# ---- pixel_stream_writer ----
--- src/rtl/pixel_stream_writer.sv ---
// Unpacks a byte stream of {header offset, 3-bytes-per-2-pixels payload} into
// registered single-pixel writes for the video cache, with frame and short-packet flags.
//
// state | meaning
// HDR0  | waiting for header byte 0 (offset[9:8] in bits [1:0])
// HDR1  | waiting for header byte 1 (offset[7:0])
// PIX0  | waiting for B0 = P0[11:4]
// PIX1  | waiting for B1 = {P0[3:0], P1[11:8]}; writes P0
// PIX2  | waiting for B2 = P1[7:0]; writes P1
module pixel_stream_writer #(
  parameter int RAM_SIZE  = 1024,
  parameter int COLOR_LEN = 12
) (
  input  logic                        clk,
  input  logic                        rst,
  input  logic                        in_ready,
  input  logic [7:0]                  in_data,
  input  logic                        in_done,
  output logic                        ram_write_req,
  output logic [$clog2(RAM_SIZE)-1:0] ram_write_addr,
  output logic [COLOR_LEN-1:0]        ram_write_val,
  output logic                        frame_done,
  output logic                        short_pkt
);

  localparam int ADDR_W = $clog2(RAM_SIZE);
  localparam logic [ADDR_W-1:0] LAST_ADDR = ADDR_W'(RAM_SIZE - 1);

  typedef enum logic [2:0] {HDR0, HDR1, PIX0, PIX1, PIX2} state_t;

  state_t            state_q, state_d;
  logic [ADDR_W-1:0] addr_q, addr_next;
  logic [1:0]        hdr_hi_q;
  logic [7:0]        b0_q;
  logic [3:0]        p1_hi_q;
  logic [9:0]        hdr_offset;
  logic [11:0]       pix;
  logic              wr_en;
  logic              short_d;

  assign hdr_offset = {hdr_hi_q, in_data};
  // Explicit wrap so non-power-of-two cache depths still roll over at RAM_SIZE-1.
  assign addr_next  = (addr_q == LAST_ADDR) ? '0 : addr_q + 1'b1;

  always_comb begin
    state_d = state_q;
    wr_en   = 1'b0;
    pix     = '0;
    if (in_ready) begin
      case (state_q)
        HDR0:    state_d = HDR1;
        HDR1:    state_d = PIX0;
        PIX0:    state_d = PIX1;
        PIX1: begin
          state_d = PIX2;
          wr_en   = 1'b1;
          pix     = {b0_q, in_data[7:4]};
        end
        PIX2: begin
          state_d = PIX0;
          wr_en   = 1'b1;
          pix     = {p1_hi_q, in_data};
        end
        default: state_d = HDR0;
      endcase
    end
    // Short packet is judged on the post-byte state, before forcing back to HDR0.
    short_d = in_done && (state_d == HDR1 || state_d == PIX1 || state_d == PIX2);
    if (in_done) state_d = HDR0;
  end

  always_ff @(posedge clk or negedge rst) begin
    if (!rst) begin
      state_q  <= HDR0;
      addr_q   <= '0;
      hdr_hi_q <= '0;
      b0_q     <= '0;
      p1_hi_q  <= '0;
    end else begin
      state_q <= state_d;
      if (in_ready) begin
        case (state_q)
          HDR0: hdr_hi_q <= in_data[1:0];
          HDR1: addr_q   <= ADDR_W'(hdr_offset);
          PIX0: b0_q     <= in_data;
          PIX1: begin
            p1_hi_q <= in_data[3:0];
            addr_q  <= addr_next;
          end
          PIX2: addr_q <= addr_next;
          default: ;
        endcase
      end
    end
  end

  always_ff @(posedge clk or negedge rst) begin
    if (!rst) begin
      ram_write_req  <= 1'b0;
      ram_write_addr <= '0;
      ram_write_val  <= '0;
      frame_done     <= 1'b0;
      short_pkt      <= 1'b0;
    end else begin
      ram_write_req <= wr_en;
      frame_done    <= wr_en && (addr_q == LAST_ADDR);
      short_pkt     <= short_d;
      if (wr_en) begin
        ram_write_addr <= addr_q;
        ram_write_val  <= COLOR_LEN'(pix);
      end
    end
  end

endmodule

--- config.mk ---
export PLATFORM = sky130hd
export DESIGN_NAME = pixel_stream_writer
export DESIGN_NICKNAME = d
export VERILOG_FILES = /design/src/rtl/pixel_stream_writer.sv
export SDC_FILE = /design/constraint.sdc
export NUM_CORES = 1
export LEC_CHECK = 0
export CORE_ASPECT_RATIO = 1.2
export CORE_UTILIZATION = 48
export CTS_CLUSTER_DIAMETER = 30
export DETAILED_ROUTE_END_ITERATION = 10
export GPL_TIMING_DRIVEN = 0
export PLACE_DENSITY = 0.87
export SLEW_MARGIN = 20
export SYNTH_ARGS = -nofsm -noshare
export SYNTH_HDL_FRONTEND = slang
export SYNTH_SLANG_ARGS = --single-unit
--- constraint.sdc ---
create_clock -name clk -period 1.8 [get_ports clk]
set_clock_uncertainty 0.1 [all_clocks]
set_input_delay 0.36 -clock clk [delete_from_list [all_inputs] [get_ports clk]]
set_output_delay 0.36 -clock clk [all_outputs]
set_load 0.01 [all_outputs]
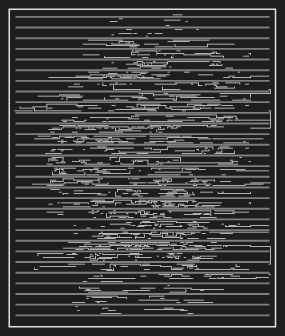
*Metal 1, pixel_stream_writer*
Supply wires on this layer in gray.
longest straight run: 20.7 um
wire length on this layer: 2400 um
nets with wire on the layer: 249
share of all routed wire: 41%
main direction: horizontal

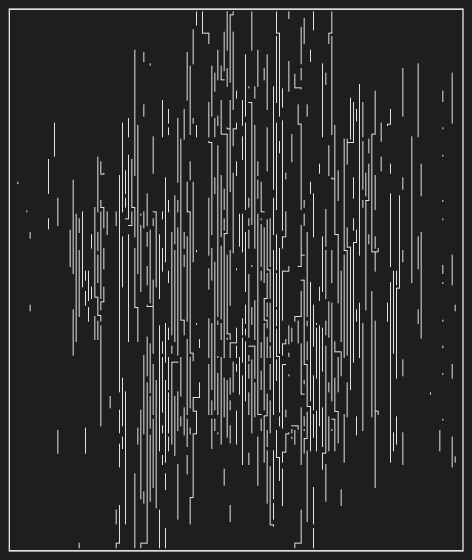
*Met2 routing, pixel_stream_writer*
share of all routed wire: 50%
nets with wire on the layer: 246
longest straight run: 32.3 um
main direction: vertical

==> changes_impl.md <==
## Implementation

* Max Cap Viol at 0
* Crit path buf inv count at 2
* Setup crit end: ram_write_addr[7]
* Crit path kind: flip-flop to flip-flop
* Top Layout Cells: dfrtp_1, clkdlybuf4s50_1, a22o_1, mux2_2, buf_4
* HP Start: ram_write_val[9]
* Post-synthesis cell area at 0.00247 mm^2
* Num rows at 28
* Hold slack at 413 ps
* Fin crit share at 0.980
* Logic area at 0.00108 mm^2
* R2R depth at 6
* Worst path arrival time at 1860 ps
* Outcome: completed
* Comb area share at 0.337
* Crit Path Max Fanout at 7
* Switching Fraction at 0.287
* Critical path origin: state_q[1]
* Yosys stat chip area at 0.00247 mm^2
* Reg2reg end: ram_write_addr[7]
* Clock latency (worst-skew pair) at 310 ps
* Sequential power share at 0.495
* Vias at 1945
* Seq. cell area at 0.00131 mm^2
* Mux area share at 0.118
* Family with the most delay on the worst path: simple AND/OR/NAND/NOR gates
* Max-slew violations at 0
* Cell Area, Placed at 0.00293 mm^2
* Top post-synthesis cells by count: dfrtp_1, a22o_1, mux2_2, a21oi_1, clkbuf_1
* Routed wl met2 at 2880 um
* Layout Nets at 274
* Core ar. at 0.00494 mm^2
* AND-OR/OR-AND Cells, Area Fraction at 0.189
* Chip area at 0.00545 mm^2
* Clock sink total at 52
* R2R Setup Slk at 40 ps
* Xor and xnor fraction of the mapped netlist area at 0.00354
* Crit-path cells: and3b_2, or2_1, buf_6, nand2_8, buf_12, mux2_4
* Setup slack at placement at -597 ps
* Vias in the first global route at 1874
* Antenna fix cells at 0
* DP Wirelength at 3740 um
* Vias/cell at 6.04
* Top flop regs: ram_write_val x12, addr_q x10, ram_write_addr x10
* Met3 Resource Use GR at 0.0412
* Worst Hold End: ram_write_val[9]
* Sequential-to-total area share from yosys stat at 0.526
* Setup ws final at 35.4 ps
* Netlist cell types at 49
* Final design utilization at 0.651
* Initial Util at 0.501
* Ys flops at 52
* Biggest register: ram_write_val
* Dominant kind of cell by area: flip-flops and latches
* Top cell excl fill/tap: dfrtp_1
* GPL Wtd Cong at 0.842
power groups by stage:
| stage | combinational (W) | sequential [W] | clock, W |
|---|---|---|---|
| 3_5_place_dp | 0.00101 | 0.00171 | 0 |
| 5_1_grt | 0.00113 | 0.00174 | 0.000735 |
| 4_1_cts | 0.00103 | 0.00169 | 0.000694 |
| 3_3_place_gp | 0.000976 | 0.00169 | 0 |
| 6_report | 0.00104 | 0.00169 | 0.000682 |
| 2_1_floorplan | 0.000452 | 0.00175 | 0 |

# ---- instr_fetch_ctrl ----
### Metal 1, instr_fetch_ctrl

Supply wires on this layer in gray.
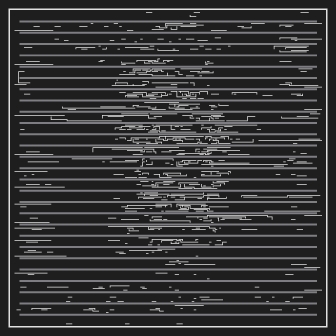
### Met2 routing, instr_fetch_ctrl

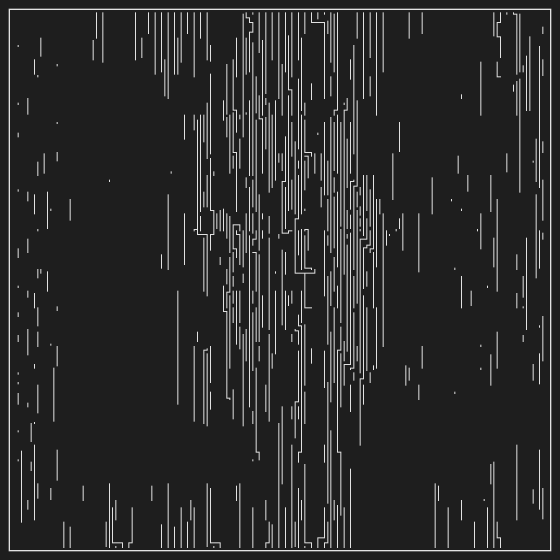
File: src/rtl/instr_fetch_ctrl_pkg.sv
// Shared definitions for the instruction fetch controller.
// Holds the controller state encoding, the instruction-memory geometry,
// the opcode field bounds and the opcode value that stops fetching.
package instr_fetch_ctrl_pkg;

  localparam int IM_ADDR_W = 5;
  localparam int IM_DATA_W = 32;

  // Opcode field position inside an instruction word
  localparam int OPC_HI = 31;
  localparam int OPC_LO = 26;

  localparam logic [OPC_HI-OPC_LO:0] HALT_OPC_DEF = 6'b111111;

  typedef enum logic [2:0] {
    ST_IDLE  = 3'd0,
    ST_LOAD  = 3'd1,
    ST_FILL  = 3'd2,
    ST_FETCH = 3'd3,
    ST_HALT  = 3'd4
  } state_e;

endpackage

File: src/rtl/instr_fetch_ctrl_next_pc.sv
// Next fetch address selection.
// Ports:
//   pc_i            current fetch address (address of the instruction on decode)
//   stall_i         decode stall: re-request the current address
//   branch_taken_i  redirect request (loses to stall)
//   branch_target_i redirect address
//   next_pc_o       address to present to the RAM this cycle
module fetch_next_pc #(
  parameter int ADDR_W = 5
) (
  input  logic [ADDR_W-1:0] pc_i,
  input  logic              stall_i,
  input  logic              branch_taken_i,
  input  logic [ADDR_W-1:0] branch_target_i,
  output logic [ADDR_W-1:0] next_pc_o
);

  localparam logic [ADDR_W-1:0] ONE = {{(ADDR_W-1){1'b0}}, 1'b1};

  always_comb begin
    if (stall_i) begin
      next_pc_o = pc_i;
    end else if (branch_taken_i) begin
      next_pc_o = branch_target_i;
    end else begin
      // Natural overflow of the ADDR_W-bit sum gives the wrap to 0
      next_pc_o = pc_i + ONE;
    end
  end

endmodule

File: src/rtl/instr_fetch_ctrl.sv
// Instruction fetch controller: owns the single port of the instruction RAM
// and shares it between a program loader and the fetch engine.
// Ports:
//   clk_i, rst_i          clock, synchronous active-high reset
//   load_*                program-load interface (load_ready_o/load_done_o out)
//   run_i                 start fetching from RESET_PC (IDLE only)
//   stall_i, branch_*     decode-side flow control and redirect
//   mem_*                 RAM port (we/addr/din out, dout in, 1-cycle read)
//   instr_o, instr_valid_o, pc_out_o  instruction stream to decode
//   halted_o              high while stopped on a halt opcode
//   state_o               current controller state (observability)
//
// Load handshake: a word is accepted in every cycle where load_ready_o and
// load_valid_i are both high; load_ready_o depends only on the state, never
// on load_valid_i, and a word with load_valid_i low is not written.
module instr_fetch_ctrl
  import instr_fetch_ctrl_pkg::*;
#(
  parameter int                 ADDR_W      = IM_ADDR_W,
  parameter int                 DATA_W      = IM_DATA_W,
  parameter logic [ADDR_W-1:0]  RESET_PC    = '0,
  parameter logic [OPC_HI-OPC_LO:0] HALT_OPCODE = HALT_OPC_DEF
) (
  input  logic              clk_i,
  input  logic              rst_i,
  input  logic              load_start_i,
  input  logic              load_valid_i,
  input  logic              load_last_i,
  input  logic [DATA_W-1:0] load_data_i,
  output logic              load_ready_o,
  output logic              load_done_o,
  input  logic              run_i,
  input  logic              stall_i,
  input  logic              branch_taken_i,
  input  logic [ADDR_W-1:0] branch_target_i,
  output logic              mem_we_o,
  output logic [ADDR_W-1:0] mem_addr_o,
  output logic [DATA_W-1:0] mem_din_o,
  input  logic [DATA_W-1:0] mem_dout_i,
  output logic [DATA_W-1:0] instr_o,
  output logic              instr_valid_o,
  output logic [ADDR_W-1:0] pc_out_o,
  output logic              halted_o,
  output state_e            state_o
);

  localparam logic [ADDR_W-1:0] PTR_MAX = '1;
  localparam logic [ADDR_W-1:0] ONE     = {{(ADDR_W-1){1'b0}}, 1'b1};

  state_e            state_q, state_d;
  logic [ADDR_W-1:0] load_ptr_q, load_ptr_d;
  logic [ADDR_W-1:0] pc_q, pc_d;
  logic              instr_valid_q, instr_valid_d;
  logic              load_done_q, load_done_d;
  logic [ADDR_W-1:0] req_pc;
  logic              halt_hit;

  fetch_next_pc #(.ADDR_W(ADDR_W)) u_next_pc (
    .pc_i            (pc_q),
    .stall_i         (stall_i),
    .branch_taken_i  (branch_taken_i),
    .branch_target_i (branch_target_i),
    .next_pc_o       (req_pc)
  );

  // The word on mem_dout_i is the one at pc_q, so the opcode test applies
  // to the instruction currently presented to decode.
  assign halt_hit = instr_valid_q && !stall_i &&
                    (mem_dout_i[OPC_HI:OPC_LO] == HALT_OPCODE);

  always_comb begin
    state_d       = state_q;
    load_ptr_d    = load_ptr_q;
    pc_d          = pc_q;
    instr_valid_d = instr_valid_q;
    load_done_d   = 1'b0;
    mem_we_o      = 1'b0;
    mem_addr_o    = '0;
    mem_din_o     = load_data_i;
    load_ready_o  = 1'b0;
    halted_o      = 1'b0;

    case (state_q)
      ST_IDLE: begin
        if (load_start_i) begin
          state_d    = ST_LOAD;
          load_ptr_d = '0;
        end else if (run_i) begin
          state_d = ST_FILL;
        end
      end

      ST_LOAD: begin
        load_ready_o = 1'b1;
        mem_we_o     = load_valid_i;
        mem_addr_o   = load_ptr_q;
        if (load_valid_i) begin
          load_ptr_d = load_ptr_q + ONE;
          // Last word either flagged by the loader or forced by full depth
          if (load_last_i || (load_ptr_q == PTR_MAX)) begin
            state_d     = ST_IDLE;
            load_done_d = 1'b1;
          end
        end
      end

      ST_FILL: begin
        mem_addr_o    = RESET_PC;
        pc_d          = RESET_PC;
        instr_valid_d = 1'b1;
        state_d       = ST_FETCH;
      end

      ST_FETCH: begin
        mem_addr_o = req_pc;
        if (halt_hit) begin
          // pc holds the halt address; any branch this cycle is dropped
          state_d       = ST_HALT;
          instr_valid_d = 1'b0;
        end else begin
          pc_d          = req_pc;
          instr_valid_d = 1'b1;
        end
      end

      ST_HALT: begin
        halted_o   = 1'b1;
        mem_addr_o = pc_q;
        if (load_start_i) begin
          state_d    = ST_LOAD;
          load_ptr_d = '0;
        end
      end

      default: begin
        state_d = ST_IDLE;
      end
    endcase
  end

  always_ff @(posedge clk_i) begin
    if (rst_i) begin
      state_q       <= ST_IDLE;
      load_ptr_q    <= '0;
      pc_q          <= '0;
      instr_valid_q <= 1'b0;
      load_done_q   <= 1'b0;
    end else begin
      state_q       <= state_d;
      load_ptr_q    <= load_ptr_d;
      pc_q          <= pc_d;
      instr_valid_q <= instr_valid_d;
      load_done_q   <= load_done_d;
    end
  end

  assign instr_o       = mem_dout_i;
  assign instr_valid_o = instr_valid_q;
  assign pc_out_o      = pc_q;
  assign load_done_o   = load_done_q;
  assign state_o       = state_q;

endmodule

File: config.mk
export PLATFORM = sky130hd
export DESIGN_NAME = instr_fetch_ctrl
export DESIGN_NICKNAME = d
export VERILOG_FILES = /design/src/rtl/instr_fetch_ctrl_pkg.sv /design/src/rtl/instr_fetch_ctrl_next_pc.sv /design/src/rtl/instr_fetch_ctrl.sv
export SDC_FILE = /design/constraint.sdc
export NUM_CORES = 1
export LEC_CHECK = 0
export CAP_MARGIN = 20
export CORE_MARGIN = 2
export CORE_UTILIZATION = 29
export CTS_CLUSTER_DIAMETER = 150
export CTS_CLUSTER_SIZE = 28
export DETAILED_ROUTE_END_ITERATION = 16
export GPL_TIMING_DRIVEN = 0
export PLACE_DENSITY = 0.89
export SYNTH_ARGS = -nofsm -noshare
export SYNTH_HDL_FRONTEND = slang
export SYNTH_SLANG_ARGS = --single-unit
File: constraint.sdc
create_clock -name clk_i -period 1.8 [get_ports clk_i]
set_input_delay 0.27 -clock clk_i [delete_from_list [all_inputs] [get_ports clk_i]]
set_output_delay 0.27 -clock clk_i [all_outputs]
set_load 0.02 [all_outputs]
==> changes_impl.md <==
## Implementation

* Outcome: finished, violations left
* Violated checks: negative setup slack
* Seq. cell area at 320 um^2
* Total power at 0.00131 W
* Logic area at 801 um^2
* First-pass DRT Iterations at 4
* Final setup fails at 1
* Worst endpoint required time at 1530 ps
* R2R depth at 6
* DRC at 0
* Synth top area share at 0.333
* GRT Overall Usage at 0.150
* P_int at 0.000850 W
* Combinational gates at 93
* Fmax achieved at 548 MHz
* Clock network power at 0.000287 W
* Die Span X at 76.2 um
* Global-route wire length before repair at 7250 um
* Non-clock buffers at 170
* Crit Path Max Fanout at 7
* Mux area share at 0.0199
* Starting DRT DRC Count at 156
* Tool warning count at 28
* Combinational logic power at 0.000650 W
* Setup slack at placement at -608 ps
* Grt ovf at 0
* Avg Cell Area, Syn at 8.36 um^2
* Num rows at 26
* Area leader, netlist: buf_4
* Chip area at 0.00581 mm^2
* GPL Wtd Cong at 0.815
* Mapped Cells at 181
* Combinational Power Share at 0.498
* Top-count cell post-synth: buf_4
* Crit path kind: flip-flop to primary output
* Core ar. at 0.00507 mm^2
* Fraction of registers with async set/reset at 0
* Yosys stat chip area at 0.00151 mm^2
* Non-clock buffer share at 0.544
* Clk buf depth at 2
* Setup ws final at -25.4 ps
Notes on 'Metal 1' of instr_fetch_ctrl above:
share of all routed wire: 35%
nets with wire on the layer: 289

Notes on 'Met2 routing' of instr_fetch_ctrl above:
longest straight run: 24.1 um
share of all routed wire: 51%
nets with wire on the layer: 325
wire length on this layer: 2380 um

flip-flops by register name, summed over array words and instances, names as in the netlist:
register       flops
instr_valid_o      1
load_done_o        1
load_ptr_q         5
pc_out_o           5
state_o            3
routing by layer:
| metal | wire, um | track usage |
|---|---|---|
| met1 | 1620 | 0.159 |
| met2 | 2380 | 0.265 |
| met3 | 507 | 0.0498 |
| met4 | 133 | 0.0764 |
| met5 | 0 | 0 |
timing repair:
item,CTS,global route
hold endpoints to repair,0,0
pin swaps,2,10
buffers inserted,1,1
setup endpoints to repair,8,11
gates resized,49,18

# ---- rf_access_arbiter_flat ----
### Metal 1, rf_access_arbiter_flat

Supply wires on this layer in gray.
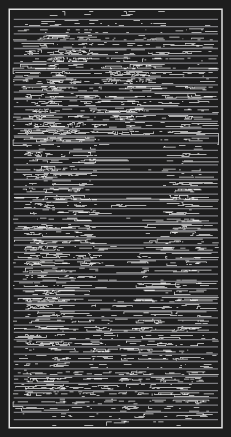
### Met2 routing, rf_access_arbiter_flat

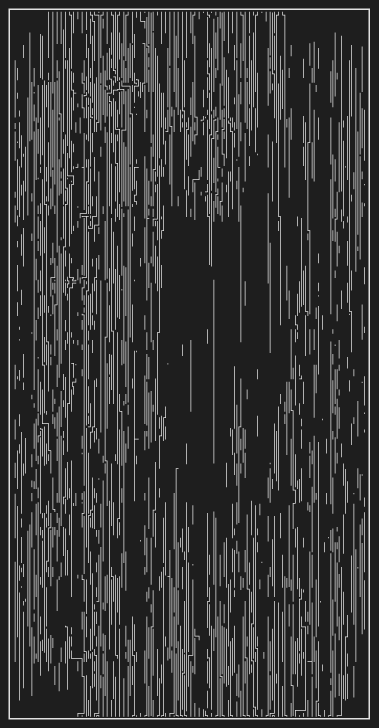
==> config.mk <==
export PLATFORM = sky130hd
export DESIGN_NAME = rf_access_arbiter_flat
export DESIGN_NICKNAME = d
export VERILOG_FILES = /design/src/rtl/rf_access_arbiter_pkg.sv /design/src/rtl/rf_access_arbiter_if.sv /design/src/rtl/rf_access_arbiter_pick.sv /design/src/rtl/rf_access_arbiter.sv /design/src/flat_wrapper.sv
export SDC_FILE = /design/constraint.sdc
export NUM_CORES = 1
export LEC_CHECK = 0
export CAP_MARGIN = 20
export CORE_ASPECT_RATIO = 2
export CORE_UTILIZATION = 41
export DETAILED_ROUTE_END_ITERATION = 8
export GPL_TIMING_DRIVEN = 0
export PLACE_DENSITY = 0.84
export SYNTH_ARGS = -nofsm -noshare
export SYNTH_HDL_FRONTEND = slang
export SYNTH_SLANG_ARGS = --single-unit
==> constraint.sdc <==
create_clock -name clk -period 4.4 [get_ports clk]
set_clock_uncertainty 0.05 [all_clocks]
set_input_delay 0.44 -clock clk [delete_from_list [all_inputs] [get_ports clk]]
set_output_delay 0.44 -clock clk [all_outputs]
set_load 0.05 [all_outputs]
==> src/rtl/rf_access_arbiter_pkg.sv <==
// Shared widths and command types for the register-file access arbiter.
// Widths mirror prj_definition.v so the arbiter matches the other register file blocks.
package rf_access_arbiter_pkg;

  localparam int DATA_WIDTH           = 32;
  localparam int DATA_INDEX_LIMIT     = DATA_WIDTH - 1;
  localparam int REG_ADDR_INDEX_LIMIT = 4;
  localparam int REG_ADDR_WIDTH       = REG_ADDR_INDEX_LIMIT + 1;

  typedef logic [DATA_INDEX_LIMIT:0]     rf_data_t;
  typedef logic [REG_ADDR_INDEX_LIMIT:0] rf_addr_t;

  // One latched requester command: direction, both read ports, write port.
  typedef struct packed {
    logic     we;
    rf_addr_t addr_r1;
    rf_addr_t addr_r2;
    rf_addr_t addr_w;
    rf_data_t data_w;
  } rf_cmd_t;

  function automatic rf_cmd_t select_cmd(input logic sel, input rf_cmd_t c0, input rf_cmd_t c1);
    return sel ? c1 : c0;
  endfunction

endpackage

==> src/rtl/rf_access_arbiter_if.sv <==
// Requester-side handshake bundle of the register-file access arbiter.
// master = the two requesters, slave = the arbiter.
interface rf_access_arbiter_if;
  import rf_access_arbiter_pkg::*;

  logic     req0;
  logic     req1;
  logic     we0;
  logic     we1;
  rf_addr_t addr_r1_0;
  rf_addr_t addr_r1_1;
  rf_addr_t addr_r2_0;
  rf_addr_t addr_r2_1;
  rf_addr_t addr_w_0;
  rf_addr_t addr_w_1;
  rf_data_t data_w_0;
  rf_data_t data_w_1;
  logic     ack0;
  logic     ack1;
  rf_data_t rd1;
  rf_data_t rd2;
  logic     busy;

  modport master (
    output req0, req1, we0, we1,
    output addr_r1_0, addr_r1_1, addr_r2_0, addr_r2_1, addr_w_0, addr_w_1,
    output data_w_0, data_w_1,
    input  ack0, ack1, rd1, rd2, busy
  );

  modport slave (
    input  req0, req1, we0, we1,
    input  addr_r1_0, addr_r1_1, addr_r2_0, addr_r2_1, addr_w_0, addr_w_1,
    input  data_w_0, data_w_1,
    output ack0, ack1, rd1, rd2, busy
  );

endinterface

==> src/rtl/rf_access_arbiter_pick.sv <==
// rf_arb_pick: two-way winner selection. With RF_ARB_ROUND_ROBIN_EN defined it keeps
// the LAST flop (1 = requester 1 granted last); otherwise requester 0 has fixed priority.
module rf_arb_pick (
`ifdef RF_ARB_ROUND_ROBIN_EN
  input  logic clk,
  input  logic rst,
  input  logic grant,
`endif
  input  logic req0,
  input  logic req1,
  output logic winner
);

`ifdef RF_ARB_ROUND_ROBIN_EN
  logic last;

  always_ff @(posedge clk) begin
    if (rst) begin
      last <= 1'b1;
    end else if (grant) begin
      last <= winner;
    end
  end

  // Under contention the requester not granted last wins.
  always_comb begin
    winner = 1'b0;
    if (req0 && req1) begin
      winner = ~last;
    end else if (req1) begin
      winner = 1'b1;
    end
  end
`else
  always_comb begin
    winner = 1'b0;
    if (req1 && !req0) begin
      winner = 1'b1;
    end
  end
`endif

endmodule

==> src/rtl/rf_access_arbiter.sv <==
// Shares one 32x32 register file between two REQ/ACK requesters, one operation at a time.
// Optional macro RF_ARB_ROUND_ROBIN_EN selects round-robin instead of fixed priority.
module rf_access_arbiter
  import rf_access_arbiter_pkg::*;
(
  input  logic                 clk,
  input  logic                 rst,
  rf_access_arbiter_if.slave   req_if,
  output logic                 rf_read,
  output logic                 rf_write,
  output rf_addr_t             rf_addr_r1,
  output rf_addr_t             rf_addr_r2,
  output rf_addr_t             rf_addr_w,
  output rf_data_t             rf_data_w,
  input  rf_data_t             rf_data_r1,
  input  rf_data_t             rf_data_r2
);

  typedef enum logic [1:0] {
    ST_IDLE  = 2'd0,
    ST_ISSUE = 2'd1,
    ST_WAIT  = 2'd2,
    ST_RESP  = 2'd3
  } arb_state_t;

  arb_state_t state;
  arb_state_t state_nxt;

  logic    any_req;
  logic    accept;
  logic    winner;
  rf_cmd_t cmd0;
  rf_cmd_t cmd1;
  rf_cmd_t cmd;
  logic    cmd_id;
  rf_data_t rd1;
  rf_data_t rd2;

  assign cmd0 = '{we: req_if.we0, addr_r1: req_if.addr_r1_0, addr_r2: req_if.addr_r2_0,
                  addr_w: req_if.addr_w_0, data_w: req_if.data_w_0};
  assign cmd1 = '{we: req_if.we1, addr_r1: req_if.addr_r1_1, addr_r2: req_if.addr_r2_1,
                  addr_w: req_if.addr_w_1, data_w: req_if.data_w_1};

  assign any_req = req_if.req0 | req_if.req1;
  assign accept  = (state == ST_IDLE) && any_req;

  rf_arb_pick u_pick (
`ifdef RF_ARB_ROUND_ROBIN_EN
    .clk    (clk),
    .rst    (rst),
    .grant  (accept),
`endif
    .req0   (req_if.req0),
    .req1   (req_if.req1),
    .winner (winner)
  );

  always_ff @(posedge clk) begin
    if (rst) begin
      state <= ST_IDLE;
    end else begin
      state <= state_nxt;
    end
  end

  always_comb begin
    state_nxt = state;
    case (state)
      ST_IDLE:  if (any_req) state_nxt = ST_ISSUE;
      ST_ISSUE: state_nxt = cmd.we ? ST_RESP : ST_WAIT;
      ST_WAIT:  state_nxt = ST_RESP;
      ST_RESP:  state_nxt = ST_IDLE;
      default:  state_nxt = ST_IDLE;
    endcase
  end

  // Command registers: loaded only on acceptance, so requesters may drop REQ afterwards.
  always_ff @(posedge clk) begin
    if (rst) begin
      cmd    <= '0;
      cmd_id <= 1'b0;
    end else if (accept) begin
      cmd    <= select_cmd(winner, cmd0, cmd1);
      cmd_id <= winner;
    end
  end

  // Read data is taken on the edge leaving WAIT; writes leave RD1/RD2 untouched.
  always_ff @(posedge clk) begin
    if (rst) begin
      rd1 <= '0;
      rd2 <= '0;
    end else if (state == ST_WAIT) begin
      rd1 <= rf_data_r1;
      rd2 <= rf_data_r2;
    end
  end

  always_comb begin
    rf_read     = 1'b0;
    rf_write    = 1'b0;
    req_if.ack0 = 1'b0;
    req_if.ack1 = 1'b0;
    case (state)
      ST_ISSUE: begin
        rf_write = cmd.we;
        rf_read  = ~cmd.we;
      end
      ST_WAIT:  rf_read = 1'b1;
      ST_RESP: begin
        req_if.ack0 = ~cmd_id;
        req_if.ack1 = cmd_id;
      end
      default: ;
    endcase
  end

  assign req_if.busy = (state != ST_IDLE);
  assign req_if.rd1  = rd1;
  assign req_if.rd2  = rd2;
  assign rf_addr_r1  = cmd.addr_r1;
  assign rf_addr_r2  = cmd.addr_r2;
  assign rf_addr_w   = cmd.addr_w;
  assign rf_data_w   = cmd.data_w;

endmodule

==> src/flat_wrapper.sv <==
// flat-port wrapper written by rule: the top's interface ports become plain ports
module rf_access_arbiter_flat import rf_access_arbiter_pkg::*;
  (clk, rst, rf_read, rf_write, rf_addr_r1, rf_addr_r2, rf_addr_w, rf_data_w, rf_data_r1, rf_data_r2, req_if_req0, req_if_req1, req_if_we0, req_if_we1, req_if_addr_r1_0, req_if_addr_r1_1, req_if_addr_r2_0, req_if_addr_r2_1, req_if_addr_w_0, req_if_addr_w_1, req_if_data_w_0, req_if_data_w_1, req_if_ack0, req_if_ack1, req_if_rd1, req_if_rd2, req_if_busy);
  rf_access_arbiter_if req_if_i ();
  input  logic clk;
  input  logic rst;
  output logic rf_read;
  output logic rf_write;
  output rf_addr_t rf_addr_r1;
  output rf_addr_t rf_addr_r2;
  output rf_addr_t rf_addr_w;
  output rf_data_t rf_data_w;
  input  rf_data_t rf_data_r1;
  input  rf_data_t rf_data_r2;
  input wire logic [$bits(req_if_i.req0)-1:0] req_if_req0;
  input wire logic [$bits(req_if_i.req1)-1:0] req_if_req1;
  input wire logic [$bits(req_if_i.we0)-1:0] req_if_we0;
  input wire logic [$bits(req_if_i.we1)-1:0] req_if_we1;
  input wire logic [$bits(req_if_i.addr_r1_0)-1:0] req_if_addr_r1_0;
  input wire logic [$bits(req_if_i.addr_r1_1)-1:0] req_if_addr_r1_1;
  input wire logic [$bits(req_if_i.addr_r2_0)-1:0] req_if_addr_r2_0;
  input wire logic [$bits(req_if_i.addr_r2_1)-1:0] req_if_addr_r2_1;
  input wire logic [$bits(req_if_i.addr_w_0)-1:0] req_if_addr_w_0;
  input wire logic [$bits(req_if_i.addr_w_1)-1:0] req_if_addr_w_1;
  input wire logic [$bits(req_if_i.data_w_0)-1:0] req_if_data_w_0;
  input wire logic [$bits(req_if_i.data_w_1)-1:0] req_if_data_w_1;
  output wire logic [$bits(req_if_i.ack0)-1:0] req_if_ack0;
  output wire logic [$bits(req_if_i.ack1)-1:0] req_if_ack1;
  output wire logic [$bits(req_if_i.rd1)-1:0] req_if_rd1;
  output wire logic [$bits(req_if_i.rd2)-1:0] req_if_rd2;
  output wire logic [$bits(req_if_i.busy)-1:0] req_if_busy;
  assign req_if_i.req0 = req_if_req0;
  assign req_if_i.req1 = req_if_req1;
  assign req_if_i.we0 = req_if_we0;
  assign req_if_i.we1 = req_if_we1;
  assign req_if_i.addr_r1_0 = req_if_addr_r1_0;
  assign req_if_i.addr_r1_1 = req_if_addr_r1_1;
  assign req_if_i.addr_r2_0 = req_if_addr_r2_0;
  assign req_if_i.addr_r2_1 = req_if_addr_r2_1;
  assign req_if_i.addr_w_0 = req_if_addr_w_0;
  assign req_if_i.addr_w_1 = req_if_addr_w_1;
  assign req_if_i.data_w_0 = req_if_data_w_0;
  assign req_if_i.data_w_1 = req_if_data_w_1;
  assign req_if_ack0 = req_if_i.ack0;
  assign req_if_ack1 = req_if_i.ack1;
  assign req_if_rd1 = req_if_i.rd1;
  assign req_if_rd2 = req_if_i.rd2;
  assign req_if_busy = req_if_i.busy;
  rf_access_arbiter u_core (.clk(clk), .rst(rst), .req_if(req_if_i), .rf_read(rf_read), .rf_write(rf_write), .rf_addr_r1(rf_addr_r1), .rf_addr_r2(rf_addr_r2), .rf_addr_w(rf_addr_w), .rf_data_w(rf_data_w), .rf_data_r1(rf_data_r1), .rf_data_r2(rf_data_r2));
endmodule
==> changes_impl.md <==
## Implementation

* Outcome: completed
* Post-CTS resize count at 0
* Reg2reg end: u_core.rf_data_w[23]
* Leak pwr at 3.36 nW
* Total power at 0.00604 W
* H-tree level count at 4
* Die height at 156 um
* Setup TNS at 0 ps
* Hold buffer count at CTS at 0
* Logic area at 0.00197 mm^2
* Starting DRT DRC Count at 177
* P_int at 0.00352 W
* Slowest CP cell: clkdlybuf4s50_1
* Ys flops at 115
* Worst endpoint required time at 3910 ps
* Mux area share at 0.134
* Layout Nets at 1011
* Post-synthesis cell area at 0.00485 mm^2
* Routed wl met2 at 9300 um
* Inverters, non-clock at 4
* Startpoint Class: flip-flop
* R2R depth at 6
* Vias in the first global route at 5271
* Cell Area, Placed at 0.00782 mm^2
* Critical path endpoint category: primary output
* TritonCTS buffer count at 17
* Met2 Resource Use GR at 0.537
* Num rows at 55
* Global-route wire length before repair at 25700 um
* Layout sequential cell count at 115
* Clk pin slew, worst setup/hold paths at 50 ps
* Crit path depth at 6
* Tool warning count at 29
* AND-OR/OR-AND Cells, Area Fraction at 0.112
* Maximum vdd ir drop at 0.000486 V
* DP Wirelength at 13100 um
* Max Cap Viol at 0
* Fin crit share at 0.696
* Psw at 0.00252 W
* DRT Wirelength at 16700 um
* Nets at Floorplan at 713
* Avg Cell Area, Syn at 8.90 um^2
* Setup Buffers After CTS at 0
* Xor and xnor fraction of the mapped netlist area at 0
* Worst path arrival time at 2570 ps
* DRC at 0
* Antenna viol nets, final at 0
* Slew @ Worst Pin at 571 ps
* Yosys stat chip area at 0.00485 mm^2
* Setup crit end: rf_read
* Worst reg2reg path startpoint: u_core.state[1]
* Sequential power share at 0.251
* Sequential-to-total area share from yosys stat at 0.475
* Clk buf depth at 2
* Core ar. at 0.0114 mm^2
* Fillers at 834
* First-pass DRT Iterations at 6
* CTS root buf: clkbuf_16
* HP Start: u_core.req_if.rd2[25]
* Top Layout Cells: clkdlybuf4s50_1, dfxtp_1, nand2_1, nor2_1, mux2i_1
* Top sig layer: met4
* Crit path buf inv count at 4
* Grt ovf at 0
* Met3 wire len at 1190 um
* Synth top area share at 0.475
* Setup ws final at 1340 ps
About 'Metal 1' of rf_access_arbiter_flat:
wire length on this layer: 5460 um
share of all routed wire: 33%
main direction: horizontal
longest straight run: 30.8 um

About 'Met2 routing' of rf_access_arbiter_flat:
share of all routed wire: 56%
wire length on this layer: 9300 um

[synth_stat cells, drive strengths merged]
| cell type | number |
|---|---|
| nand2b | 1 |
| nor3b | 1 |
| nor2b | 2 |
| a311oi | 18 |
| and2 | 2 |
| o21ai | 31 |
| a21oi | 1 |
| nand2 | 96 |
| nor2 | 84 |
| and2b | 1 |
| mux2i | 65 |
| inv | 4 |
| dfxtp | 115 |
| a211oi | 1 |
| o21a | 2 |
| a31oi | 30 |
| o311a | 1 |
| ha | 4 |
| clkbuf | 12 |
| buf | 74 |

# ---- seq_add_ctrl ----
[config.mk]
export PLATFORM = sky130hd
export DESIGN_NAME = seq_add_ctrl
export DESIGN_NICKNAME = d
export VERILOG_FILES = /design/src/rtl/seq_add_ctrl.sv
export SDC_FILE = /design/constraint.sdc
export NUM_CORES = 1
export LEC_CHECK = 0
export ABC_AREA = 1
export ABC_CLOCK_PERIOD_IN_PS = 2650
export CORE_MARGIN = 2
export CORE_UTILIZATION = 48
export DETAILED_ROUTE_END_ITERATION = 12
export PLACE_DENSITY = 0.76
export SLEW_MARGIN = 20
export SYNTH_ARGS = -nofsm -noshare
export SYNTH_HDL_FRONTEND = slang
export SYNTH_SLANG_ARGS = --single-unit
[constraint.sdc]
create_clock -name clk -period 2.65 [get_ports clk]
set_input_delay 0.265 -clock clk [delete_from_list [all_inputs] [get_ports clk]]
set_output_delay 0.265 -clock clk [all_outputs]
set_load 0.01 [all_outputs]
[src/rtl/seq_add_ctrl.sv]
// Saturating signed add/sub that reuses one SLICE-bit lookahead adder, LSB slice first; done pulses WIDTH/SLICE cycles after accept.
// Backpressure: start is taken only in IDLE/DONE and is ignored while busy; results hold until the next done.
module seq_add_ctrl #(
    parameter int WIDTH = 16,
    parameter int SLICE = 4
) (
    input  logic             clk,
    input  logic             rst,
    input  logic             start,
    input  logic             op_sub,
    input  logic [WIDTH-1:0] a,
    input  logic [WIDTH-1:0] b,
    output logic             busy,
    output logic             done,
    output logic [WIDTH-1:0] result,
    output logic             flag_n,
    output logic             flag_z,
    output logic             flag_v
);

    localparam int NSLICE = WIDTH / SLICE;
    localparam int IDXW   = (NSLICE > 1) ? $clog2(NSLICE) : 1;

    typedef enum logic [1:0] {
        S_IDLE,
        S_RUN,
        S_DONE
    } state_t;

    state_t            state;
    logic [WIDTH-1:0]  a_r;
    logic [WIDTH-1:0]  beff_r;
    logic [WIDTH-1:0]  partial;
    logic              carry;
    logic [IDXW-1:0]   idx;

    logic [SLICE-1:0]  sa;
    logic [SLICE-1:0]  sb;
    logic [SLICE-1:0]  g;
    logic [SLICE-1:0]  p;
    logic [SLICE-1:0]  ssum;
    logic [SLICE:0]    c;
    logic              cn;
    logic              pp;
    logic [WIDTH-1:0]  raw;
    logic [WIDTH-1:0]  sat;
    logic              ovf;
    logic              last;

    // Each carry is expanded straight from the slice generates/propagates and
    // carry-in, so the shared slice has no internal ripple path.
    always_comb begin
        sa   = a_r[idx*SLICE +: SLICE];
        sb   = beff_r[idx*SLICE +: SLICE];
        g    = sa & sb;
        p    = sa ^ sb;
        c    = '0;
        cn   = 1'b0;
        pp   = 1'b0;
        c[0] = carry;
        for (int i = 0; i < SLICE; i++) begin
            cn = g[i];
            pp = p[i];
            for (int j = i - 1; j >= 0; j--) begin
                cn = cn | (pp & g[j]);
                pp = pp & p[j];
            end
            cn       = cn | (pp & carry);
            c[i+1]   = cn;
        end
        ssum = p ^ c[SLICE-1:0];
        raw  = partial;
        raw[idx*SLICE +: SLICE] = ssum;
    end

    always_comb begin
        last = (idx == IDXW'(NSLICE - 1));
        ovf  = (a_r[WIDTH-1] == beff_r[WIDTH-1]) && (raw[WIDTH-1] != a_r[WIDTH-1]);
        if (ovf)
            sat = a_r[WIDTH-1] ? {1'b1, {(WIDTH-1){1'b0}}} : {1'b0, {(WIDTH-1){1'b1}}};
        else
            sat = raw;
    end

    always_ff @(posedge clk) begin
        if (rst) begin
            state   <= S_IDLE;
            a_r     <= '0;
            beff_r  <= '0;
            partial <= '0;
            carry   <= 1'b0;
            idx     <= '0;
            busy    <= 1'b0;
            done    <= 1'b0;
            result  <= '0;
            flag_n  <= 1'b0;
            flag_z  <= 1'b0;
            flag_v  <= 1'b0;
        end else begin
            case (state)
                S_IDLE, S_DONE: begin
                    done <= 1'b0;
                    if (start) begin
                        a_r     <= a;
                        beff_r  <= op_sub ? ~b : b;
                        carry   <= op_sub;
                        idx     <= '0;
                        partial <= '0;
                        busy    <= 1'b1;
                        state   <= S_RUN;
                    end else begin
                        state   <= S_IDLE;
                    end
                end
                S_RUN: begin
                    partial <= raw;
                    carry   <= c[SLICE];
                    if (last) begin
                        result <= sat;
                        flag_v <= ovf;
                        flag_n <= sat[WIDTH-1];
                        flag_z <= (sat == '0);
                        done   <= 1'b1;
                        busy   <= 1'b0;
                        state  <= S_DONE;
                    end else begin
                        idx    <= idx + 1'b1;
                    end
                end
                default: state <= S_IDLE;
            endcase
        end
    end

endmodule
==> changes_impl.md <==
## Implementation

* Worst path arrival time at 2900 ps
* Crit path kind: flip-flop to flip-flop
* Xor and xnor fraction of the mapped netlist area at 0.0420
* Clock sink total at 73
* Post-CTS resize count at 4
* Most Crowded Layer GR: met2
* Mapped Cells at 480
* TritonCTS buffer count at 9
* Die height at 90.0 um
* CTS tree: yes
* Final Skew at 13.7 ps
* Worst Hold End: done
* Maximum vdd ir drop at 0.000336 V
* PD cells at 609 mW/mm^2
* Combinational Power Share at 0.259
* ClkCell Share at 0.0430
* Fillers at 661
* Outcome: completed
* H-tree level count at 3
* Worst Hold Class: flip-flop to flip-flop
* Global-route wire length before repair at 14500 um
* Core ar. at 0.00721 mm^2
* Top post-synthesis cells by count: nand2_1, dfxtp_1, o21ai_0, nor2_1, a21oi_1
* R2R Setup Slk at 50 ps
* FA/HA/MAJ Cells, Area Fraction at 0.0409
* CTS root buf: clkbuf_8
* Starting DRT DRC Count at 198
* Top-count cell post-synth: nand2_1
* Logic area at 0.00195 mm^2
* Worst reg2reg path startpoint: idx[1]
* Critical path endpoint category: flip-flop
* I/O pin count at 57
* Non-clock buffers at 83
* Non-Filler Instances at 654
* First-pass DRT Iterations at 5
* R2R depth at 12
* Psw at 0.000915 W
* Wire per inst at 13.8 um
* Placed Cells at 630
* Flop share of the area at 0.313
* P_int at 0.00194 W
* Sequential power share at 0.429
* GRT Overall Usage at 0.219
* Vias at 3488
* Slew @ Worst Pin at 565 ps
* Max Cap Viol at 0
* Avg Cell Area, Syn at 7.39 um^2
critical path, cell delays in order (launching register included):
cell and delay, ps:
dfxtp_4 400, clkinvlp_4 190, a21oi_2 160, o21ai_1 100
o21ai_1 110, ha_1 300, buf_4 160, xnor2_1 180
nand4_1 100, o21ai_0 210, o41ai_1 360, nand3_1 130
o21bai_1 140
layer usage:
metal	part of all wire	vias to the layer above	wire (um)
met2	0.50	122	4520
met3	0.056	22	504
met5	0	-	0
li1	-	1735	-
met1	0.42	1609	3790
met4	0.027	0	240
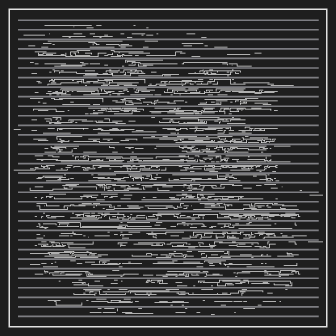
*Metal 1, seq_add_ctrl*
Supply wires on this layer in gray.
share of all routed wire: 42%
nets with wire on the layer: 534
main direction: horizontal

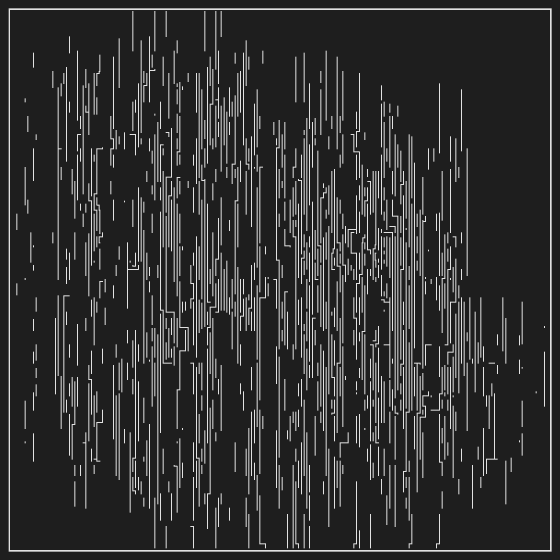
*Met2 routing, seq_add_ctrl*
share of all routed wire: 50%
wire length on this layer: 4520 um


# ---- ram_stream_controller ----
### Metal 1, ram_stream_controller

Supply wires on this layer in gray.
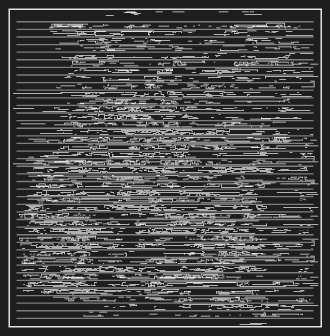
### Met2 routing, ram_stream_controller

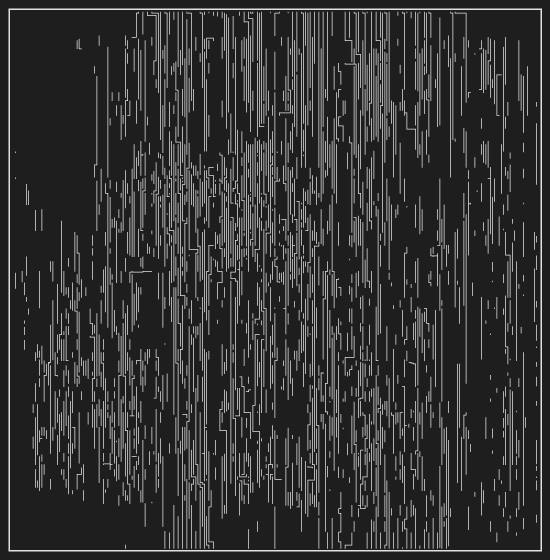
### Met3 routing, ram_stream_controller

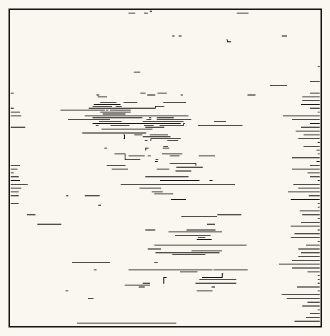
[config.mk]
export PLATFORM = sky130hd
export DESIGN_NAME = ram_stream_controller
export DESIGN_NICKNAME = d
export VERILOG_FILES = /design/src/rtl/ram_ctrl_pkg.sv /design/src/rtl/ram_stream_out_reg.sv /design/src/rtl/ram_stream_controller.sv
export SDC_FILE = /design/constraint.sdc
export NUM_CORES = 1
export LEC_CHECK = 0
export ABC_AREA = 1
export CAP_MARGIN = 40
export CORE_AREA = 2 2 109 111
export CTS_CLUSTER_DIAMETER = 30
export DETAILED_ROUTE_END_ITERATION = 7
export DIE_AREA = 0 0 111 113
export GPL_ROUTABILITY_DRIVEN = 0
export MAX_ROUTING_LAYER = met4
export PLACE_DENSITY = 0.78
export SLEW_MARGIN = 20
export SYNTH_ARGS = -nofsm -noshare
export SYNTH_HDL_FRONTEND = slang
export SYNTH_SLANG_ARGS = --single-unit
export TNS_END_PERCENT = 30
[constraint.sdc]
create_clock -name Clk -period 3.1 [get_ports Clk]
set_input_delay 0.31 -clock Clk [delete_from_list [all_inputs] [get_ports Clk]]
set_output_delay 0.31 -clock Clk [all_outputs]
set_load 0.1 [all_outputs]
[src/rtl/ram_ctrl_pkg.sv]
// Shared command opcodes and controller state encoding for the RAM stream controller.
package ram_ctrl_pkg;
    localparam logic OP_LOAD = 1'b0;
    localparam logic OP_DUMP = 1'b1;

    typedef enum logic [2:0] {
        S_IDLE,
        S_LOAD,
        S_DUMP,
        S_DRAIN,
        S_DONE
    } state_t;
endpackage

[src/rtl/ram_stream_out_reg.sv]
// Two-word output register with valid/ready hold; reloads whenever empty or being consumed.
module ram_stream_out_reg #(
    parameter int N = 16
) (
    input  logic         clk,
    input  logic         rst,
    input  logic         load,
    input  logic [N-1:0] one_d,
    input  logic [N-1:0] two_d,
    input  logic         two_vld_d,
    input  logic         ready,
    output logic         valid,
    output logic [N-1:0] one,
    output logic [N-1:0] two,
    output logic         two_vld,
    output logic         load_en
);
    assign load_en = !valid || ready;

    always_ff @(posedge clk or posedge rst) begin
        if (rst) begin
            valid   <= 1'b0;
            one     <= '0;
            two     <= '0;
            two_vld <= 1'b0;
        end else if (load_en) begin
            if (load) begin
                valid   <= 1'b1;
                one     <= one_d;
                two     <= two_d;
                two_vld <= two_vld_d;
            end else begin
                valid   <= 1'b0;
            end
        end
    end
endmodule

[src/rtl/ram_stream_controller.sv]
// LOAD/DUMP command master for a 1W/2R RAM: streams words in one per cycle, out two per beat.
module ram_stream_controller
    import ram_ctrl_pkg::*;
#(
    parameter int N = 16,
    parameter int M = 6000,
    parameter int K = 13
) (
    input  logic         Clk,
    input  logic         Rst,
    input  logic         cmdValid,
    output logic         cmdReady,
    input  logic         cmdOp,
    input  logic [K-1:0] cmdBase,
    input  logic [K-1:0] cmdCount,
    output logic         cmdDone,
    output logic         cmdErr,
    input  logic         inValid,
    output logic         inReady,
    input  logic [N-1:0] inData,
    output logic         outValid,
    input  logic         outReady,
    output logic [N-1:0] outDataOne,
    output logic [N-1:0] outDataTwo,
    output logic         outTwoValid,
    output logic         WE,
    output logic [K-1:0] addressWritePort,
    output logic [N-1:0] writePortData,
    output logic [K-1:0] addressPortOne,
    output logic [K-1:0] addressPortTwo,
    input  logic [N-1:0] readPortOneData,
    input  logic [N-1:0] readPortTwoData
);
    localparam logic [K:0] DEPTH = (K+1)'(M);

    state_t       state, state_d;
    logic [K-1:0] ptr, rem;
    logic         err_q;
    logic         accept, range_bad, rem_ge2, load_en, dump_fire;
    logic [K:0]   end_addr;

    // Range check carries one extra bit so base+count cannot wrap past the depth.
    assign end_addr  = {1'b0, cmdBase} + {1'b0, cmdCount};
    assign range_bad = end_addr > DEPTH;
    assign accept    = cmdValid && (state == S_IDLE);
    assign rem_ge2   = rem >= K'(2);
    assign dump_fire = (state == S_DUMP) && load_en;
    assign cmdErr    = err_q;

    always_ff @(posedge Clk or posedge Rst) begin
        if (Rst) begin
            state <= S_IDLE;
            ptr   <= '0;
            rem   <= '0;
            err_q <= 1'b0;
        end else begin
            state <= state_d;
            err_q <= accept && range_bad;
            if (accept && !range_bad) begin
                ptr <= cmdBase;
                rem <= cmdCount;
            end else if (WE) begin
                ptr <= ptr + K'(1);
                rem <= rem - K'(1);
            end else if (dump_fire) begin
                ptr <= ptr + K'(2);
                rem <= rem - (rem_ge2 ? K'(2) : rem);
            end
        end
    end

    always_comb begin
        state_d          = state;
        cmdReady         = 1'b0;
        cmdDone          = 1'b0;
        inReady          = 1'b0;
        WE               = 1'b0;
        addressWritePort = '0;
        writePortData    = '0;
        addressPortOne   = '0;
        addressPortTwo   = '0;
        case (state)
            S_IDLE: begin
                cmdReady = 1'b1;
                if (accept && !range_bad) begin
                    if (cmdCount == '0)        state_d = S_DONE;
                    else if (cmdOp == OP_DUMP) state_d = S_DUMP;
                    else                       state_d = S_LOAD;
                end
            end
            S_LOAD: begin
                inReady          = 1'b1;
                WE               = inValid;
                addressWritePort = ptr;
                writePortData    = inData;
                if (inValid && rem == K'(1)) state_d = S_DONE;
            end
            S_DUMP: begin
                // Second port stays on ptr for a lone final word so it never reads past the end.
                addressPortOne = ptr;
                addressPortTwo = rem_ge2 ? ptr + K'(1) : ptr;
                if (load_en && rem <= K'(2)) state_d = S_DRAIN;
            end
            S_DRAIN: begin
                if (outValid && outReady) state_d = S_DONE;
            end
            S_DONE: begin
                cmdDone = 1'b1;
                state_d = S_IDLE;
            end
            default: state_d = S_IDLE;
        endcase
    end

    ram_stream_out_reg #(.N(N)) u_out_reg (
        .clk      (Clk),
        .rst      (Rst),
        .load     (dump_fire),
        .one_d    (readPortOneData),
        .two_d    (readPortTwoData),
        .two_vld_d(rem_ge2),
        .ready    (outReady),
        .valid    (outValid),
        .one      (outDataOne),
        .two      (outDataTwo),
        .two_vld  (outTwoValid),
        .load_en  (load_en)
    );
endmodule

==> changes_impl.md <==
## Implementation

* Outcome: completed
* Fmax achieved at 344 MHz
* Design Area, Final at 0.00814 mm^2
* Antenna fix cells at 0
* Slowest CP cell: dfrtp_1
* Yosys cell count at 844
* Final Skew at 5.38 ps
* Core ar. at 0.0113 mm^2
* Layout Nets at 1157
* Logic area at 0.00310 mm^2
* Antenna viol nets, final at 0
* Vias in the first global route at 5921
* CTS root buf: clkbuf_16
* Chip area at 0.0125 mm^2
* First-pass DRT Iterations at 5
* Combinational gates at 641
* Initial Util at 0.464
* EDFF count, synth at 0
* Setup slack at placement at -31.5 ps
* Port bufs at 173
* R2R Setup Slk at 250 ps
* Slew headroom at 0.546
* Final Hold Vio Count at 0
* Tapcell Cnt at 143
* Placed Cells at 1189
* Startpoint Class: flip-flop
* Die height at 113 um
* FA/HA/MAJ Cells, Area Fraction at 0.0493
* Top post-synthesis cells by count: nand2_1, nor2_1, inv_1, dfrtp_1, nand3_1
* Nets at Floorplan at 944
Notes on 'Metal 1' of ram_stream_controller above:
nets with wire on the layer: 1032
share of all routed wire: 42%
longest straight run: 30.6 um
wire length on this layer: 7350 um

Notes on 'Met2 routing' of ram_stream_controller above:
wire length on this layer: 8340 um
nets with wire on the layer: 929
longest straight run: 43.0 um

Notes on 'Met3 routing' of ram_stream_controller above:
longest straight run: 40.5 um
share of all routed wire: 7.3%
main direction: horizontal

## layer usage
metal,GRT usage,vias to the layer above,wire length (um)
met4,0.117,0,664
met5,-,-,0
met2,0.468,287,8340
li1,-,3091,-
met3,0.0525,57,1280
met1,0.357,2852,7350
## state kept, by name, summed over array words and instances (netlist names)
signal             flops
u_out_reg.two_vld      1
rem                   13
u_out_reg.two         16
cmdErr                 1
state                  3
u_out_reg.valid        1
ptr                   13
u_out_reg.one         16

# ---- uart_boot_loader ----
### Metal 1, uart_boot_loader

Supply wires on this layer in gray.
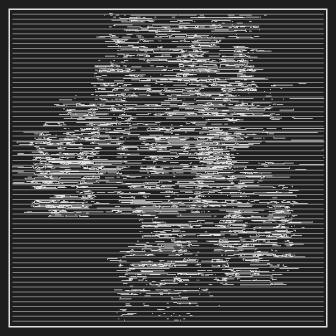
**src/rtl/boot_pkg.sv**
```systemverilog
// Shared constants for the UART boot loader:
// sync byte, loader/receiver state encodings and address helper.
package boot_pkg;

    localparam logic [7:0] SYNC_BYTE = 8'hA5;

    typedef enum logic [2:0] {
        ST_IDLE   = 3'd0,
        ST_LEN_LO = 3'd1,
        ST_LEN_HI = 3'd2,
        ST_DATA   = 3'd3,
        ST_WRITE  = 3'd4,
        ST_DONE   = 3'd5
    } load_state_t;

    typedef enum logic [1:0] {
        RX_IDLE  = 2'd0,
        RX_START = 2'd1,
        RX_DATA  = 2'd2,
        RX_STOP  = 2'd3
    } rx_state_t;

    // Byte address of word idx; wraps modulo 2^32.
    function automatic logic [31:0] word_addr(
        input logic [31:0] base,
        input logic [15:0] idx
    );
        return base + {14'b0, idx, 2'b00};
    endfunction

endpackage

```
**src/rtl/uart_rx_byte.sv**
```systemverilog
// 8N1 UART byte receiver with a two-flop input synchronizer.
// Emits a one-cycle byte_valid or frame_err after the stop-bit sample.
module uart_rx_byte
    import boot_pkg::*;
#(
    parameter int CLKS_PER_BIT = 87
) (
    input  logic       CLK,
    input  logic       reset,
    input  logic       RX,
    output logic       byte_valid,
    output logic [7:0] byte_data,
    output logic       frame_err
);

    localparam logic [15:0] FULL = 16'(CLKS_PER_BIT);
    localparam logic [15:0] HALF = 16'(CLKS_PER_BIT / 2);

    logic        sync1;
    logic        rx_s;
    logic        rx_prev;
    rx_state_t   state;
    logic [15:0] cnt;
    logic [2:0]  bit_idx;
    logic [7:0]  shift;

    always_ff @(posedge CLK) begin
        if (reset) begin
            sync1      <= 1'b1;
            rx_s       <= 1'b1;
            rx_prev    <= 1'b1;
            state      <= RX_IDLE;
            cnt        <= '0;
            bit_idx    <= '0;
            shift      <= '0;
            byte_data  <= '0;
            byte_valid <= 1'b0;
            frame_err  <= 1'b0;
        end else begin
            sync1      <= RX;
            rx_s       <= sync1;
            rx_prev    <= rx_s;
            byte_valid <= 1'b0;
            frame_err  <= 1'b0;
            unique case (state)
                RX_IDLE: begin
                    if (rx_prev && !rx_s) begin
                        state <= RX_START;
                        cnt   <= 16'd1;
                    end
                end
                RX_START: begin
                    // A start bit that is high again by mid-bit is a glitch.
                    if (cnt == HALF) begin
                        cnt     <= 16'd1;
                        bit_idx <= '0;
                        state   <= rx_s ? RX_IDLE : RX_DATA;
                    end else begin
                        cnt <= cnt + 16'd1;
                    end
                end
                RX_DATA: begin
                    if (cnt == FULL) begin
                        cnt     <= 16'd1;
                        shift   <= {rx_s, shift[7:1]};
                        bit_idx <= bit_idx + 3'd1;
                        if (bit_idx == 3'd7)
                            state <= RX_STOP;
                    end else begin
                        cnt <= cnt + 16'd1;
                    end
                end
                RX_STOP: begin
                    if (cnt == FULL) begin
                        cnt   <= '0;
                        state <= RX_IDLE;
                        if (rx_s) begin
                            byte_valid <= 1'b1;
                            byte_data  <= shift;
                        end else begin
                            frame_err <= 1'b1;
                        end
                    end else begin
                        cnt <= cnt + 16'd1;
                    end
                end
                default: state <= RX_IDLE;
            endcase
        end
    end

endmodule

```
**src/rtl/uart_boot_loader.sv**
```systemverilog
// UART boot loader: receives A5, a 16-bit word count and little-endian
// words, writes them to instruction memory while stalling the CPU.
module uart_boot_loader
    import boot_pkg::*;
#(
    parameter int          CLKS_PER_BIT   = 87,
    parameter int          IMEM_WORDS     = 64,
    parameter logic [31:0] BASE_ADDR      = 32'h0,
    parameter int          TIMEOUT_CYCLES = 20 * CLKS_PER_BIT
) (
    input  logic        CLK,
    input  logic        reset,
    input  logic        RX,
    output logic        imem_WE,
    output logic [31:0] imem_A,
    output logic [31:0] imem_WD,
    output logic        cpu_stall,
    output logic        load_done,
    output logic        load_err
);

    localparam logic [15:0] MAX_WORDS = 16'(IMEM_WORDS);
    localparam logic [31:0] TMO_LAST  = 32'(TIMEOUT_CYCLES - 1);

    logic        byte_valid;
    logic        frame_err;
    logic [7:0]  byte_data;

    load_state_t state;
    logic [7:0]  len_lo;
    logic [15:0] len;
    logic [15:0] idx;
    logic [1:0]  bidx;
    logic [23:0] word;
    logic [31:0] tmo;

    logic [15:0] len_new;
    logic [15:0] idx_next;
    logic        timeout;
    logic        abort;

    uart_rx_byte #(
        .CLKS_PER_BIT(CLKS_PER_BIT)
    ) u_rx (
        .CLK       (CLK),
        .reset     (reset),
        .RX        (RX),
        .byte_valid(byte_valid),
        .byte_data (byte_data),
        .frame_err (frame_err)
    );

    assign len_new  = {byte_data, len_lo};
    assign idx_next = idx + 16'd1;
    assign timeout  = (tmo == TMO_LAST) && !byte_valid;
    assign abort    = (state != ST_IDLE) && (frame_err || timeout);

    always_ff @(posedge CLK) begin
        if (reset) begin
            state     <= ST_IDLE;
            imem_WE   <= 1'b0;
            imem_A    <= BASE_ADDR;
            imem_WD   <= '0;
            cpu_stall <= 1'b0;
            load_done <= 1'b0;
            load_err  <= 1'b0;
            len_lo    <= '0;
            len       <= '0;
            idx       <= '0;
            bidx      <= '0;
            word      <= '0;
            tmo       <= '0;
        end else begin
            imem_WE   <= 1'b0;
            load_done <= 1'b0;
            load_err  <= 1'b0;
            // Idle-gap counter: cycles since the last received byte.
            if (state == ST_IDLE || byte_valid)
                tmo <= '0;
            else
                tmo <= tmo + 32'd1;

            if (abort) begin
                state     <= ST_IDLE;
                cpu_stall <= 1'b0;
                load_err  <= 1'b1;
            end else begin
                unique case (state)
                    ST_IDLE: begin
                        if (byte_valid && byte_data == SYNC_BYTE) begin
                            state     <= ST_LEN_LO;
                            cpu_stall <= 1'b1;
                        end
                    end
                    ST_LEN_LO: begin
                        if (byte_valid) begin
                            len_lo <= byte_data;
                            state  <= ST_LEN_HI;
                        end
                    end
                    ST_LEN_HI: begin
                        if (byte_valid) begin
                            len  <= len_new;
                            idx  <= '0;
                            bidx <= '0;
                            if (len_new == 16'd0) begin
                                state     <= ST_DONE;
                                load_done <= 1'b1;
                            end else if (len_new > MAX_WORDS) begin
                                state     <= ST_IDLE;
                                cpu_stall <= 1'b0;
                                load_err  <= 1'b1;
                            end else begin
                                state <= ST_DATA;
                            end
                        end
                    end
                    ST_DATA: begin
                        if (byte_valid) begin
                            bidx <= bidx + 2'd1;
                            unique case (bidx)
                                2'd0: word[7:0]   <= byte_data;
                                2'd1: word[15:8]  <= byte_data;
                                2'd2: word[23:16] <= byte_data;
                                default: begin
                                    state   <= ST_WRITE;
                                    imem_WE <= 1'b1;
                                    imem_A  <= word_addr(BASE_ADDR, idx);
                                    imem_WD <= {byte_data, word};
                                end
                            endcase
                        end
                    end
                    ST_WRITE: begin
                        idx <= idx_next;
                        if (idx_next < len) begin
                            state <= ST_DATA;
                        end else begin
                            state     <= ST_DONE;
                            load_done <= 1'b1;
                        end
                    end
                    ST_DONE: begin
                        state     <= ST_IDLE;
                        cpu_stall <= 1'b0;
                    end
                    default: begin
                        state     <= ST_IDLE;
                        cpu_stall <= 1'b0;
                    end
                endcase
            end
        end
    end

endmodule

```
**config.mk**
```make
export PLATFORM = sky130hd
export DESIGN_NAME = uart_boot_loader
export DESIGN_NICKNAME = d
export VERILOG_FILES = /design/src/rtl/boot_pkg.sv /design/src/rtl/uart_rx_byte.sv /design/src/rtl/uart_boot_loader.sv
export SDC_FILE = /design/constraint.sdc
export NUM_CORES = 1
export LEC_CHECK = 0
export CAP_MARGIN = 40
export CORE_UTILIZATION = 30
export DETAILED_ROUTE_END_ITERATION = 16
export PLACE_DENSITY = 0.58
export SYNTH_ARGS = -nofsm -noshare
export SYNTH_HDL_FRONTEND = slang
export SYNTH_SLANG_ARGS = --single-unit
export TNS_END_PERCENT = 30
```
**constraint.sdc**
```tcl
create_clock -name CLK -period 4.23 [get_ports CLK]
set_clock_uncertainty 0.05 [all_clocks]
set_input_delay 0.423 -clock CLK [delete_from_list [all_inputs] [get_ports CLK]]
set_output_delay 0.423 -clock CLK [all_outputs]
set_load 0.01 [all_outputs]
```
==> changes_impl.md <==
## Implementation

* Outcome: completed
* R2R depth at 12
* Top area cell types: dfxtp_1, nand2_1, a21oi_1, ha_1, nand3_1
* Top post-synthesis cells by count: nand2_1, dfxtp_1, a21oi_1, nor2_1
* Die Span X at 177 um
* Top sig layer: met4
* Worst Hold End: u_rx.rx_s
* Minimum clock period at 3140 ps
* Starting DRT DRC Count at 417
* Clock latency (worst-skew pair) at 430 ps
* Yosys cell count at 1094
* Worst path max stage delay at 440 ps
* Fraction of registers with async set/reset at 0
* Met1 usage at 0.194
* Worst reg2reg path startpoint: idx[0]
* Crit Path Max Fanout at 6
* Met2 Resource Use GR at 0.228
* Clk pin slew, worst setup/hold paths at 70 ps
* DRC at 0
* CTS root buf: clkbuf_16
* Crit path buf inv count at 1
* Final design utilization at 0.355
* Family with the most delay on the worst path: AND-OR/OR-AND gates
* Power Sequential at 0.00185 W
* Critical path endpoint category: flip-flop
* Sequential-to-total area share from yosys stat at 0.427
* Clock sink total at 195
* Design Area, Final at 0.0106 mm^2
* Top flop regs: imem_WD x32, tmo x32, word x24
* Top cell excl fill/tap: nand2_1
* Critical path origin: idx[0]
* Max-slew violations at 0
* Most Crowded Layer GR: met2
* P_int at 0.00279 W
* Area leader, netlist: dfxtp_1
* Antenna fix cells at 0
* Initial Util at 0.307
* Crit path depth at 12
* Slowest CP cell: dfxtp_1
* Slew @ Worst Pin at 815 ps
* Non-Filler Instances at 1521
* Fmax achieved at 319 MHz
* Global-route wire length before repair at 35900 um
* Post-synthesis cell area at 0.00914 mm^2
* Final Hold Vio Count at 0
* First-pass DRT Iterations at 5
* Layout area overhead at 15.7%
* AND/OR/NAND/NOR Cells, Area Fraction at 0.254
About 'Metal 1' of uart_boot_loader:
share of all routed wire: 50%
nets with wire on the layer: 1068
main direction: horizontal
wire length on this layer: 10800 um
longest straight run: 38.6 um

-- cell type report --
| class | count | area (um^2) |
|---|---|---|
| Clock buffer | 23 | 478 |
| Clock inverter | 8 | 100 |
| Fill cell | 3095 | 19200 |
| Inverter | 59 | 221 |
| Multi-Input combinational cell | 781 | 4700 |
| Sequential cell | 195 | 3900 |
| Tap cell | 390 | 488 |
| Timing Repair Buffer | 65 | 681 |

# ---- td4_sequencer ----
### Metal 1, td4_sequencer

Supply wires on this layer in gray.
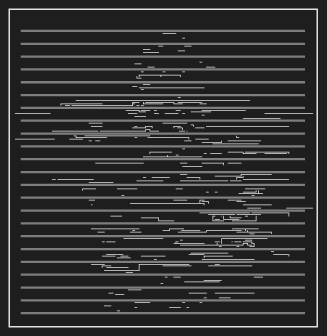
### Met2 routing, td4_sequencer

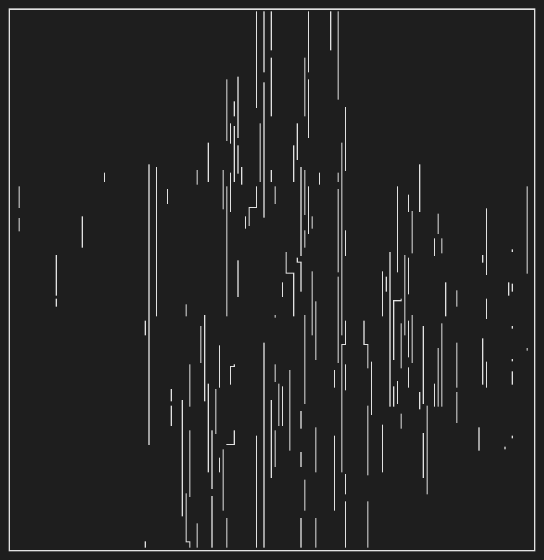
[src/rtl/td4_pkg.sv]
// Shared types for the TD4 sequencer: opcodes, FSM states, datapath selects
// and the decoded-instruction bundle. The HALT state exists only when
// TD4_SEQ_TRAP_EN is defined.
package td4_pkg;

  // 4-bit opcode space; 1000, 1010, 1100 and 1101 are undefined.
  typedef enum logic [3:0] {
    OpAddAIm = 4'b0000,
    OpMovAB  = 4'b0001,
    OpInA    = 4'b0010,
    OpMovAIm = 4'b0011,
    OpMovBA  = 4'b0100,
    OpAddBIm = 4'b0101,
    OpInB    = 4'b0110,
    OpMovBIm = 4'b0111,
    OpOutB   = 4'b1001,
    OpOutIm  = 4'b1011,
    OpJnc    = 4'b1110,
    OpJmp    = 4'b1111
  } opcode_e;

`ifdef TD4_SEQ_TRAP_EN
  typedef enum logic [1:0] {StFetch, StWait, StExec, StHalt} state_e;
`else
  typedef enum logic [1:0] {StFetch, StWait, StExec} state_e;
`endif

  // Datapath mux select, encoded as {sel_b, sel_a}.
  localparam logic [1:0] SEL_A    = 2'b00;
  localparam logic [1:0] SEL_B    = 2'b01;
  localparam logic [1:0] SEL_IN   = 2'b10;
  localparam logic [1:0] SEL_ZERO = 2'b11;

  typedef struct packed {
    logic [1:0] sel;
    logic       load_a;
    logic       load_b;
    logic       load_out;
    logic       jump;
    logic       illegal;
  } decode_t;

  // Value driven on the control outputs whenever no instruction is executing.
  localparam decode_t DecodeIdle = '{
    sel:      SEL_A,
    load_a:   1'b0,
    load_b:   1'b0,
    load_out: 1'b0,
    jump:     1'b0,
    illegal:  1'b0
  };

endpackage

[src/rtl/td4_idecode.sv]
// Pure combinational TD4 instruction decoder: opcode plus carry flag to
// mux selects and load/jump/illegal indications.
module td4_idecode
  import td4_pkg::*;
(
  input  logic [3:0] opcode,
  input  logic       cflag,
  output decode_t    dec
);

  // Decode opcode; anything not listed is flagged illegal with the zero select.
  always_comb begin
    dec          = DecodeIdle;
    dec.sel      = SEL_ZERO;
    case (opcode)
      OpAddAIm: begin dec.sel = SEL_A;    dec.load_a   = 1'b1; end
      OpMovAB:  begin dec.sel = SEL_B;    dec.load_a   = 1'b1; end
      OpInA:    begin dec.sel = SEL_IN;   dec.load_a   = 1'b1; end
      OpMovAIm: begin dec.sel = SEL_ZERO; dec.load_a   = 1'b1; end
      OpMovBA:  begin dec.sel = SEL_A;    dec.load_b   = 1'b1; end
      OpAddBIm: begin dec.sel = SEL_B;    dec.load_b   = 1'b1; end
      OpInB:    begin dec.sel = SEL_IN;   dec.load_b   = 1'b1; end
      OpMovBIm: begin dec.sel = SEL_ZERO; dec.load_b   = 1'b1; end
      OpOutB:   begin dec.sel = SEL_B;    dec.load_out = 1'b1; end
      OpOutIm:  begin dec.sel = SEL_ZERO; dec.load_out = 1'b1; end
      OpJnc:    begin dec.sel = SEL_ZERO; dec.jump     = ~cflag; end
      OpJmp:    begin dec.sel = SEL_ZERO; dec.jump     = 1'b1; end
      default:  begin dec.sel = SEL_ZERO; dec.illegal  = 1'b1; end
    endcase
  end

endmodule

[src/rtl/td4_sequencer.sv]
// TD4 control unit: program counter, instruction register and carry flag,
// running a FETCH/WAIT/EXEC loop against instruction memory over req/ack.
// Define TD4_SEQ_TRAP_EN to make illegal opcodes halt the sequencer.
module td4_sequencer
  import td4_pkg::*;
#(
  parameter int unsigned DATA_W = 4,
  parameter int unsigned ADDR_W = 4
) (
  input  logic                clk,
  input  logic                reset,
  input  logic                step_en,
  output logic                imem_req,
  output logic [ADDR_W-1:0]   imem_addr,
  input  logic                imem_ack,
  input  logic [DATA_W+3:0]   imem_data,
  input  logic                alu_carry,
  output logic                sel_a,
  output logic                sel_b,
  output logic                load_a,
  output logic                load_b,
  output logic                load_out,
  output logic                jump,
  output logic [DATA_W-1:0]   imm,
  output logic [ADDR_W-1:0]   pc,
  output logic                cflag,
  output logic                illegal
);

  state_e              state_q, state_d;
  logic [ADDR_W-1:0]   pc_q, pc_d;
  logic [DATA_W+3:0]   ir_q, ir_d;
  logic                cflag_q, cflag_d;
  decode_t             dec, dec_out;

  td4_idecode u_idecode (
    .opcode (ir_q[DATA_W+3:DATA_W]),
    .cflag  (cflag_q),
    .dec    (dec)
  );

  // State, program counter, instruction register and carry flag.
  always_ff @(posedge clk or posedge reset) begin
    if (reset) begin
      state_q <= StFetch;
      pc_q    <= '0;
      ir_q    <= '0;
      cflag_q <= 1'b0;
    end else begin
      state_q <= state_d;
      pc_q    <= pc_d;
      ir_q    <= ir_d;
      cflag_q <= cflag_d;
    end
  end

  // Next-state logic; decoder outputs reach the datapath only during EXEC.
  always_comb begin
    state_d  = state_q;
    pc_d     = pc_q;
    ir_d     = ir_q;
    cflag_d  = cflag_q;
    imem_req = 1'b0;
    dec_out  = DecodeIdle;
    case (state_q)
      StFetch: begin
        if (step_en) state_d = StWait;
      end
      StWait: begin
        imem_req = 1'b1;
        if (imem_ack) begin
          ir_d    = imem_data;
          state_d = StExec;
        end
      end
      StExec: begin
        dec_out = dec;
        cflag_d = alu_carry;
        pc_d    = dec.jump ? ir_q[ADDR_W-1:0] : pc_q + ADDR_W'(1);
        state_d = StFetch;
`ifdef TD4_SEQ_TRAP_EN
        // Trap: keep the faulting address visible and stop fetching.
        if (dec.illegal) begin
          pc_d    = pc_q;
          state_d = StHalt;
        end
`endif
      end
`ifdef TD4_SEQ_TRAP_EN
      StHalt: begin
        state_d = StHalt;
      end
`endif
      default: begin
        state_d = StFetch;
      end
    endcase
  end

  assign imem_addr = pc_q;
  assign sel_a     = dec_out.sel[0];
  assign sel_b     = dec_out.sel[1];
  assign load_a    = dec_out.load_a;
  assign load_b    = dec_out.load_b;
  assign load_out  = dec_out.load_out;
  assign jump      = dec_out.jump;
  assign illegal   = dec_out.illegal;
  assign imm       = ir_q[DATA_W-1:0];
  assign pc        = pc_q;
  assign cflag     = cflag_q;

endmodule
[config.mk]
export PLATFORM = sky130hd
export DESIGN_NAME = td4_sequencer
export DESIGN_NICKNAME = d
export VERILOG_FILES = /design/src/rtl/td4_pkg.sv /design/src/rtl/td4_idecode.sv /design/src/rtl/td4_sequencer.sv
export SDC_FILE = /design/constraint.sdc
export NUM_CORES = 1
export LEC_CHECK = 0
export CAP_MARGIN = 20
export CORE_AREA = 2 2 63 65
export DETAILED_ROUTE_END_ITERATION = 8
export DIE_AREA = 0 0 65 67
export GPL_ROUTABILITY_DRIVEN = 0
export PLACE_DENSITY = 0.5
export RECOVER_POWER = 50
export SLEW_MARGIN = 20
export SYNTH_ARGS = -nofsm -noshare
export SYNTH_HDL_FRONTEND = slang
export SYNTH_HIERARCHICAL = 1
export SYNTH_SLANG_ARGS = --single-unit
[constraint.sdc]
create_clock -name clk -period 1.64 [get_ports clk]
set_input_delay 0.246 -clock clk [delete_from_list [all_inputs] [get_ports clk]]
set_output_delay 0.246 -clock clk [all_outputs]
set_load 0.005 [all_outputs]
==> changes_impl.md <==
## Implementation

* Worst path arrival time at 1340 ps
* Comb area share at 0.295
* Psw at 0.000537 W
* Starting DRT DRC Count at 29
* Maximum vdd ir drop at 0.000318 V
* Biggest register: ir_q
* Antenna fix cells at 0
* AND/OR/NAND/NOR Cells, Area Fraction at 0.197
* Global-route wire length before repair at 2950 um
* Sequential-to-total area share from yosys stat at 0.429
* Clock Power Share at 0.165
* Mapped Cells at 78
* Clock network power at 0.000293 W
* Cell Area, Placed at 0.00123 mm^2
* Flop share of the area at 0.293
* H-tree level count at 1
* Avg Cell Area, Syn at 11.2 um^2
* Final setup fails at 0
* Setup Buffers After CTS at 5
* Initial Util at 0.243
* Worst Hold Class: flip-flop to flip-flop
* Slowest CP cell: dfrtp_1
* Fmax achieved at 631 MHz
* Cells on Worst Hold Path at 1
* Non-Filler Instances at 165
* Inverters, non-clock at 6
* Grt ovf at 0
* HP Start: ir_q[0]
* Worst endpoint required time at 1390 ps
* Tool warning count at 27
* DP Wirelength at 1340 um
* Non-clock buffers at 44
* Port bufs at 33
* Sequential power share at 0.364
* Largest net degree at the start of global routing at 16
* Hold buffer count at CTS at 0
* Non-clock buffer share at 0.313
* Vias/cell at 4.03
* Yosys warnings at 6
* Crit path buf inv count at 2
* CTS tree: yes
* Antenna viol nets, final at 0
* DRT Wirelength at 1770 um
* Startpoint Class: flip-flop
* DRC at 0
* ClkCell Share at 0.0350
* Yosys cell count at 78
* Core ar. at 0.00361 mm^2
* Yosys stat chip area at 875 um^2
* Outcome: completed
* Hold slack at 520 ps
* Clk pin slew, worst setup/hold paths at 60 ps
* Num rows at 22
* Tapcell Cnt at 48
* Seq. cell area at 377 um^2
* Synth top area share at 0.429
* Switching Fraction at 0.301
* Clock Buffer Count at 4
* P_int at 0.00124 W
* R2R depth at 7
## Picture notes: 'Metal 1' of td4_sequencer
main direction: horizontal
share of all routed wire: 46%
wire length on this layer: 812 um

## Picture notes: 'Met2 routing' of td4_sequencer
nets with wire on the layer: 117
longest straight run: 34.7 um
wire length on this layer: 859 um
share of all routed wire: 49%

-- metal layers --
metal  part of all wire  global-route usage  up-vias
met5                  0                   0        -
met4              0.015              0.0559        0
met3              0.039              0.0152        2
met2               0.49               0.144       19
met1               0.46               0.114      313
li1                   -                   -      331
-- how the worst max path moves through the flow --
stage                 start            to  depth (start not counted)
finish              ir_q[7]         sel_b                          4
global route        ir_q[7]         sel_b                          4
CTS                 ir_q[7]          jump                          4
detailed placement  ir_q[7]          jump                          4
global placement    ir_q[7]          jump                          4
floorplan             cflag  imem_addr[0]                          5

# ---- register64 ----
**src/rtl/register64.sv**
```systemverilog
// WIDTH-bit load-enable storage register with synchronous active-low reset.
// Optional registered even-parity output when REGISTER64_PARITY_EN is defined.
module register64 #(
   parameter int unsigned      WIDTH       = 64,
   parameter logic [WIDTH-1:0] RESET_VALUE = {WIDTH{1'b0}}
) (
   output logic [WIDTH-1:0] data_out,
   input  logic [WIDTH-1:0] data_in,
   input  logic             clk,
   input  logic             reset,
   input  logic             write_en
`ifdef REGISTER64_PARITY_EN
   ,
   output logic             data_parity
`endif
);

   logic [WIDTH-1:0] data_next;

   // Per-bit enable mux in front of each flop; hold recirculates the stored bit.
   // NOTE: always_comb gives every output a value on every path, so no latch is inferred.
   always_comb begin
      data_next = data_out;
      for (int i = 0; i < int'(WIDTH); i++) begin
         data_next[i] = write_en ? data_in[i] : data_out[i];
      end
   end

`ifdef REGISTER64_PARITY_EN
   logic parity_next;

   always_comb begin
      parity_next = write_en ? ^data_in : data_parity;
   end

   // Parity is tracked alongside the data so it always matches ^data_out.
   always_ff @(posedge clk) begin
      // NOTE: non-blocking assignments keep flop updates order-independent.
      if (!reset) begin
         data_out    <= RESET_VALUE;
         data_parity <= ^RESET_VALUE;
      end else begin
         data_out    <= data_next;
         data_parity <= parity_next;
      end
   end
`else
   always_ff @(posedge clk) begin
      // NOTE: non-blocking assignments keep flop updates order-independent.
      if (!reset) begin
         data_out <= RESET_VALUE;
      end else begin
         data_out <= data_next;
      end
   end
`endif

endmodule

```
**config.mk**
```make
export PLATFORM = sky130hd
export DESIGN_NAME = register64
export DESIGN_NICKNAME = d
export VERILOG_FILES = /design/src/rtl/register64.sv
export SDC_FILE = /design/constraint.sdc
export NUM_CORES = 1
export LEC_CHECK = 0
export CORE_AREA = 2 2 83 85
export DETAILED_ROUTE_END_ITERATION = 7
export DIE_AREA = 0 0 85 87
export PLACE_DENSITY = 0.78
export SLEW_MARGIN = 20
export SYNTH_ARGS = -nofsm -noshare
export SYNTH_HDL_FRONTEND = slang
export SYNTH_SLANG_ARGS = --single-unit
```
**constraint.sdc**
```tcl
create_clock -name clk -period 1.3 [get_ports clk]
set_clock_uncertainty 0.15 [all_clocks]
set_input_delay 0.195 -clock clk [delete_from_list [all_inputs] [get_ports clk]]
set_output_delay 0.195 -clock clk [all_outputs]
set_load 0.02 [all_outputs]
```
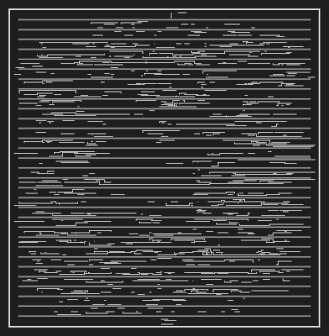
*Metal 1, register64*
Supply wires on this layer in gray.
main direction: horizontal
wire length on this layer: 2460 um
longest straight run: 30.4 um
nets with wire on the layer: 331
share of all routed wire: 44%

==> changes_impl.md <==
## Implementation

* Startpoint Class: flip-flop
* Wl on met1 at 2460 um
* Global-route wire length before repair at 8890 um
* Max reg flops at 64
* Minimum clock period at 1260 ps
* Vias in the first global route at 1930
* Hold buffer count at CTS at 0
* Worst endpoint required time at 950 ps
* Mux area share at 0.261
* Routed wl met2 at 2550 um
* Max-slew violations at 0
* DRC at 0
* Largest net degree at the start of global routing at 65
* Final setup fails at 0
* Mapped Cells at 206
* Antenna viol nets, final at 0
* Clock latency (worst-skew pair) at 320 ps
* Clock Power Share at 0.366
* Ys flops at 64
* Setup Buffers After CTS at 0
* Setup ws final at 35.5 ps
* Clock sink total at 64
* Initial Util at 0.373
* Fmax achieved at 791 MHz
* Vias at 1861
* Clk pin slew, worst setup/hold paths at 70 ps
* Crit Path Max Fanout at 2
* Outcome: completed
* Initial antenna violation count at 0
* Top cell excl fill/tap: clkdlybuf4s50_1
* Yosys warnings at 0
* Core ar. at 0.00657 mm^2
* DP Wirelength at 3890 um
* Sequential-to-total area share from yosys stat at 0.523
* Combinational logic power at 0.000791 W
* Hold slack at 273 ps
* FA/HA/MAJ Cells, Area Fraction at 0
* Reg2reg end: data_out[47]
* I/O pin count at 131
* Setup slack at placement at -58.2 ps
* Met3 wire len at 486 um
* Grt ovf at 0
* TritonCTS buffer count at 9
* AND/OR/NAND/NOR Cells, Area Fraction at 0.163
* Leading power group: sequential cells
* Psw at 0.00112 W
* AND-OR/OR-AND Cells, Area Fraction at 0
* CTS tree: yes
* Switching Fraction at 0.242
* Slew headroom at 0.887
* DRT Wirelength at 5560 um
* Crit path buf inv count at 1
* Avg Cell Area, Syn at 11.9 um^2
* Netlist cell types at 7
* Area leader, netlist: dfxtp_1
* Final Hold Vio Count at 0
* Main logic family after synthesis: multiplexers
* HP Start: write_en
* R2R depth at 2
* Yosys cell count at 206
* Total power at 0.00461 W
* Clock network power at 0.00169 W
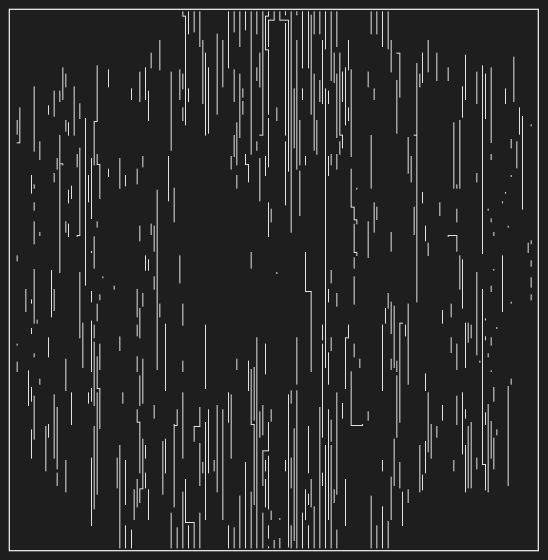
*Met2 routing, register64*
main direction: vertical
nets with wire on the layer: 344
longest straight run: 44.9 um
wire length on this layer: 2550 um

==> cell type report <==
cell class                 count  area [um^2]
clock buffer                  13          159
clock inverter                 3         40.0
fill                         624         2800
multi-input combinational    128         1040
sequential                    64         1280
tap                           80          100
timing repair buffer         134         1150
==> per-stage QoR <==
step / cell area [um^2] / utilization / TNS [ps] / cells
3_3_place_gp: 3800 / 0.579 / -505 / 406
2_1_floorplan: 2450 / - / 0 / 206
4_1_cts: 4060 / 0.617 / 0 / 422
3_5_place_dp: 3800 / 0.579 / -2100 / 406
5_1_grt: 3770 / 0.574 / 0 / 422
6_report: 3770 / 0.574 / 0 / 422

# ---- if_stage ----
**config.mk**
```make
export PLATFORM = sky130hd
export DESIGN_NAME = if_stage
export DESIGN_NICKNAME = d
export VERILOG_FILES = /design/src/rtl/if_stage.sv
export SDC_FILE = /design/constraint.sdc
export NUM_CORES = 1
export LEC_CHECK = 0
export CAP_MARGIN = 20
export CELL_PAD_IN_SITES_DETAIL_PLACEMENT = 1
export CELL_PAD_IN_SITES_GLOBAL_PLACEMENT = 1
export CORE_ASPECT_RATIO = 1.4
export CORE_MARGIN = 10
export CORE_UTILIZATION = 28
export CTS_CLUSTER_DIAMETER = 200
export DETAILED_ROUTE_END_ITERATION = 7
export GPL_TIMING_DRIVEN = 0
export HOLD_SLACK_MARGIN = 0.08
export PLACE_DENSITY_LB_ADDON = 0.15
export SLEW_MARGIN = 25
export SYNTH_ARGS = -nofsm -noshare
export SYNTH_HDL_FRONTEND = slang
export SYNTH_SLANG_ARGS = --single-unit
```
**constraint.sdc**
```tcl
create_clock -name clk -period 2.3 [get_ports clk]
set_clock_uncertainty 0.2 [all_clocks]
set_input_delay 0.69 -clock clk [delete_from_list [all_inputs] [get_ports clk]]
set_output_delay 0.69 -clock clk [all_outputs]
set_load 0.01 [all_outputs]
```
**src/rtl/if_stage.sv**
```systemverilog
// Instruction-fetch stage: owns the PC, drives the combinational instruction
// ROM and fills the IF/ID pipeline register. Redirects flush the wrong-path
// fetch; stalls freeze everything. Edge priority: redirect > stall > normal.
module if_stage #(
    parameter logic [31:0] RESET_PC = 32'h0000_0000,
    parameter logic [31:0] NOP_INST = 32'h0000_0013,
    parameter int unsigned CNT_W    = 32
) (
    input  logic             clk,
    input  logic             rst_n,
    input  logic             stall,
    input  logic             redirect_valid,
    input  logic [31:0]      redirect_target,
    output logic [31:0]      imem_addr,
    input  logic [31:0]      imem_inst,
    output logic [31:0]      id_pc,
    output logic [31:0]      id_pc_plus4,
    output logic [31:0]      id_inst,
    output logic             id_valid,
    output logic             misalign_err,
    output logic [CNT_W-1:0] fetch_count
);

    logic [31:0] pc;
    logic [31:0] pc_plus4;
    logic        advance;

    // 32-bit modulo increment; the top word wraps to zero silently.
    assign pc_plus4  = pc + 32'd4;
    assign imem_addr = pc;
    assign advance   = !redirect_valid && !stall;

    // Program counter: redirect target (word-aligned) beats stall beats +4.
    always_ff @(posedge clk or negedge rst_n) begin
        if (!rst_n) begin
            pc <= RESET_PC;
        end else if (redirect_valid) begin
            pc <= {redirect_target[31:2], 2'b00};
        end else if (!stall) begin
            pc <= pc_plus4;
        end
    end

    // IF/ID register: a redirect squashes the instruction at pc into a bubble
    // while id_pc/id_pc_plus4 keep their last values.
    always_ff @(posedge clk or negedge rst_n) begin
        if (!rst_n) begin
            id_pc       <= '0;
            id_pc_plus4 <= '0;
            id_inst     <= NOP_INST;
            id_valid    <= 1'b0;
        end else if (redirect_valid) begin
            id_inst     <= NOP_INST;
            id_valid    <= 1'b0;
        end else if (!stall) begin
            id_pc       <= pc;
            id_pc_plus4 <= pc_plus4;
            id_inst     <= imem_inst;
            id_valid    <= 1'b1;
        end
    end

    // One-cycle flag for a redirect whose target had low address bits set.
    always_ff @(posedge clk or negedge rst_n) begin
        if (!rst_n) begin
            misalign_err <= 1'b0;
        end else begin
            misalign_err <= redirect_valid && (redirect_target[1:0] != 2'b00);
        end
    end

    // Count every instruction latched into IF/ID; wraps modulo 2^CNT_W.
    always_ff @(posedge clk or negedge rst_n) begin
        if (!rst_n) begin
            fetch_count <= '0;
        end else if (advance) begin
            fetch_count <= fetch_count + 1'b1;
        end
    end

endmodule

```
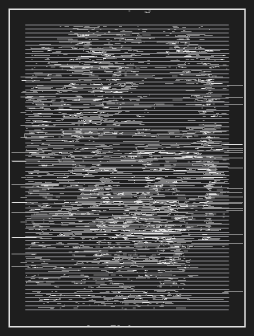
*Metal 1, if_stage*
Supply wires on this layer in gray.
wire length on this layer: 11200 um
share of all routed wire: 39%
main direction: horizontal
nets with wire on the layer: 996

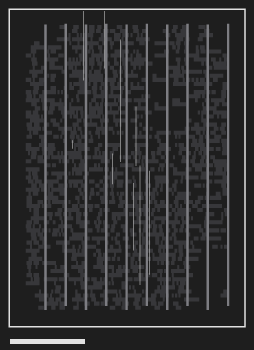
*M4 wires, if_stage*
Bar = 50 um. Supply wires on this layer in gray.
main direction: vertical
longest straight run: 81.6 um
nets with wire on the layer: 8
share of all routed wire: 1.5%

==> changes_impl.md <==
## Implementation

* ClkCell Share at 0.0514
* Final Hold Vio Count at 0
* Synth top area share at 0.523
* Comb area share at 0.293
* Antenna viol nets, final at 0
* Initial antenna violation count at 2
* Yosys stat chip area at 0.00732 mm^2
* Top area cell types: dfrtp_1, nand2_1, xnor2_1, mux2i_1, nor2_1
* Clk pin slew, worst setup/hold paths at 70 ps
* Ys flops at 156
* Worst path max stage delay at 560 ps
* Fillers at 2888
* Slew @ Worst Pin at 606 ps
* DRC at 0
* Avg Cell Area, Syn at 9.78 um^2
* CTS tree: yes
* Setup TNS at 0 ps
* P_int at 0.00560 W
* Worst path arrival time at 2410 ps
* Final design utilization at 0.436
* Crit Path Max Fanout at 9
* CTS root buf: clkbuf_16
* Tool warning count at 27
* Slew headroom at 0.596
* Crit path kind: flip-flop to flip-flop
* Yosys cell count at 748
* Main logic family after synthesis: simple AND/OR/NAND/NOR gates
* Hold buffer count at CTS at 1
* Leak pwr at 5.47 nW
* Outcome: completed
* Port bufs at 223
* Worst Hold End: fetch_count[31]
* Grt ovf at 0
* DRT Wirelength at 28900 um
* RSZ-0062 raised after global routing: true
* I/O pin count at 230
* Crit path buf inv count at 1
* R2R depth at 5
* Worst Hold Class: flip-flop to flip-flop
* Family with the most delay on the worst path: simple AND/OR/NAND/NOR gates
* Combinational gates at 529
* Core ar. at 0.0259 mm^2
* Startpoint Class: flip-flop
* FA/HA/MAJ Cells, Area Fraction at 0.00342
* Setup ws final at 37.0 ps
* Xor and xnor fraction of the mapped netlist area at 0.0706
* Top-count cell post-synth: dfrtp_1
* Fmax achieved at 442 MHz
* Max Cap Viol at 0
* Netlist cell types at 55
* Vias in the first global route at 7201
* Top Layout Cells: nand2_1, clkdlybuf4s50_1, dfrtp_1, nor2_1, xnor2_1
[power groups by stage]
stage	logic [W]	clock network, W	registers (W)
finish	0.00179	0.00284	0.00326
global placement	0.00169	0	0.00332
floorplan	0.000530	0	0.00341
detailed placement	0.00171	0	0.00333
CTS	0.00182	0.00292	0.00327
global route	0.00196	0.00303	0.00330
[metal layers]
layer | share of wire | GRT usage
met1 | 0.39 | 0.190
met2 | 0.51 | 0.304
met3 | 0.081 | 0.0707
met4 | 0.015 | 0.0470
met5 | 0.0012 | 0

# ---- alu_mc ----
### config.mk
export PLATFORM = sky130hd
export DESIGN_NAME = alu_mc
export DESIGN_NICKNAME = d
export VERILOG_FILES = /design/src/rtl/alu_mc.sv
export SDC_FILE = /design/constraint.sdc
export NUM_CORES = 1
export LEC_CHECK = 0
export CAP_MARGIN = 30
export CORE_MARGIN = 4
export CORE_UTILIZATION = 55
export DETAILED_ROUTE_END_ITERATION = 12
export PLACE_DENSITY = 0.73
export SYNTH_ARGS = -nofsm -noshare
export SYNTH_HDL_FRONTEND = slang
export SYNTH_SLANG_ARGS = --single-unit
### constraint.sdc
create_clock -name clk -period 8.4 [get_ports clk]
set_clock_uncertainty 0.2 [all_clocks]
set_input_delay 1.68 -clock clk [delete_from_list [all_inputs] [get_ports clk]]
set_output_delay 1.68 -clock clk [all_outputs]
set_load 0.005 [all_outputs]
### src/rtl/alu_mc.sv
// alu_mc: parametrised datapath ALU with dual-read register bank, flag register,
// address adder, writeback and iterative multiply / variable-shift operations.
module alu_mc #(
  parameter int unsigned WIDTH = 16,
  parameter int unsigned REGS  = 8
) (
  input  logic                    clk,
  input  logic                    rst,
  input  logic [3:0]              alu_f,
  input  logic [$clog2(REGS)-1:0] a_idx,
  input  logic [$clog2(REGS)-1:0] b_idx,
  input  logic [$clog2(REGS)-1:0] d_idx,
  input  logic                    wr_reg,
  input  logic                    wr_flags,
  input  logic                    carry_mask,
  input  logic [WIDTH-1:0]        t16,
  input  logic                    sel_inp,
  input  logic                    start,
  output logic                    busy,
  output logic                    done,
  output logic [WIDTH-1:0]        flags,
  output logic [WIDTH-1:0]        d_val,
  output logic [WIDTH-1:0]        mar_val,
  output logic [WIDTH-1:0]        mem_data,
  output logic                    wr_pc
);

  localparam int unsigned IDX_W = $clog2(REGS);
  localparam int unsigned SH_W  = $clog2(WIDTH);
  localparam int unsigned CNT_W = $clog2(WIDTH + 1);
  localparam int unsigned HALF  = WIDTH / 2;
  localparam int unsigned MSB   = WIDTH - 1;

  localparam logic [3:0] OP_ADD  = 4'b0000;
  localparam logic [3:0] OP_INC  = 4'b0001;
  localparam logic [3:0] OP_SUB  = 4'b0010;
  localparam logic [3:0] OP_DEP  = 4'b0011;
  localparam logic [3:0] OP_AND  = 4'b0100;
  localparam logic [3:0] OP_ORA  = 4'b0101;
  localparam logic [3:0] OP_EOR  = 4'b0110;
  localparam logic [3:0] OP_LDA  = 4'b0111;
  localparam logic [3:0] OP_EXT  = 4'b1000;
  localparam logic [3:0] OP_BSW  = 4'b1001;
  localparam logic [3:0] OP_LSR  = 4'b1010;
  localparam logic [3:0] OP_ASL  = 4'b1011;
  localparam logic [3:0] OP_MULL = 4'b1100;
  localparam logic [3:0] OP_MULH = 4'b1101;
  localparam logic [3:0] OP_LSRN = 4'b1110;

  localparam logic [IDX_W-1:0] FLAG_IDX = IDX_W'(2);
  localparam logic [IDX_W-1:0] PC_IDX   = IDX_W'(3);

  typedef enum logic {ST_IDLE = 1'b0, ST_BUSY = 1'b1} state_t;

  // Pack C, V, Z, N, A into the low bits of a flag word.
  function automatic logic [WIDTH-1:0] status(input logic [WIDTH-1:0] r, input logic c,
                                              input logic v, input logic a);
    return WIDTH'({a, r[MSB], (r == '0), v, c});
  endfunction

  logic [WIDTH-1:0]   regs [REGS];
  logic [WIDTH-1:0]   flags_q;
  state_t             state_q, state_d;
  logic [CNT_W-1:0]   cnt_q, cnt_d;
  logic               done_q, done_d;
  logic [3:0]         op_q;
  logic [IDX_W-1:0]   dst_q;
  logic               wr_reg_q, wr_flags_q;
  logic [WIDTH-1:0]   mcand_q;
  logic [2*WIDTH-1:0] prod_q, prod_d;
  logic [WIDTH-1:0]   sh_q, sh_d;
  logic               sh_en_q, sh_c_d;
  logic [WIDTH:0]     mul_sum;

  logic [WIDTH-1:0]   a_val, b_val, sel;
  logic               is_sub, cin, multi_op, launch;
  logic [SH_W-1:0]    sh_n;
  logic [CNT_W-1:0]   iters;

  logic [WIDTH:0]     sum;
  logic [WIDTH-1:0]   res_s, res_m;
  logic               c_s, v_s, af_s, c_m;
  logic [WIDTH-1:0]   stat_s, stat_m;

  logic               wb_en, wb_flags;
  logic [IDX_W-1:0]   wb_idx;
  logic [WIDTH-1:0]   wb_res, wb_stat;

  // Register reads; index 2 aliases the flag register.
  assign a_val    = (a_idx == FLAG_IDX) ? flags_q : regs[a_idx];
  assign b_val    = (b_idx == FLAG_IDX) ? flags_q : regs[b_idx];
  assign sel      = sel_inp ? t16 : b_val;
  assign is_sub   = (alu_f == OP_SUB);
  assign cin      = (flags_q[0] ^ is_sub) & ~carry_mask;
  assign multi_op = (alu_f[3:2] == 2'b11);
  assign launch   = (state_q == ST_IDLE) && start && multi_op;
  assign sh_n     = a_val[SH_W-1:0];
  assign iters    = alu_f[1] ? ((sh_n == '0) ? CNT_W'(1) : CNT_W'(sh_n)) : CNT_W'(WIDTH);

  assign mar_val  = a_val + t16;
  assign mem_data = b_val;
  assign flags    = flags_q;
  assign busy     = (state_q == ST_BUSY);
  assign done     = done_q;

  // Single-cycle operation result and status.
  always_comb begin
    sum   = '0;
    res_s = '0;
    c_s   = 1'b0;
    v_s   = 1'b0;
    af_s  = 1'b0;
    case (alu_f)
      OP_ADD: begin
        sum   = {1'b0, a_val} + {1'b0, sel} + (WIDTH+1)'(cin);
        res_s = sum[WIDTH-1:0];
        c_s   = sum[WIDTH];
        v_s   = (a_val[MSB] == sel[MSB]) && (res_s[MSB] != a_val[MSB]);
      end
      OP_INC: begin
        sum   = {1'b0, b_val} + (WIDTH+1)'(1);
        res_s = sum[WIDTH-1:0];
        c_s   = sum[WIDTH];
        v_s   = ~b_val[MSB] & res_s[MSB];
      end
      OP_SUB: begin
        sum   = {1'b0, a_val} + {1'b0, ~sel} + (WIDTH+1)'(cin);
        res_s = sum[WIDTH-1:0];
        c_s   = sum[WIDTH];
        v_s   = (a_val[MSB] != sel[MSB]) && (res_s[MSB] != a_val[MSB]);
      end
      OP_DEP: begin
        if (b_val != '0) begin
          res_s = b_val - WIDTH'(1);
          af_s  = 1'b1;
          v_s   = b_val[MSB] & ~res_s[MSB];
        end else begin
          res_s = b_val;
        end
      end
      OP_AND: res_s = a_val & sel;
      OP_ORA: res_s = a_val | sel;
      OP_EOR: res_s = a_val ^ sel;
      OP_LDA: res_s = b_val;
      OP_EXT: res_s = WIDTH'($signed(sel[7:0]));
      OP_BSW: res_s = {sel[HALF-1:0], sel[WIDTH-1:HALF]};
      OP_LSR: begin
        res_s = {cin, sel[WIDTH-1:1]};
        c_s   = sel[0];
      end
      OP_ASL: begin
        res_s = {sel[WIDTH-2:0], cin};
        c_s   = sel[MSB];
      end
      default: res_s = '0;
    endcase
    stat_s = status(res_s, c_s, v_s, af_s);
  end

  // One iteration of the multi-cycle datapath: shift-add multiply or 1-bit shift.
  always_comb begin
    mul_sum = {1'b0, prod_q[2*WIDTH-1:WIDTH]} + (prod_q[0] ? {1'b0, mcand_q} : '0);
    prod_d  = {mul_sum, prod_q[WIDTH-1:1]};
    sh_d    = sh_q;
    sh_c_d  = 1'b0;
    if (sh_en_q) begin
      if (op_q == OP_LSRN) begin
        sh_d   = sh_q >> 1;
        sh_c_d = sh_q[0];
      end else begin
        sh_d   = sh_q << 1;
        sh_c_d = sh_q[MSB];
      end
    end
    case (op_q)
      OP_MULL: begin
        res_m = prod_d[WIDTH-1:0];
        c_m   = (prod_d[2*WIDTH-1:WIDTH] != '0);
      end
      OP_MULH: begin
        res_m = prod_d[2*WIDTH-1:WIDTH];
        c_m   = (prod_d[2*WIDTH-1:WIDTH] != '0);
      end
      default: begin
        res_m = sh_d;
        c_m   = sh_c_d;
      end
    endcase
    stat_m = status(res_m, c_m, 1'b0, 1'b0);
  end

  assign d_val = busy ? res_m : res_s;

  // Writeback source: live single-cycle op in IDLE, latched request in the done cycle.
  always_comb begin
    wb_en    = 1'b0;
    wb_flags = 1'b0;
    wb_idx   = d_idx;
    wb_res   = res_s;
    wb_stat  = stat_s;
    if (state_q == ST_IDLE) begin
      if (!multi_op) begin
        wb_en    = wr_reg;
        wb_flags = wr_flags;
      end
    end else if (done_q) begin
      wb_en    = wr_reg_q;
      wb_flags = wr_flags_q;
      wb_idx   = dst_q;
      wb_res   = res_m;
      wb_stat  = stat_m;
    end
  end

  assign wr_pc = wb_en && (wb_idx == PC_IDX);

  // Next-state logic for the multi-cycle sequencer.
  always_comb begin
    state_d = state_q;
    cnt_d   = cnt_q;
    done_d  = 1'b0;
    case (state_q)
      ST_IDLE: begin
        if (launch) begin
          state_d = ST_BUSY;
          cnt_d   = iters;
          done_d  = (iters == CNT_W'(1));
        end
      end
      ST_BUSY: begin
        if (done_q) begin
          state_d = ST_IDLE;
        end else begin
          cnt_d  = cnt_q - CNT_W'(1);
          done_d = (cnt_q == CNT_W'(2));
        end
      end
      default: state_d = ST_IDLE;
    endcase
  end

  // Sequencer state, operand latches and iteration registers.
  always_ff @(posedge clk) begin
    if (rst) begin
      state_q    <= ST_IDLE;
      cnt_q      <= '0;
      done_q     <= 1'b0;
      op_q       <= '0;
      dst_q      <= '0;
      wr_reg_q   <= 1'b0;
      wr_flags_q <= 1'b0;
      mcand_q    <= '0;
      prod_q     <= '0;
      sh_q       <= '0;
      sh_en_q    <= 1'b0;
    end else begin
      state_q <= state_d;
      cnt_q   <= cnt_d;
      done_q  <= done_d;
      if (launch) begin
        op_q       <= alu_f;
        dst_q      <= d_idx;
        wr_reg_q   <= wr_reg;
        wr_flags_q <= wr_flags;
        mcand_q    <= a_val;
        prod_q     <= {WIDTH'(0), sel};
        sh_q       <= sel;
        sh_en_q    <= (sh_n != '0);
      end else if (state_q == ST_BUSY) begin
        prod_q <= prod_d;
        sh_q   <= sh_d;
      end
    end
  end

  // Register bank and flag register; status write beats a raw write to index 2.
  always_ff @(posedge clk) begin
    if (rst) begin
      for (int i = 0; i < int'(REGS); i++) regs[i] <= '0;
      flags_q <= '0;
    end else begin
      if (wb_en && (wb_idx != FLAG_IDX)) regs[wb_idx] <= wb_res;
      if (wb_flags) flags_q <= wb_stat;
      else if (wb_en && (wb_idx == FLAG_IDX)) flags_q <= wb_res;
    end
  end

endmodule

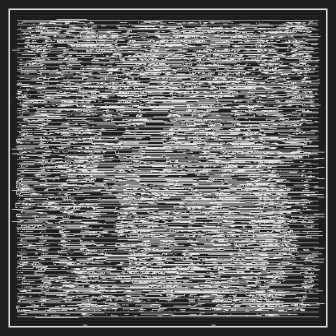
*Metal 1, alu_mc*
Supply wires on this layer in gray.
wire length on this layer: 27.6 mm
nets with wire on the layer: 2168

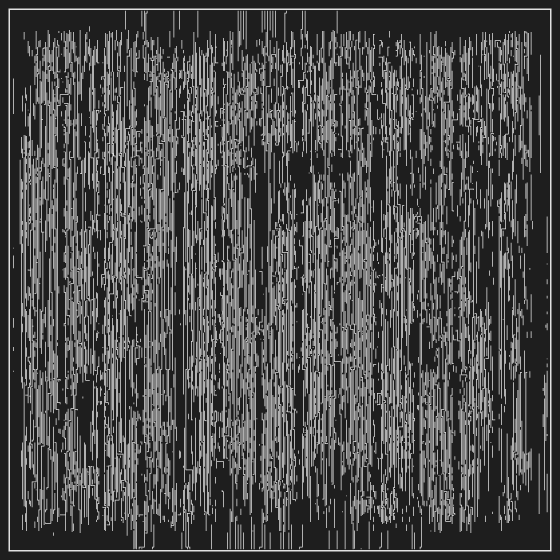
*Met2 routing, alu_mc*
share of all routed wire: 44%
wire length on this layer: 31.8 mm
longest straight run: 76.5 um

==> changes_impl.md <==
## Implementation

* H-tree level count at 1
* Non-clock buffers at 292
* Ys flop type: edfxtp_1
* Setup TNS at 0 ps
* Antenna viol nets, final at 0
* Top flop regs: regs x112, prod_q x32
* Combinational gates at 1548
* Layout area overhead at 19.5%
* Global-route wire length before repair at 106000 um
* Max reg flops at 112
* Initial Util at 0.563
* Final setup fails at 0
* Layout Nets at 2308
* Worst Hold Class: flip-flop to flip-flop
* Design Area, Final at 0.0207 mm^2
* Grt ovf at 0
* Clock Buffer Count at 31
* Area leader, netlist: edfxtp_1
* Antenna fix cells at 0
* CTS root buf: clkbuf_16
* Starting DRT DRC Count at 2606
* Power Sequential at 0.00116 W
* DRC at 0
* ClkCell Share at 0.0383
* Crit path kind: input port to primary output
* Outcome: completed
* Yosys cell count at 1989
* EDFF count, synth at 112
* First-pass DRT Iterations at 8
* Fmax achieved at 120 MHz
* Leak pwr at 8.27 nW
* Crit Path Max Fanout at 16
* Seq. cell area at 0.00531 mm^2
* Max Cap Viol at 0
* Crit path depth at 17
* Crit-path most repeated cell: buf_4
* Core ar. at 0.0308 mm^2
* PD cells at 171 mW/mm^2
* Clk buf depth at 3
* Tapcell Cnt at 396
* Crit-path cells: buf_2, buf_4, mux2_2, o22ai_1, o31a_2, inv_1, ha_1, o21a_1, o21ai_0, a21oi_1, a2111o_1, a41oi_1, buf_4, xnor2_1, a211oi_2, mux2i_1, clkdlybuf4s50_1
* I/O pin count at 103
* Setup slack at placement at -203 ps
* Reg2reg end: flags[2]
* Die Span X at 186 um
* Placed Cells at 2542
* Mapped Cells at 1989
* Avg Cell Area, Syn at 8.73 um^2
* Worst endpoint required time at 6520 ps
* Critical path endpoint category: primary output
* Nets at Floorplan at 2124
* Combinational logic power at 0.00131 W
* Top post-synthesis cells by count: nor2_1, nand2_1, a21oi_1, edfxtp_1, clkbuf_1
* Clock latency (worst-skew pair) at 550 ps
* Fraction of registers with async set/reset at 0
* Setup ws final at 52.8 ps
* Hold slack at 280 ps
* Cells on Worst Hold Path at 2
* Minimum clock period at 8350 ps
* R2R Setup Slk at 3130 ps
* Worst path max stage delay at 560 ps
* Yosys warnings at 0
-- kinds of logic after synthesis --
group	Yosys count	synth area share
AND/OR/NAND/NOR	714	0.195
AND-OR/OR-AND	533	0.216
buffers and inverters	232	0.0542
flip-flops	209	0.306
multiplexers	162	0.135
adder cells (fa/ha/maj)	99	0.0740
XOR/XNOR	40	0.0202
-- metrics by stage --
stage               utilization  power [W]
finish                    0.673    0.00354
global route              0.673    0.00365
CTS                       0.668    0.00347
detailed placement        0.642    0.00242
global placement          0.642    0.00241
floorplan                     -    0.00184

# ---- dmem_arbiter_flat ----
### Metal 1, dmem_arbiter_flat

Supply wires on this layer in gray.
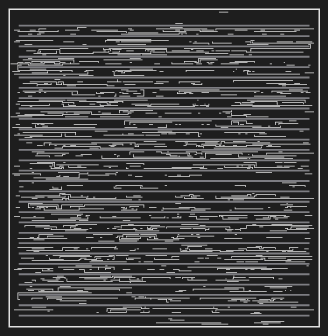
### Met2 routing, dmem_arbiter_flat

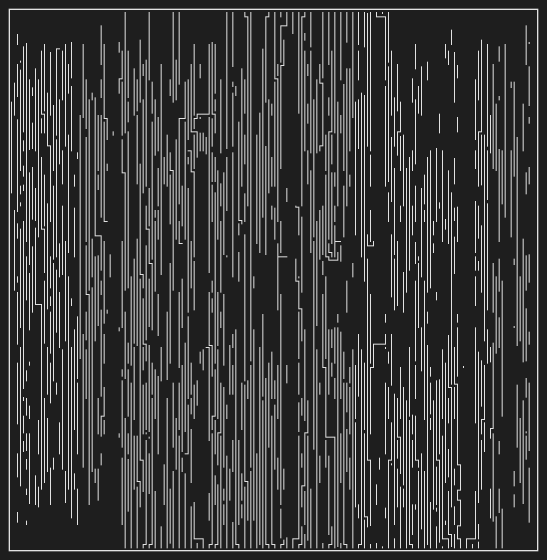
**config.mk**
```make
export PLATFORM = sky130hd
export DESIGN_NAME = dmem_arbiter_flat
export DESIGN_NICKNAME = d
export VERILOG_FILES = /design/src/rtl/dmem_arbiter_pkg.sv /design/src/rtl/dmem_arbiter_if.sv /design/src/rtl/dmem_starve_cnt.sv /design/src/rtl/dmem_arbiter.sv /design/src/flat_wrapper.sv
export SDC_FILE = /design/constraint.sdc
export NUM_CORES = 1
export LEC_CHECK = 0
export ABC_AREA = 1
export CORE_AREA = 2 2 79 81
export CTS_CLUSTER_DIAMETER = 120
export DETAILED_ROUTE_END_ITERATION = 10
export DIE_AREA = 0 0 81 83
export GPL_ROUTABILITY_DRIVEN = 1
export MAX_ROUTING_LAYER = met4
export PLACE_DENSITY_LB_ADDON = 0.12
export SETUP_SLACK_MARGIN = 0.4
export SYNTH_ARGS = -nofsm -noshare
export SYNTH_HDL_FRONTEND = slang
export SYNTH_SLANG_ARGS = --single-unit
```
**constraint.sdc**
```tcl
create_clock -name clk -period 1.6 [get_ports clk]
set_clock_uncertainty 0.2 [all_clocks]
set_input_delay 0.24 -clock clk [delete_from_list [all_inputs] [get_ports clk]]
set_output_delay 0.24 -clock clk [all_outputs]
set_load 0.1 [all_outputs]
```
**src/rtl/dmem_arbiter_pkg.sv**
```systemverilog
// Shared types for the data-RAM arbiter: owner encodings, word width,
// wait-counter width and the priority decision used by the top level.
package dmem_arbiter_pkg;

    localparam int DATA_W = 16;
    localparam int CNT_W  = 4;

    typedef logic [DATA_W-1:0] word_t;

    typedef enum logic [1:0] {
        OWN_IDLE = 2'b00,
        OWN_CPU  = 2'b01,
        OWN_LDR  = 2'b10
    } owner_e;

    // CPU wins a collision unless the loader has been starved long enough.
    function automatic owner_e pick_owner(input logic cpu_req,
                                          input logic ldr_req,
                                          input logic starve);
        if (cpu_req && ldr_req) return starve ? OWN_LDR : OWN_CPU;
        if (cpu_req)            return OWN_CPU;
        if (ldr_req)            return OWN_LDR;
        return OWN_IDLE;
    endfunction

endpackage

```
**src/rtl/dmem_arbiter_if.sv**
```systemverilog
// Bus bundle between the CPU, the loader/debug port, the data RAM and the
// arbiter. The slave modport is the arbiter's view; master is the environment.
interface dmem_arbiter_if;
    import dmem_arbiter_pkg::*;

    // CPU side
    logic   cpu_req;
    word_t  cpu_addrA, cpu_addrB;
    logic   cpu_wenA, cpu_wenB;
    word_t  cpu_wdataA, cpu_wdataB;
    logic   cpu_stall;

    // loader side (port A only)
    logic   ldr_req, ldr_wen;
    word_t  ldr_addr, ldr_wdata;
    logic   ldr_gnt, ldr_rvalid;
    word_t  ldr_rdata;

    // RAM side
    word_t  mem_addrA, mem_addrB;
    logic   mem_wenA, mem_wenB;
    word_t  mem_wdataA, mem_wdataB;
    word_t  mem_qA;

    owner_e owner;

    modport slave (
        input  cpu_req, cpu_addrA, cpu_addrB, cpu_wenA, cpu_wenB,
               cpu_wdataA, cpu_wdataB,
        input  ldr_req, ldr_wen, ldr_addr, ldr_wdata,
        input  mem_qA,
        output cpu_stall, ldr_gnt, ldr_rvalid, ldr_rdata,
        output mem_addrA, mem_addrB, mem_wenA, mem_wenB,
               mem_wdataA, mem_wdataB,
        output owner
    );

    modport master (
        output cpu_req, cpu_addrA, cpu_addrB, cpu_wenA, cpu_wenB,
               cpu_wdataA, cpu_wdataB,
        output ldr_req, ldr_wen, ldr_addr, ldr_wdata,
        output mem_qA,
        input  cpu_stall, ldr_gnt, ldr_rvalid, ldr_rdata,
        input  mem_addrA, mem_addrB, mem_wenA, mem_wenB,
               mem_wdataA, mem_wdataB,
        input  owner
    );

endinterface

```
**src/rtl/dmem_starve_cnt.sv**
```systemverilog
// Loader starvation counter: counts consecutive cycles the loader asks for
// the RAM and is refused, saturating at LIMIT. Any grant or a dropped
// request restarts the count.
module dmem_starve_cnt
    import dmem_arbiter_pkg::*;
#(
    parameter int LIMIT = 4
) (
    input  logic             clk,
    input  logic             rst,
    input  logic             ldr_req,
    input  logic             ldr_gnt,
    output logic [CNT_W-1:0] wait_cnt
);

    localparam logic [CNT_W-1:0] LIMIT_CNT = CNT_W'(LIMIT);

    // Count refused loader cycles, hold at the limit, clear on grant or idle.
    // NOTE: state registers use non-blocking assignments so every flop
    // samples the pre-edge value regardless of statement order.
    always_ff @(posedge clk) begin
        if (rst) begin
            wait_cnt <= '0;
        end else if (!ldr_req || ldr_gnt) begin
            wait_cnt <= '0;
        end else if (wait_cnt != LIMIT_CNT) begin
            wait_cnt <= wait_cnt + 1'b1;
        end
    end

endmodule

```
**src/rtl/dmem_arbiter.sv**
```systemverilog
// Data-RAM arbiter: one requester (CPU or loader) owns both RAM ports each
// cycle. CPU has priority; with DMEM_ARBITER_FAIR_EN defined the loader is
// forced through after STARVE_LIMIT consecutive refused cycles. Loader reads
// return mem_qA one cycle after the grant.
module dmem_arbiter
    import dmem_arbiter_pkg::*;
#(
    parameter int STARVE_LIMIT = 4
) (
    input  logic           clk,
    input  logic           rst,
    dmem_arbiter_if.slave  bus
);

    if (STARVE_LIMIT < 1 || STARVE_LIMIT > 15) begin : g_bad_limit
        $error("dmem_arbiter: STARVE_LIMIT must be in 1..15");
    end

    owner_e grant;
    owner_e owner_q;
    logic   rd_pend;
    logic   starve;
    logic   ldr_granted;

    assign ldr_granted = (grant == OWN_LDR);

`ifdef DMEM_ARBITER_FAIR_EN
    logic [CNT_W-1:0] wait_cnt;

    dmem_starve_cnt #(
        .LIMIT    (STARVE_LIMIT)
    ) u_starve_cnt (
        .clk      (clk),
        .rst      (rst),
        .ldr_req  (bus.ldr_req),
        .ldr_gnt  (ldr_granted),
        .wait_cnt (wait_cnt)
    );

    assign starve = (wait_cnt == CNT_W'(STARVE_LIMIT));
`else
    assign starve = 1'b0;
`endif

    // Owner register: remembers who held the RAM last cycle.
    always_ff @(posedge clk) begin
        if (rst) owner_q <= OWN_IDLE;
        else     owner_q <= grant;
    end

    // Pending-read flag: a granted loader read returns data next cycle.
    always_ff @(posedge clk) begin
        if (rst) rd_pend <= 1'b0;
        else     rd_pend <= ldr_granted && !bus.ldr_wen;
    end

    // Grant decision and RAM port steering for the current owner.
    // NOTE: every output gets a default before the case so no path can
    // leave a value held, which would otherwise infer a latch.
    always_comb begin
        grant          = OWN_IDLE;
        bus.mem_addrA  = '0;
        bus.mem_wenA   = 1'b0;
        bus.mem_wdataA = '0;
        bus.mem_addrB  = '0;
        bus.mem_wenB   = 1'b0;
        bus.mem_wdataB = '0;

        if (!rst) grant = pick_owner(bus.cpu_req, bus.ldr_req, starve);

        case (grant)
            OWN_CPU: begin
                bus.mem_addrA  = bus.cpu_addrA;
                bus.mem_wenA   = bus.cpu_wenA;
                bus.mem_wdataA = bus.cpu_wdataA;
                bus.mem_addrB  = bus.cpu_addrB;
                bus.mem_wenB   = bus.cpu_wenB;
                bus.mem_wdataB = bus.cpu_wdataB;
            end
            OWN_LDR: begin
                bus.mem_addrA  = bus.ldr_addr;
                bus.mem_wenA   = bus.ldr_wen;
                bus.mem_wdataA = bus.ldr_wdata;
            end
            default: ;
        endcase
    end

    assign bus.cpu_stall  = bus.cpu_req && (grant != OWN_CPU);
    assign bus.ldr_gnt    = ldr_granted;
    // A read granted just before reset must not surface during reset.
    assign bus.ldr_rvalid = rd_pend && !rst;
    assign bus.ldr_rdata  = bus.ldr_rvalid ? bus.mem_qA : '0;
    assign bus.owner      = owner_q;

endmodule

```
**src/flat_wrapper.sv**
```systemverilog
// flat-port wrapper written by rule: the top's interface ports become plain ports
module dmem_arbiter_flat import dmem_arbiter_pkg::*;
#(
    parameter int STARVE_LIMIT = 4
)
  (clk, rst, bus_cpu_req, bus_cpu_addrA, bus_cpu_addrB, bus_cpu_wenA, bus_cpu_wenB, bus_cpu_wdataA, bus_cpu_wdataB, bus_ldr_req, bus_ldr_wen, bus_ldr_addr, bus_ldr_wdata, bus_mem_qA, bus_cpu_stall, bus_ldr_gnt, bus_ldr_rvalid, bus_ldr_rdata, bus_mem_addrA, bus_mem_addrB, bus_mem_wenA, bus_mem_wenB, bus_mem_wdataA, bus_mem_wdataB, bus_owner);
  dmem_arbiter_if bus_i ();
  input  logic clk;
  input  logic rst;
  input wire logic [$bits(bus_i.cpu_req)-1:0] bus_cpu_req;
  input wire logic [$bits(bus_i.cpu_addrA)-1:0] bus_cpu_addrA;
  input wire logic [$bits(bus_i.cpu_addrB)-1:0] bus_cpu_addrB;
  input wire logic [$bits(bus_i.cpu_wenA)-1:0] bus_cpu_wenA;
  input wire logic [$bits(bus_i.cpu_wenB)-1:0] bus_cpu_wenB;
  input wire logic [$bits(bus_i.cpu_wdataA)-1:0] bus_cpu_wdataA;
  input wire logic [$bits(bus_i.cpu_wdataB)-1:0] bus_cpu_wdataB;
  input wire logic [$bits(bus_i.ldr_req)-1:0] bus_ldr_req;
  input wire logic [$bits(bus_i.ldr_wen)-1:0] bus_ldr_wen;
  input wire logic [$bits(bus_i.ldr_addr)-1:0] bus_ldr_addr;
  input wire logic [$bits(bus_i.ldr_wdata)-1:0] bus_ldr_wdata;
  input wire logic [$bits(bus_i.mem_qA)-1:0] bus_mem_qA;
  output wire logic [$bits(bus_i.cpu_stall)-1:0] bus_cpu_stall;
  output wire logic [$bits(bus_i.ldr_gnt)-1:0] bus_ldr_gnt;
  output wire logic [$bits(bus_i.ldr_rvalid)-1:0] bus_ldr_rvalid;
  output wire logic [$bits(bus_i.ldr_rdata)-1:0] bus_ldr_rdata;
  output wire logic [$bits(bus_i.mem_addrA)-1:0] bus_mem_addrA;
  output wire logic [$bits(bus_i.mem_addrB)-1:0] bus_mem_addrB;
  output wire logic [$bits(bus_i.mem_wenA)-1:0] bus_mem_wenA;
  output wire logic [$bits(bus_i.mem_wenB)-1:0] bus_mem_wenB;
  output wire logic [$bits(bus_i.mem_wdataA)-1:0] bus_mem_wdataA;
  output wire logic [$bits(bus_i.mem_wdataB)-1:0] bus_mem_wdataB;
  output wire logic [$bits(bus_i.owner)-1:0] bus_owner;
  assign bus_i.cpu_req = bus_cpu_req;
  assign bus_i.cpu_addrA = bus_cpu_addrA;
  assign bus_i.cpu_addrB = bus_cpu_addrB;
  assign bus_i.cpu_wenA = bus_cpu_wenA;
  assign bus_i.cpu_wenB = bus_cpu_wenB;
  assign bus_i.cpu_wdataA = bus_cpu_wdataA;
  assign bus_i.cpu_wdataB = bus_cpu_wdataB;
  assign bus_i.ldr_req = bus_ldr_req;
  assign bus_i.ldr_wen = bus_ldr_wen;
  assign bus_i.ldr_addr = bus_ldr_addr;
  assign bus_i.ldr_wdata = bus_ldr_wdata;
  assign bus_i.mem_qA = bus_mem_qA;
  assign bus_cpu_stall = bus_i.cpu_stall;
  assign bus_ldr_gnt = bus_i.ldr_gnt;
  assign bus_ldr_rvalid = bus_i.ldr_rvalid;
  assign bus_ldr_rdata = bus_i.ldr_rdata;
  assign bus_mem_addrA = bus_i.mem_addrA;
  assign bus_mem_addrB = bus_i.mem_addrB;
  assign bus_mem_wenA = bus_i.mem_wenA;
  assign bus_mem_wenB = bus_i.mem_wenB;
  assign bus_mem_wdataA = bus_i.mem_wdataA;
  assign bus_mem_wdataB = bus_i.mem_wdataB;
  assign bus_owner = bus_i.owner;
  dmem_arbiter #(.STARVE_LIMIT(STARVE_LIMIT)) u_core (.clk(clk), .rst(rst), .bus(bus_i));
endmodule
```
==> changes_impl.md <==
## Implementation

* Clk pin slew, worst setup/hold paths at 30 ps
* Mux area share at 0
* Setup Buffers After CTS at 2
* Fraction of registers with async set/reset at 0
* Final setup fails at 13
* Met1 usage at 0.265
* PD cells at 415 mW/mm^2
* Total power at 0.00227 W
* Clock network power at 0.000231 W
* Crit path kind: input port to primary output
* Met3 wire len at 837 um
* Clock Buffer Count at 4
* Wl on met1 at 3590 um
* Placed Cells at 516
* Switching Fraction at 0.530
* Layout sequential cell count at 3
* Initial Util at 0.167
* Non-clock buffer share at 0.635
* Layout Nets at 575
* Synth top area share at 0.267
* Sequential-to-total area share from yosys stat at 0.0619
* Inverters, non-clock at 54
* Core ar. at 0.00582 mm^2
* Worst Hold Class: input port to flip-flop
* Slowest CP cell: buf_12
* Power Sequential at 0.0000813 W
* Antenna fix cells at 0
* Yosys stat chip area at 971 um^2
* Logic area at 0.00157 mm^2
* Post-synthesis cell area at 971 um^2
* Fin crit share at 1.02
* Most Crowded Layer GR: met2
* Non-clock buffers at 238
* DP Wirelength at 7260 um
* Num rows at 28
* Ys flops at 3
* Violated checks: negative setup slack
* Max-slew violations at 0
* EDFF count, synth at 0
* GRT Overall Usage at 0.277
* Tool warning count at 29
* Worst path max stage delay at 170 ps
* Setup ws final at -24.4 ps
* AND-OR/OR-AND Cells, Area Fraction at 0
* Clk buf depth at 2
* Outcome: finished, violations left
* Non-Filler Instances at 530
Notes on 'Metal 1' of dmem_arbiter_flat above:
share of all routed wire: 32%
nets with wire on the layer: 480
wire length on this layer: 3590 um
longest straight run: 27.1 um

Notes on 'Met2 routing' of dmem_arbiter_flat above:
wire length on this layer: 6400 um
nets with wire on the layer: 543
share of all routed wire: 57%

## through the flow
stage          instance area (um^2)  setup slack, ps
6_report                       5480            -24.4
3_5_place_dp                   4940             -507
3_3_place_gp                   4940             -506
2_1_floorplan                  1810             -127
4_1_cts                        5230             4.85
5_1_grt                        5480            -79.0
## cells by family (layout without fill, tap and decap cells)
group                  count (synthesis)  count (layout)
buffers and inverters                 69             296
AND/OR/NAND/NOR                      156             156
flip-flops                             3               3
## sequential cells by signal, summed over array words and instances (netlist names)
register,cells
u_core.bus.owner,2
u_core.rd_pend,1


==> screenshots <==
M4 wires.
image #1
Bar = 50 um. Supply wires on this layer in gray.
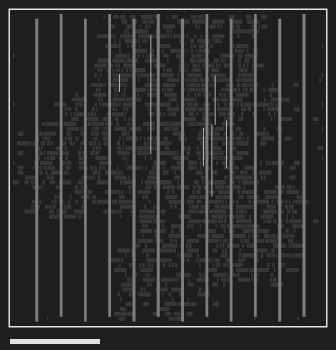
image #2
Bar = 20 um. Supply wires on this layer in gray.
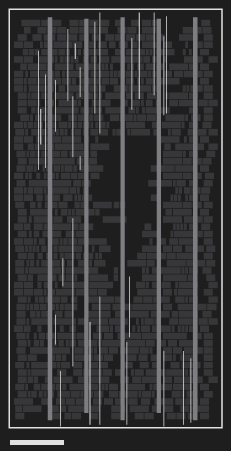
image #3
Bar = 20 um. Supply wires on this layer in gray.
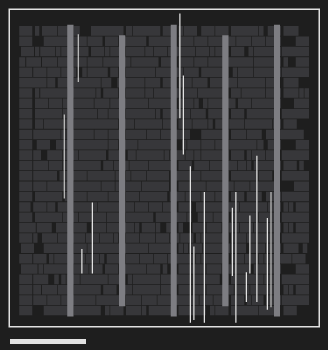
image #4
Bar = 50 um. Supply wires on this layer in gray.
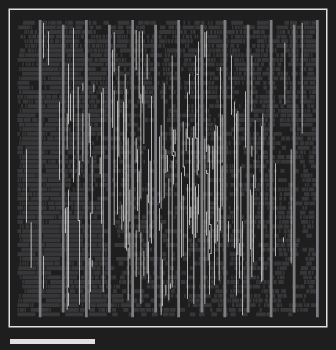
image #5
Bar = 20 um. Supply wires on this layer in gray.
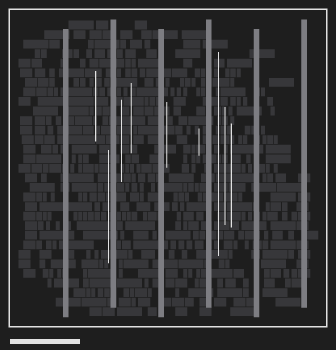
image #6
Bar = 20 um. Supply wires on this layer in gray.
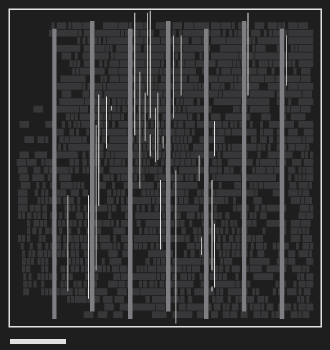
image #4 -> alu_mc
image #2 -> rf_access_arbiter_flat
image #1 -> uart_boot_loader
image #5 -> seq_add_ctrl
image #6 -> ram_stream_controller
image #3 -> dmem_arbiter_flat
The one with the smallest die is image #3.

Key to image #4:
wire length on this layer: 5390 um
nets with wire on the layer: 111


==> gallery <==
Clock wiring as the flow saved it.
picture 1
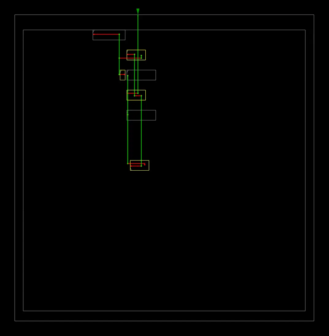
picture 2
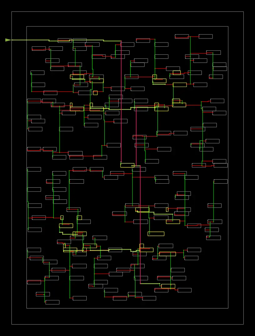
picture 3
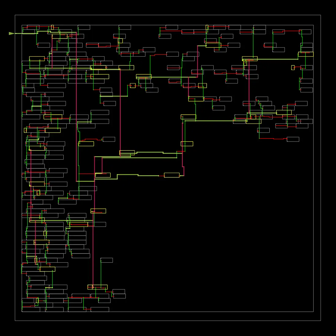
picture 4
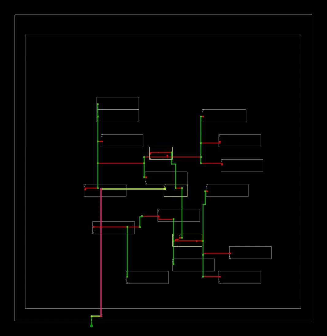
picture 5
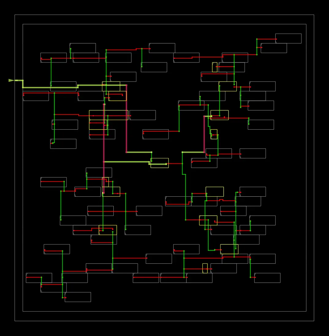
picture 6
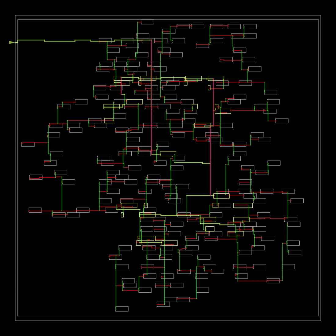
- fewest sequential cells: picture 1
- register64 = picture 5
- td4_sequencer = picture 4
- if_stage = picture 2
- uart_boot_loader = picture 6
- alu_mc = picture 3
- dmem_arbiter_flat = picture 1

Power figures rest on the tool's default switching activity, not on a simulated workload.
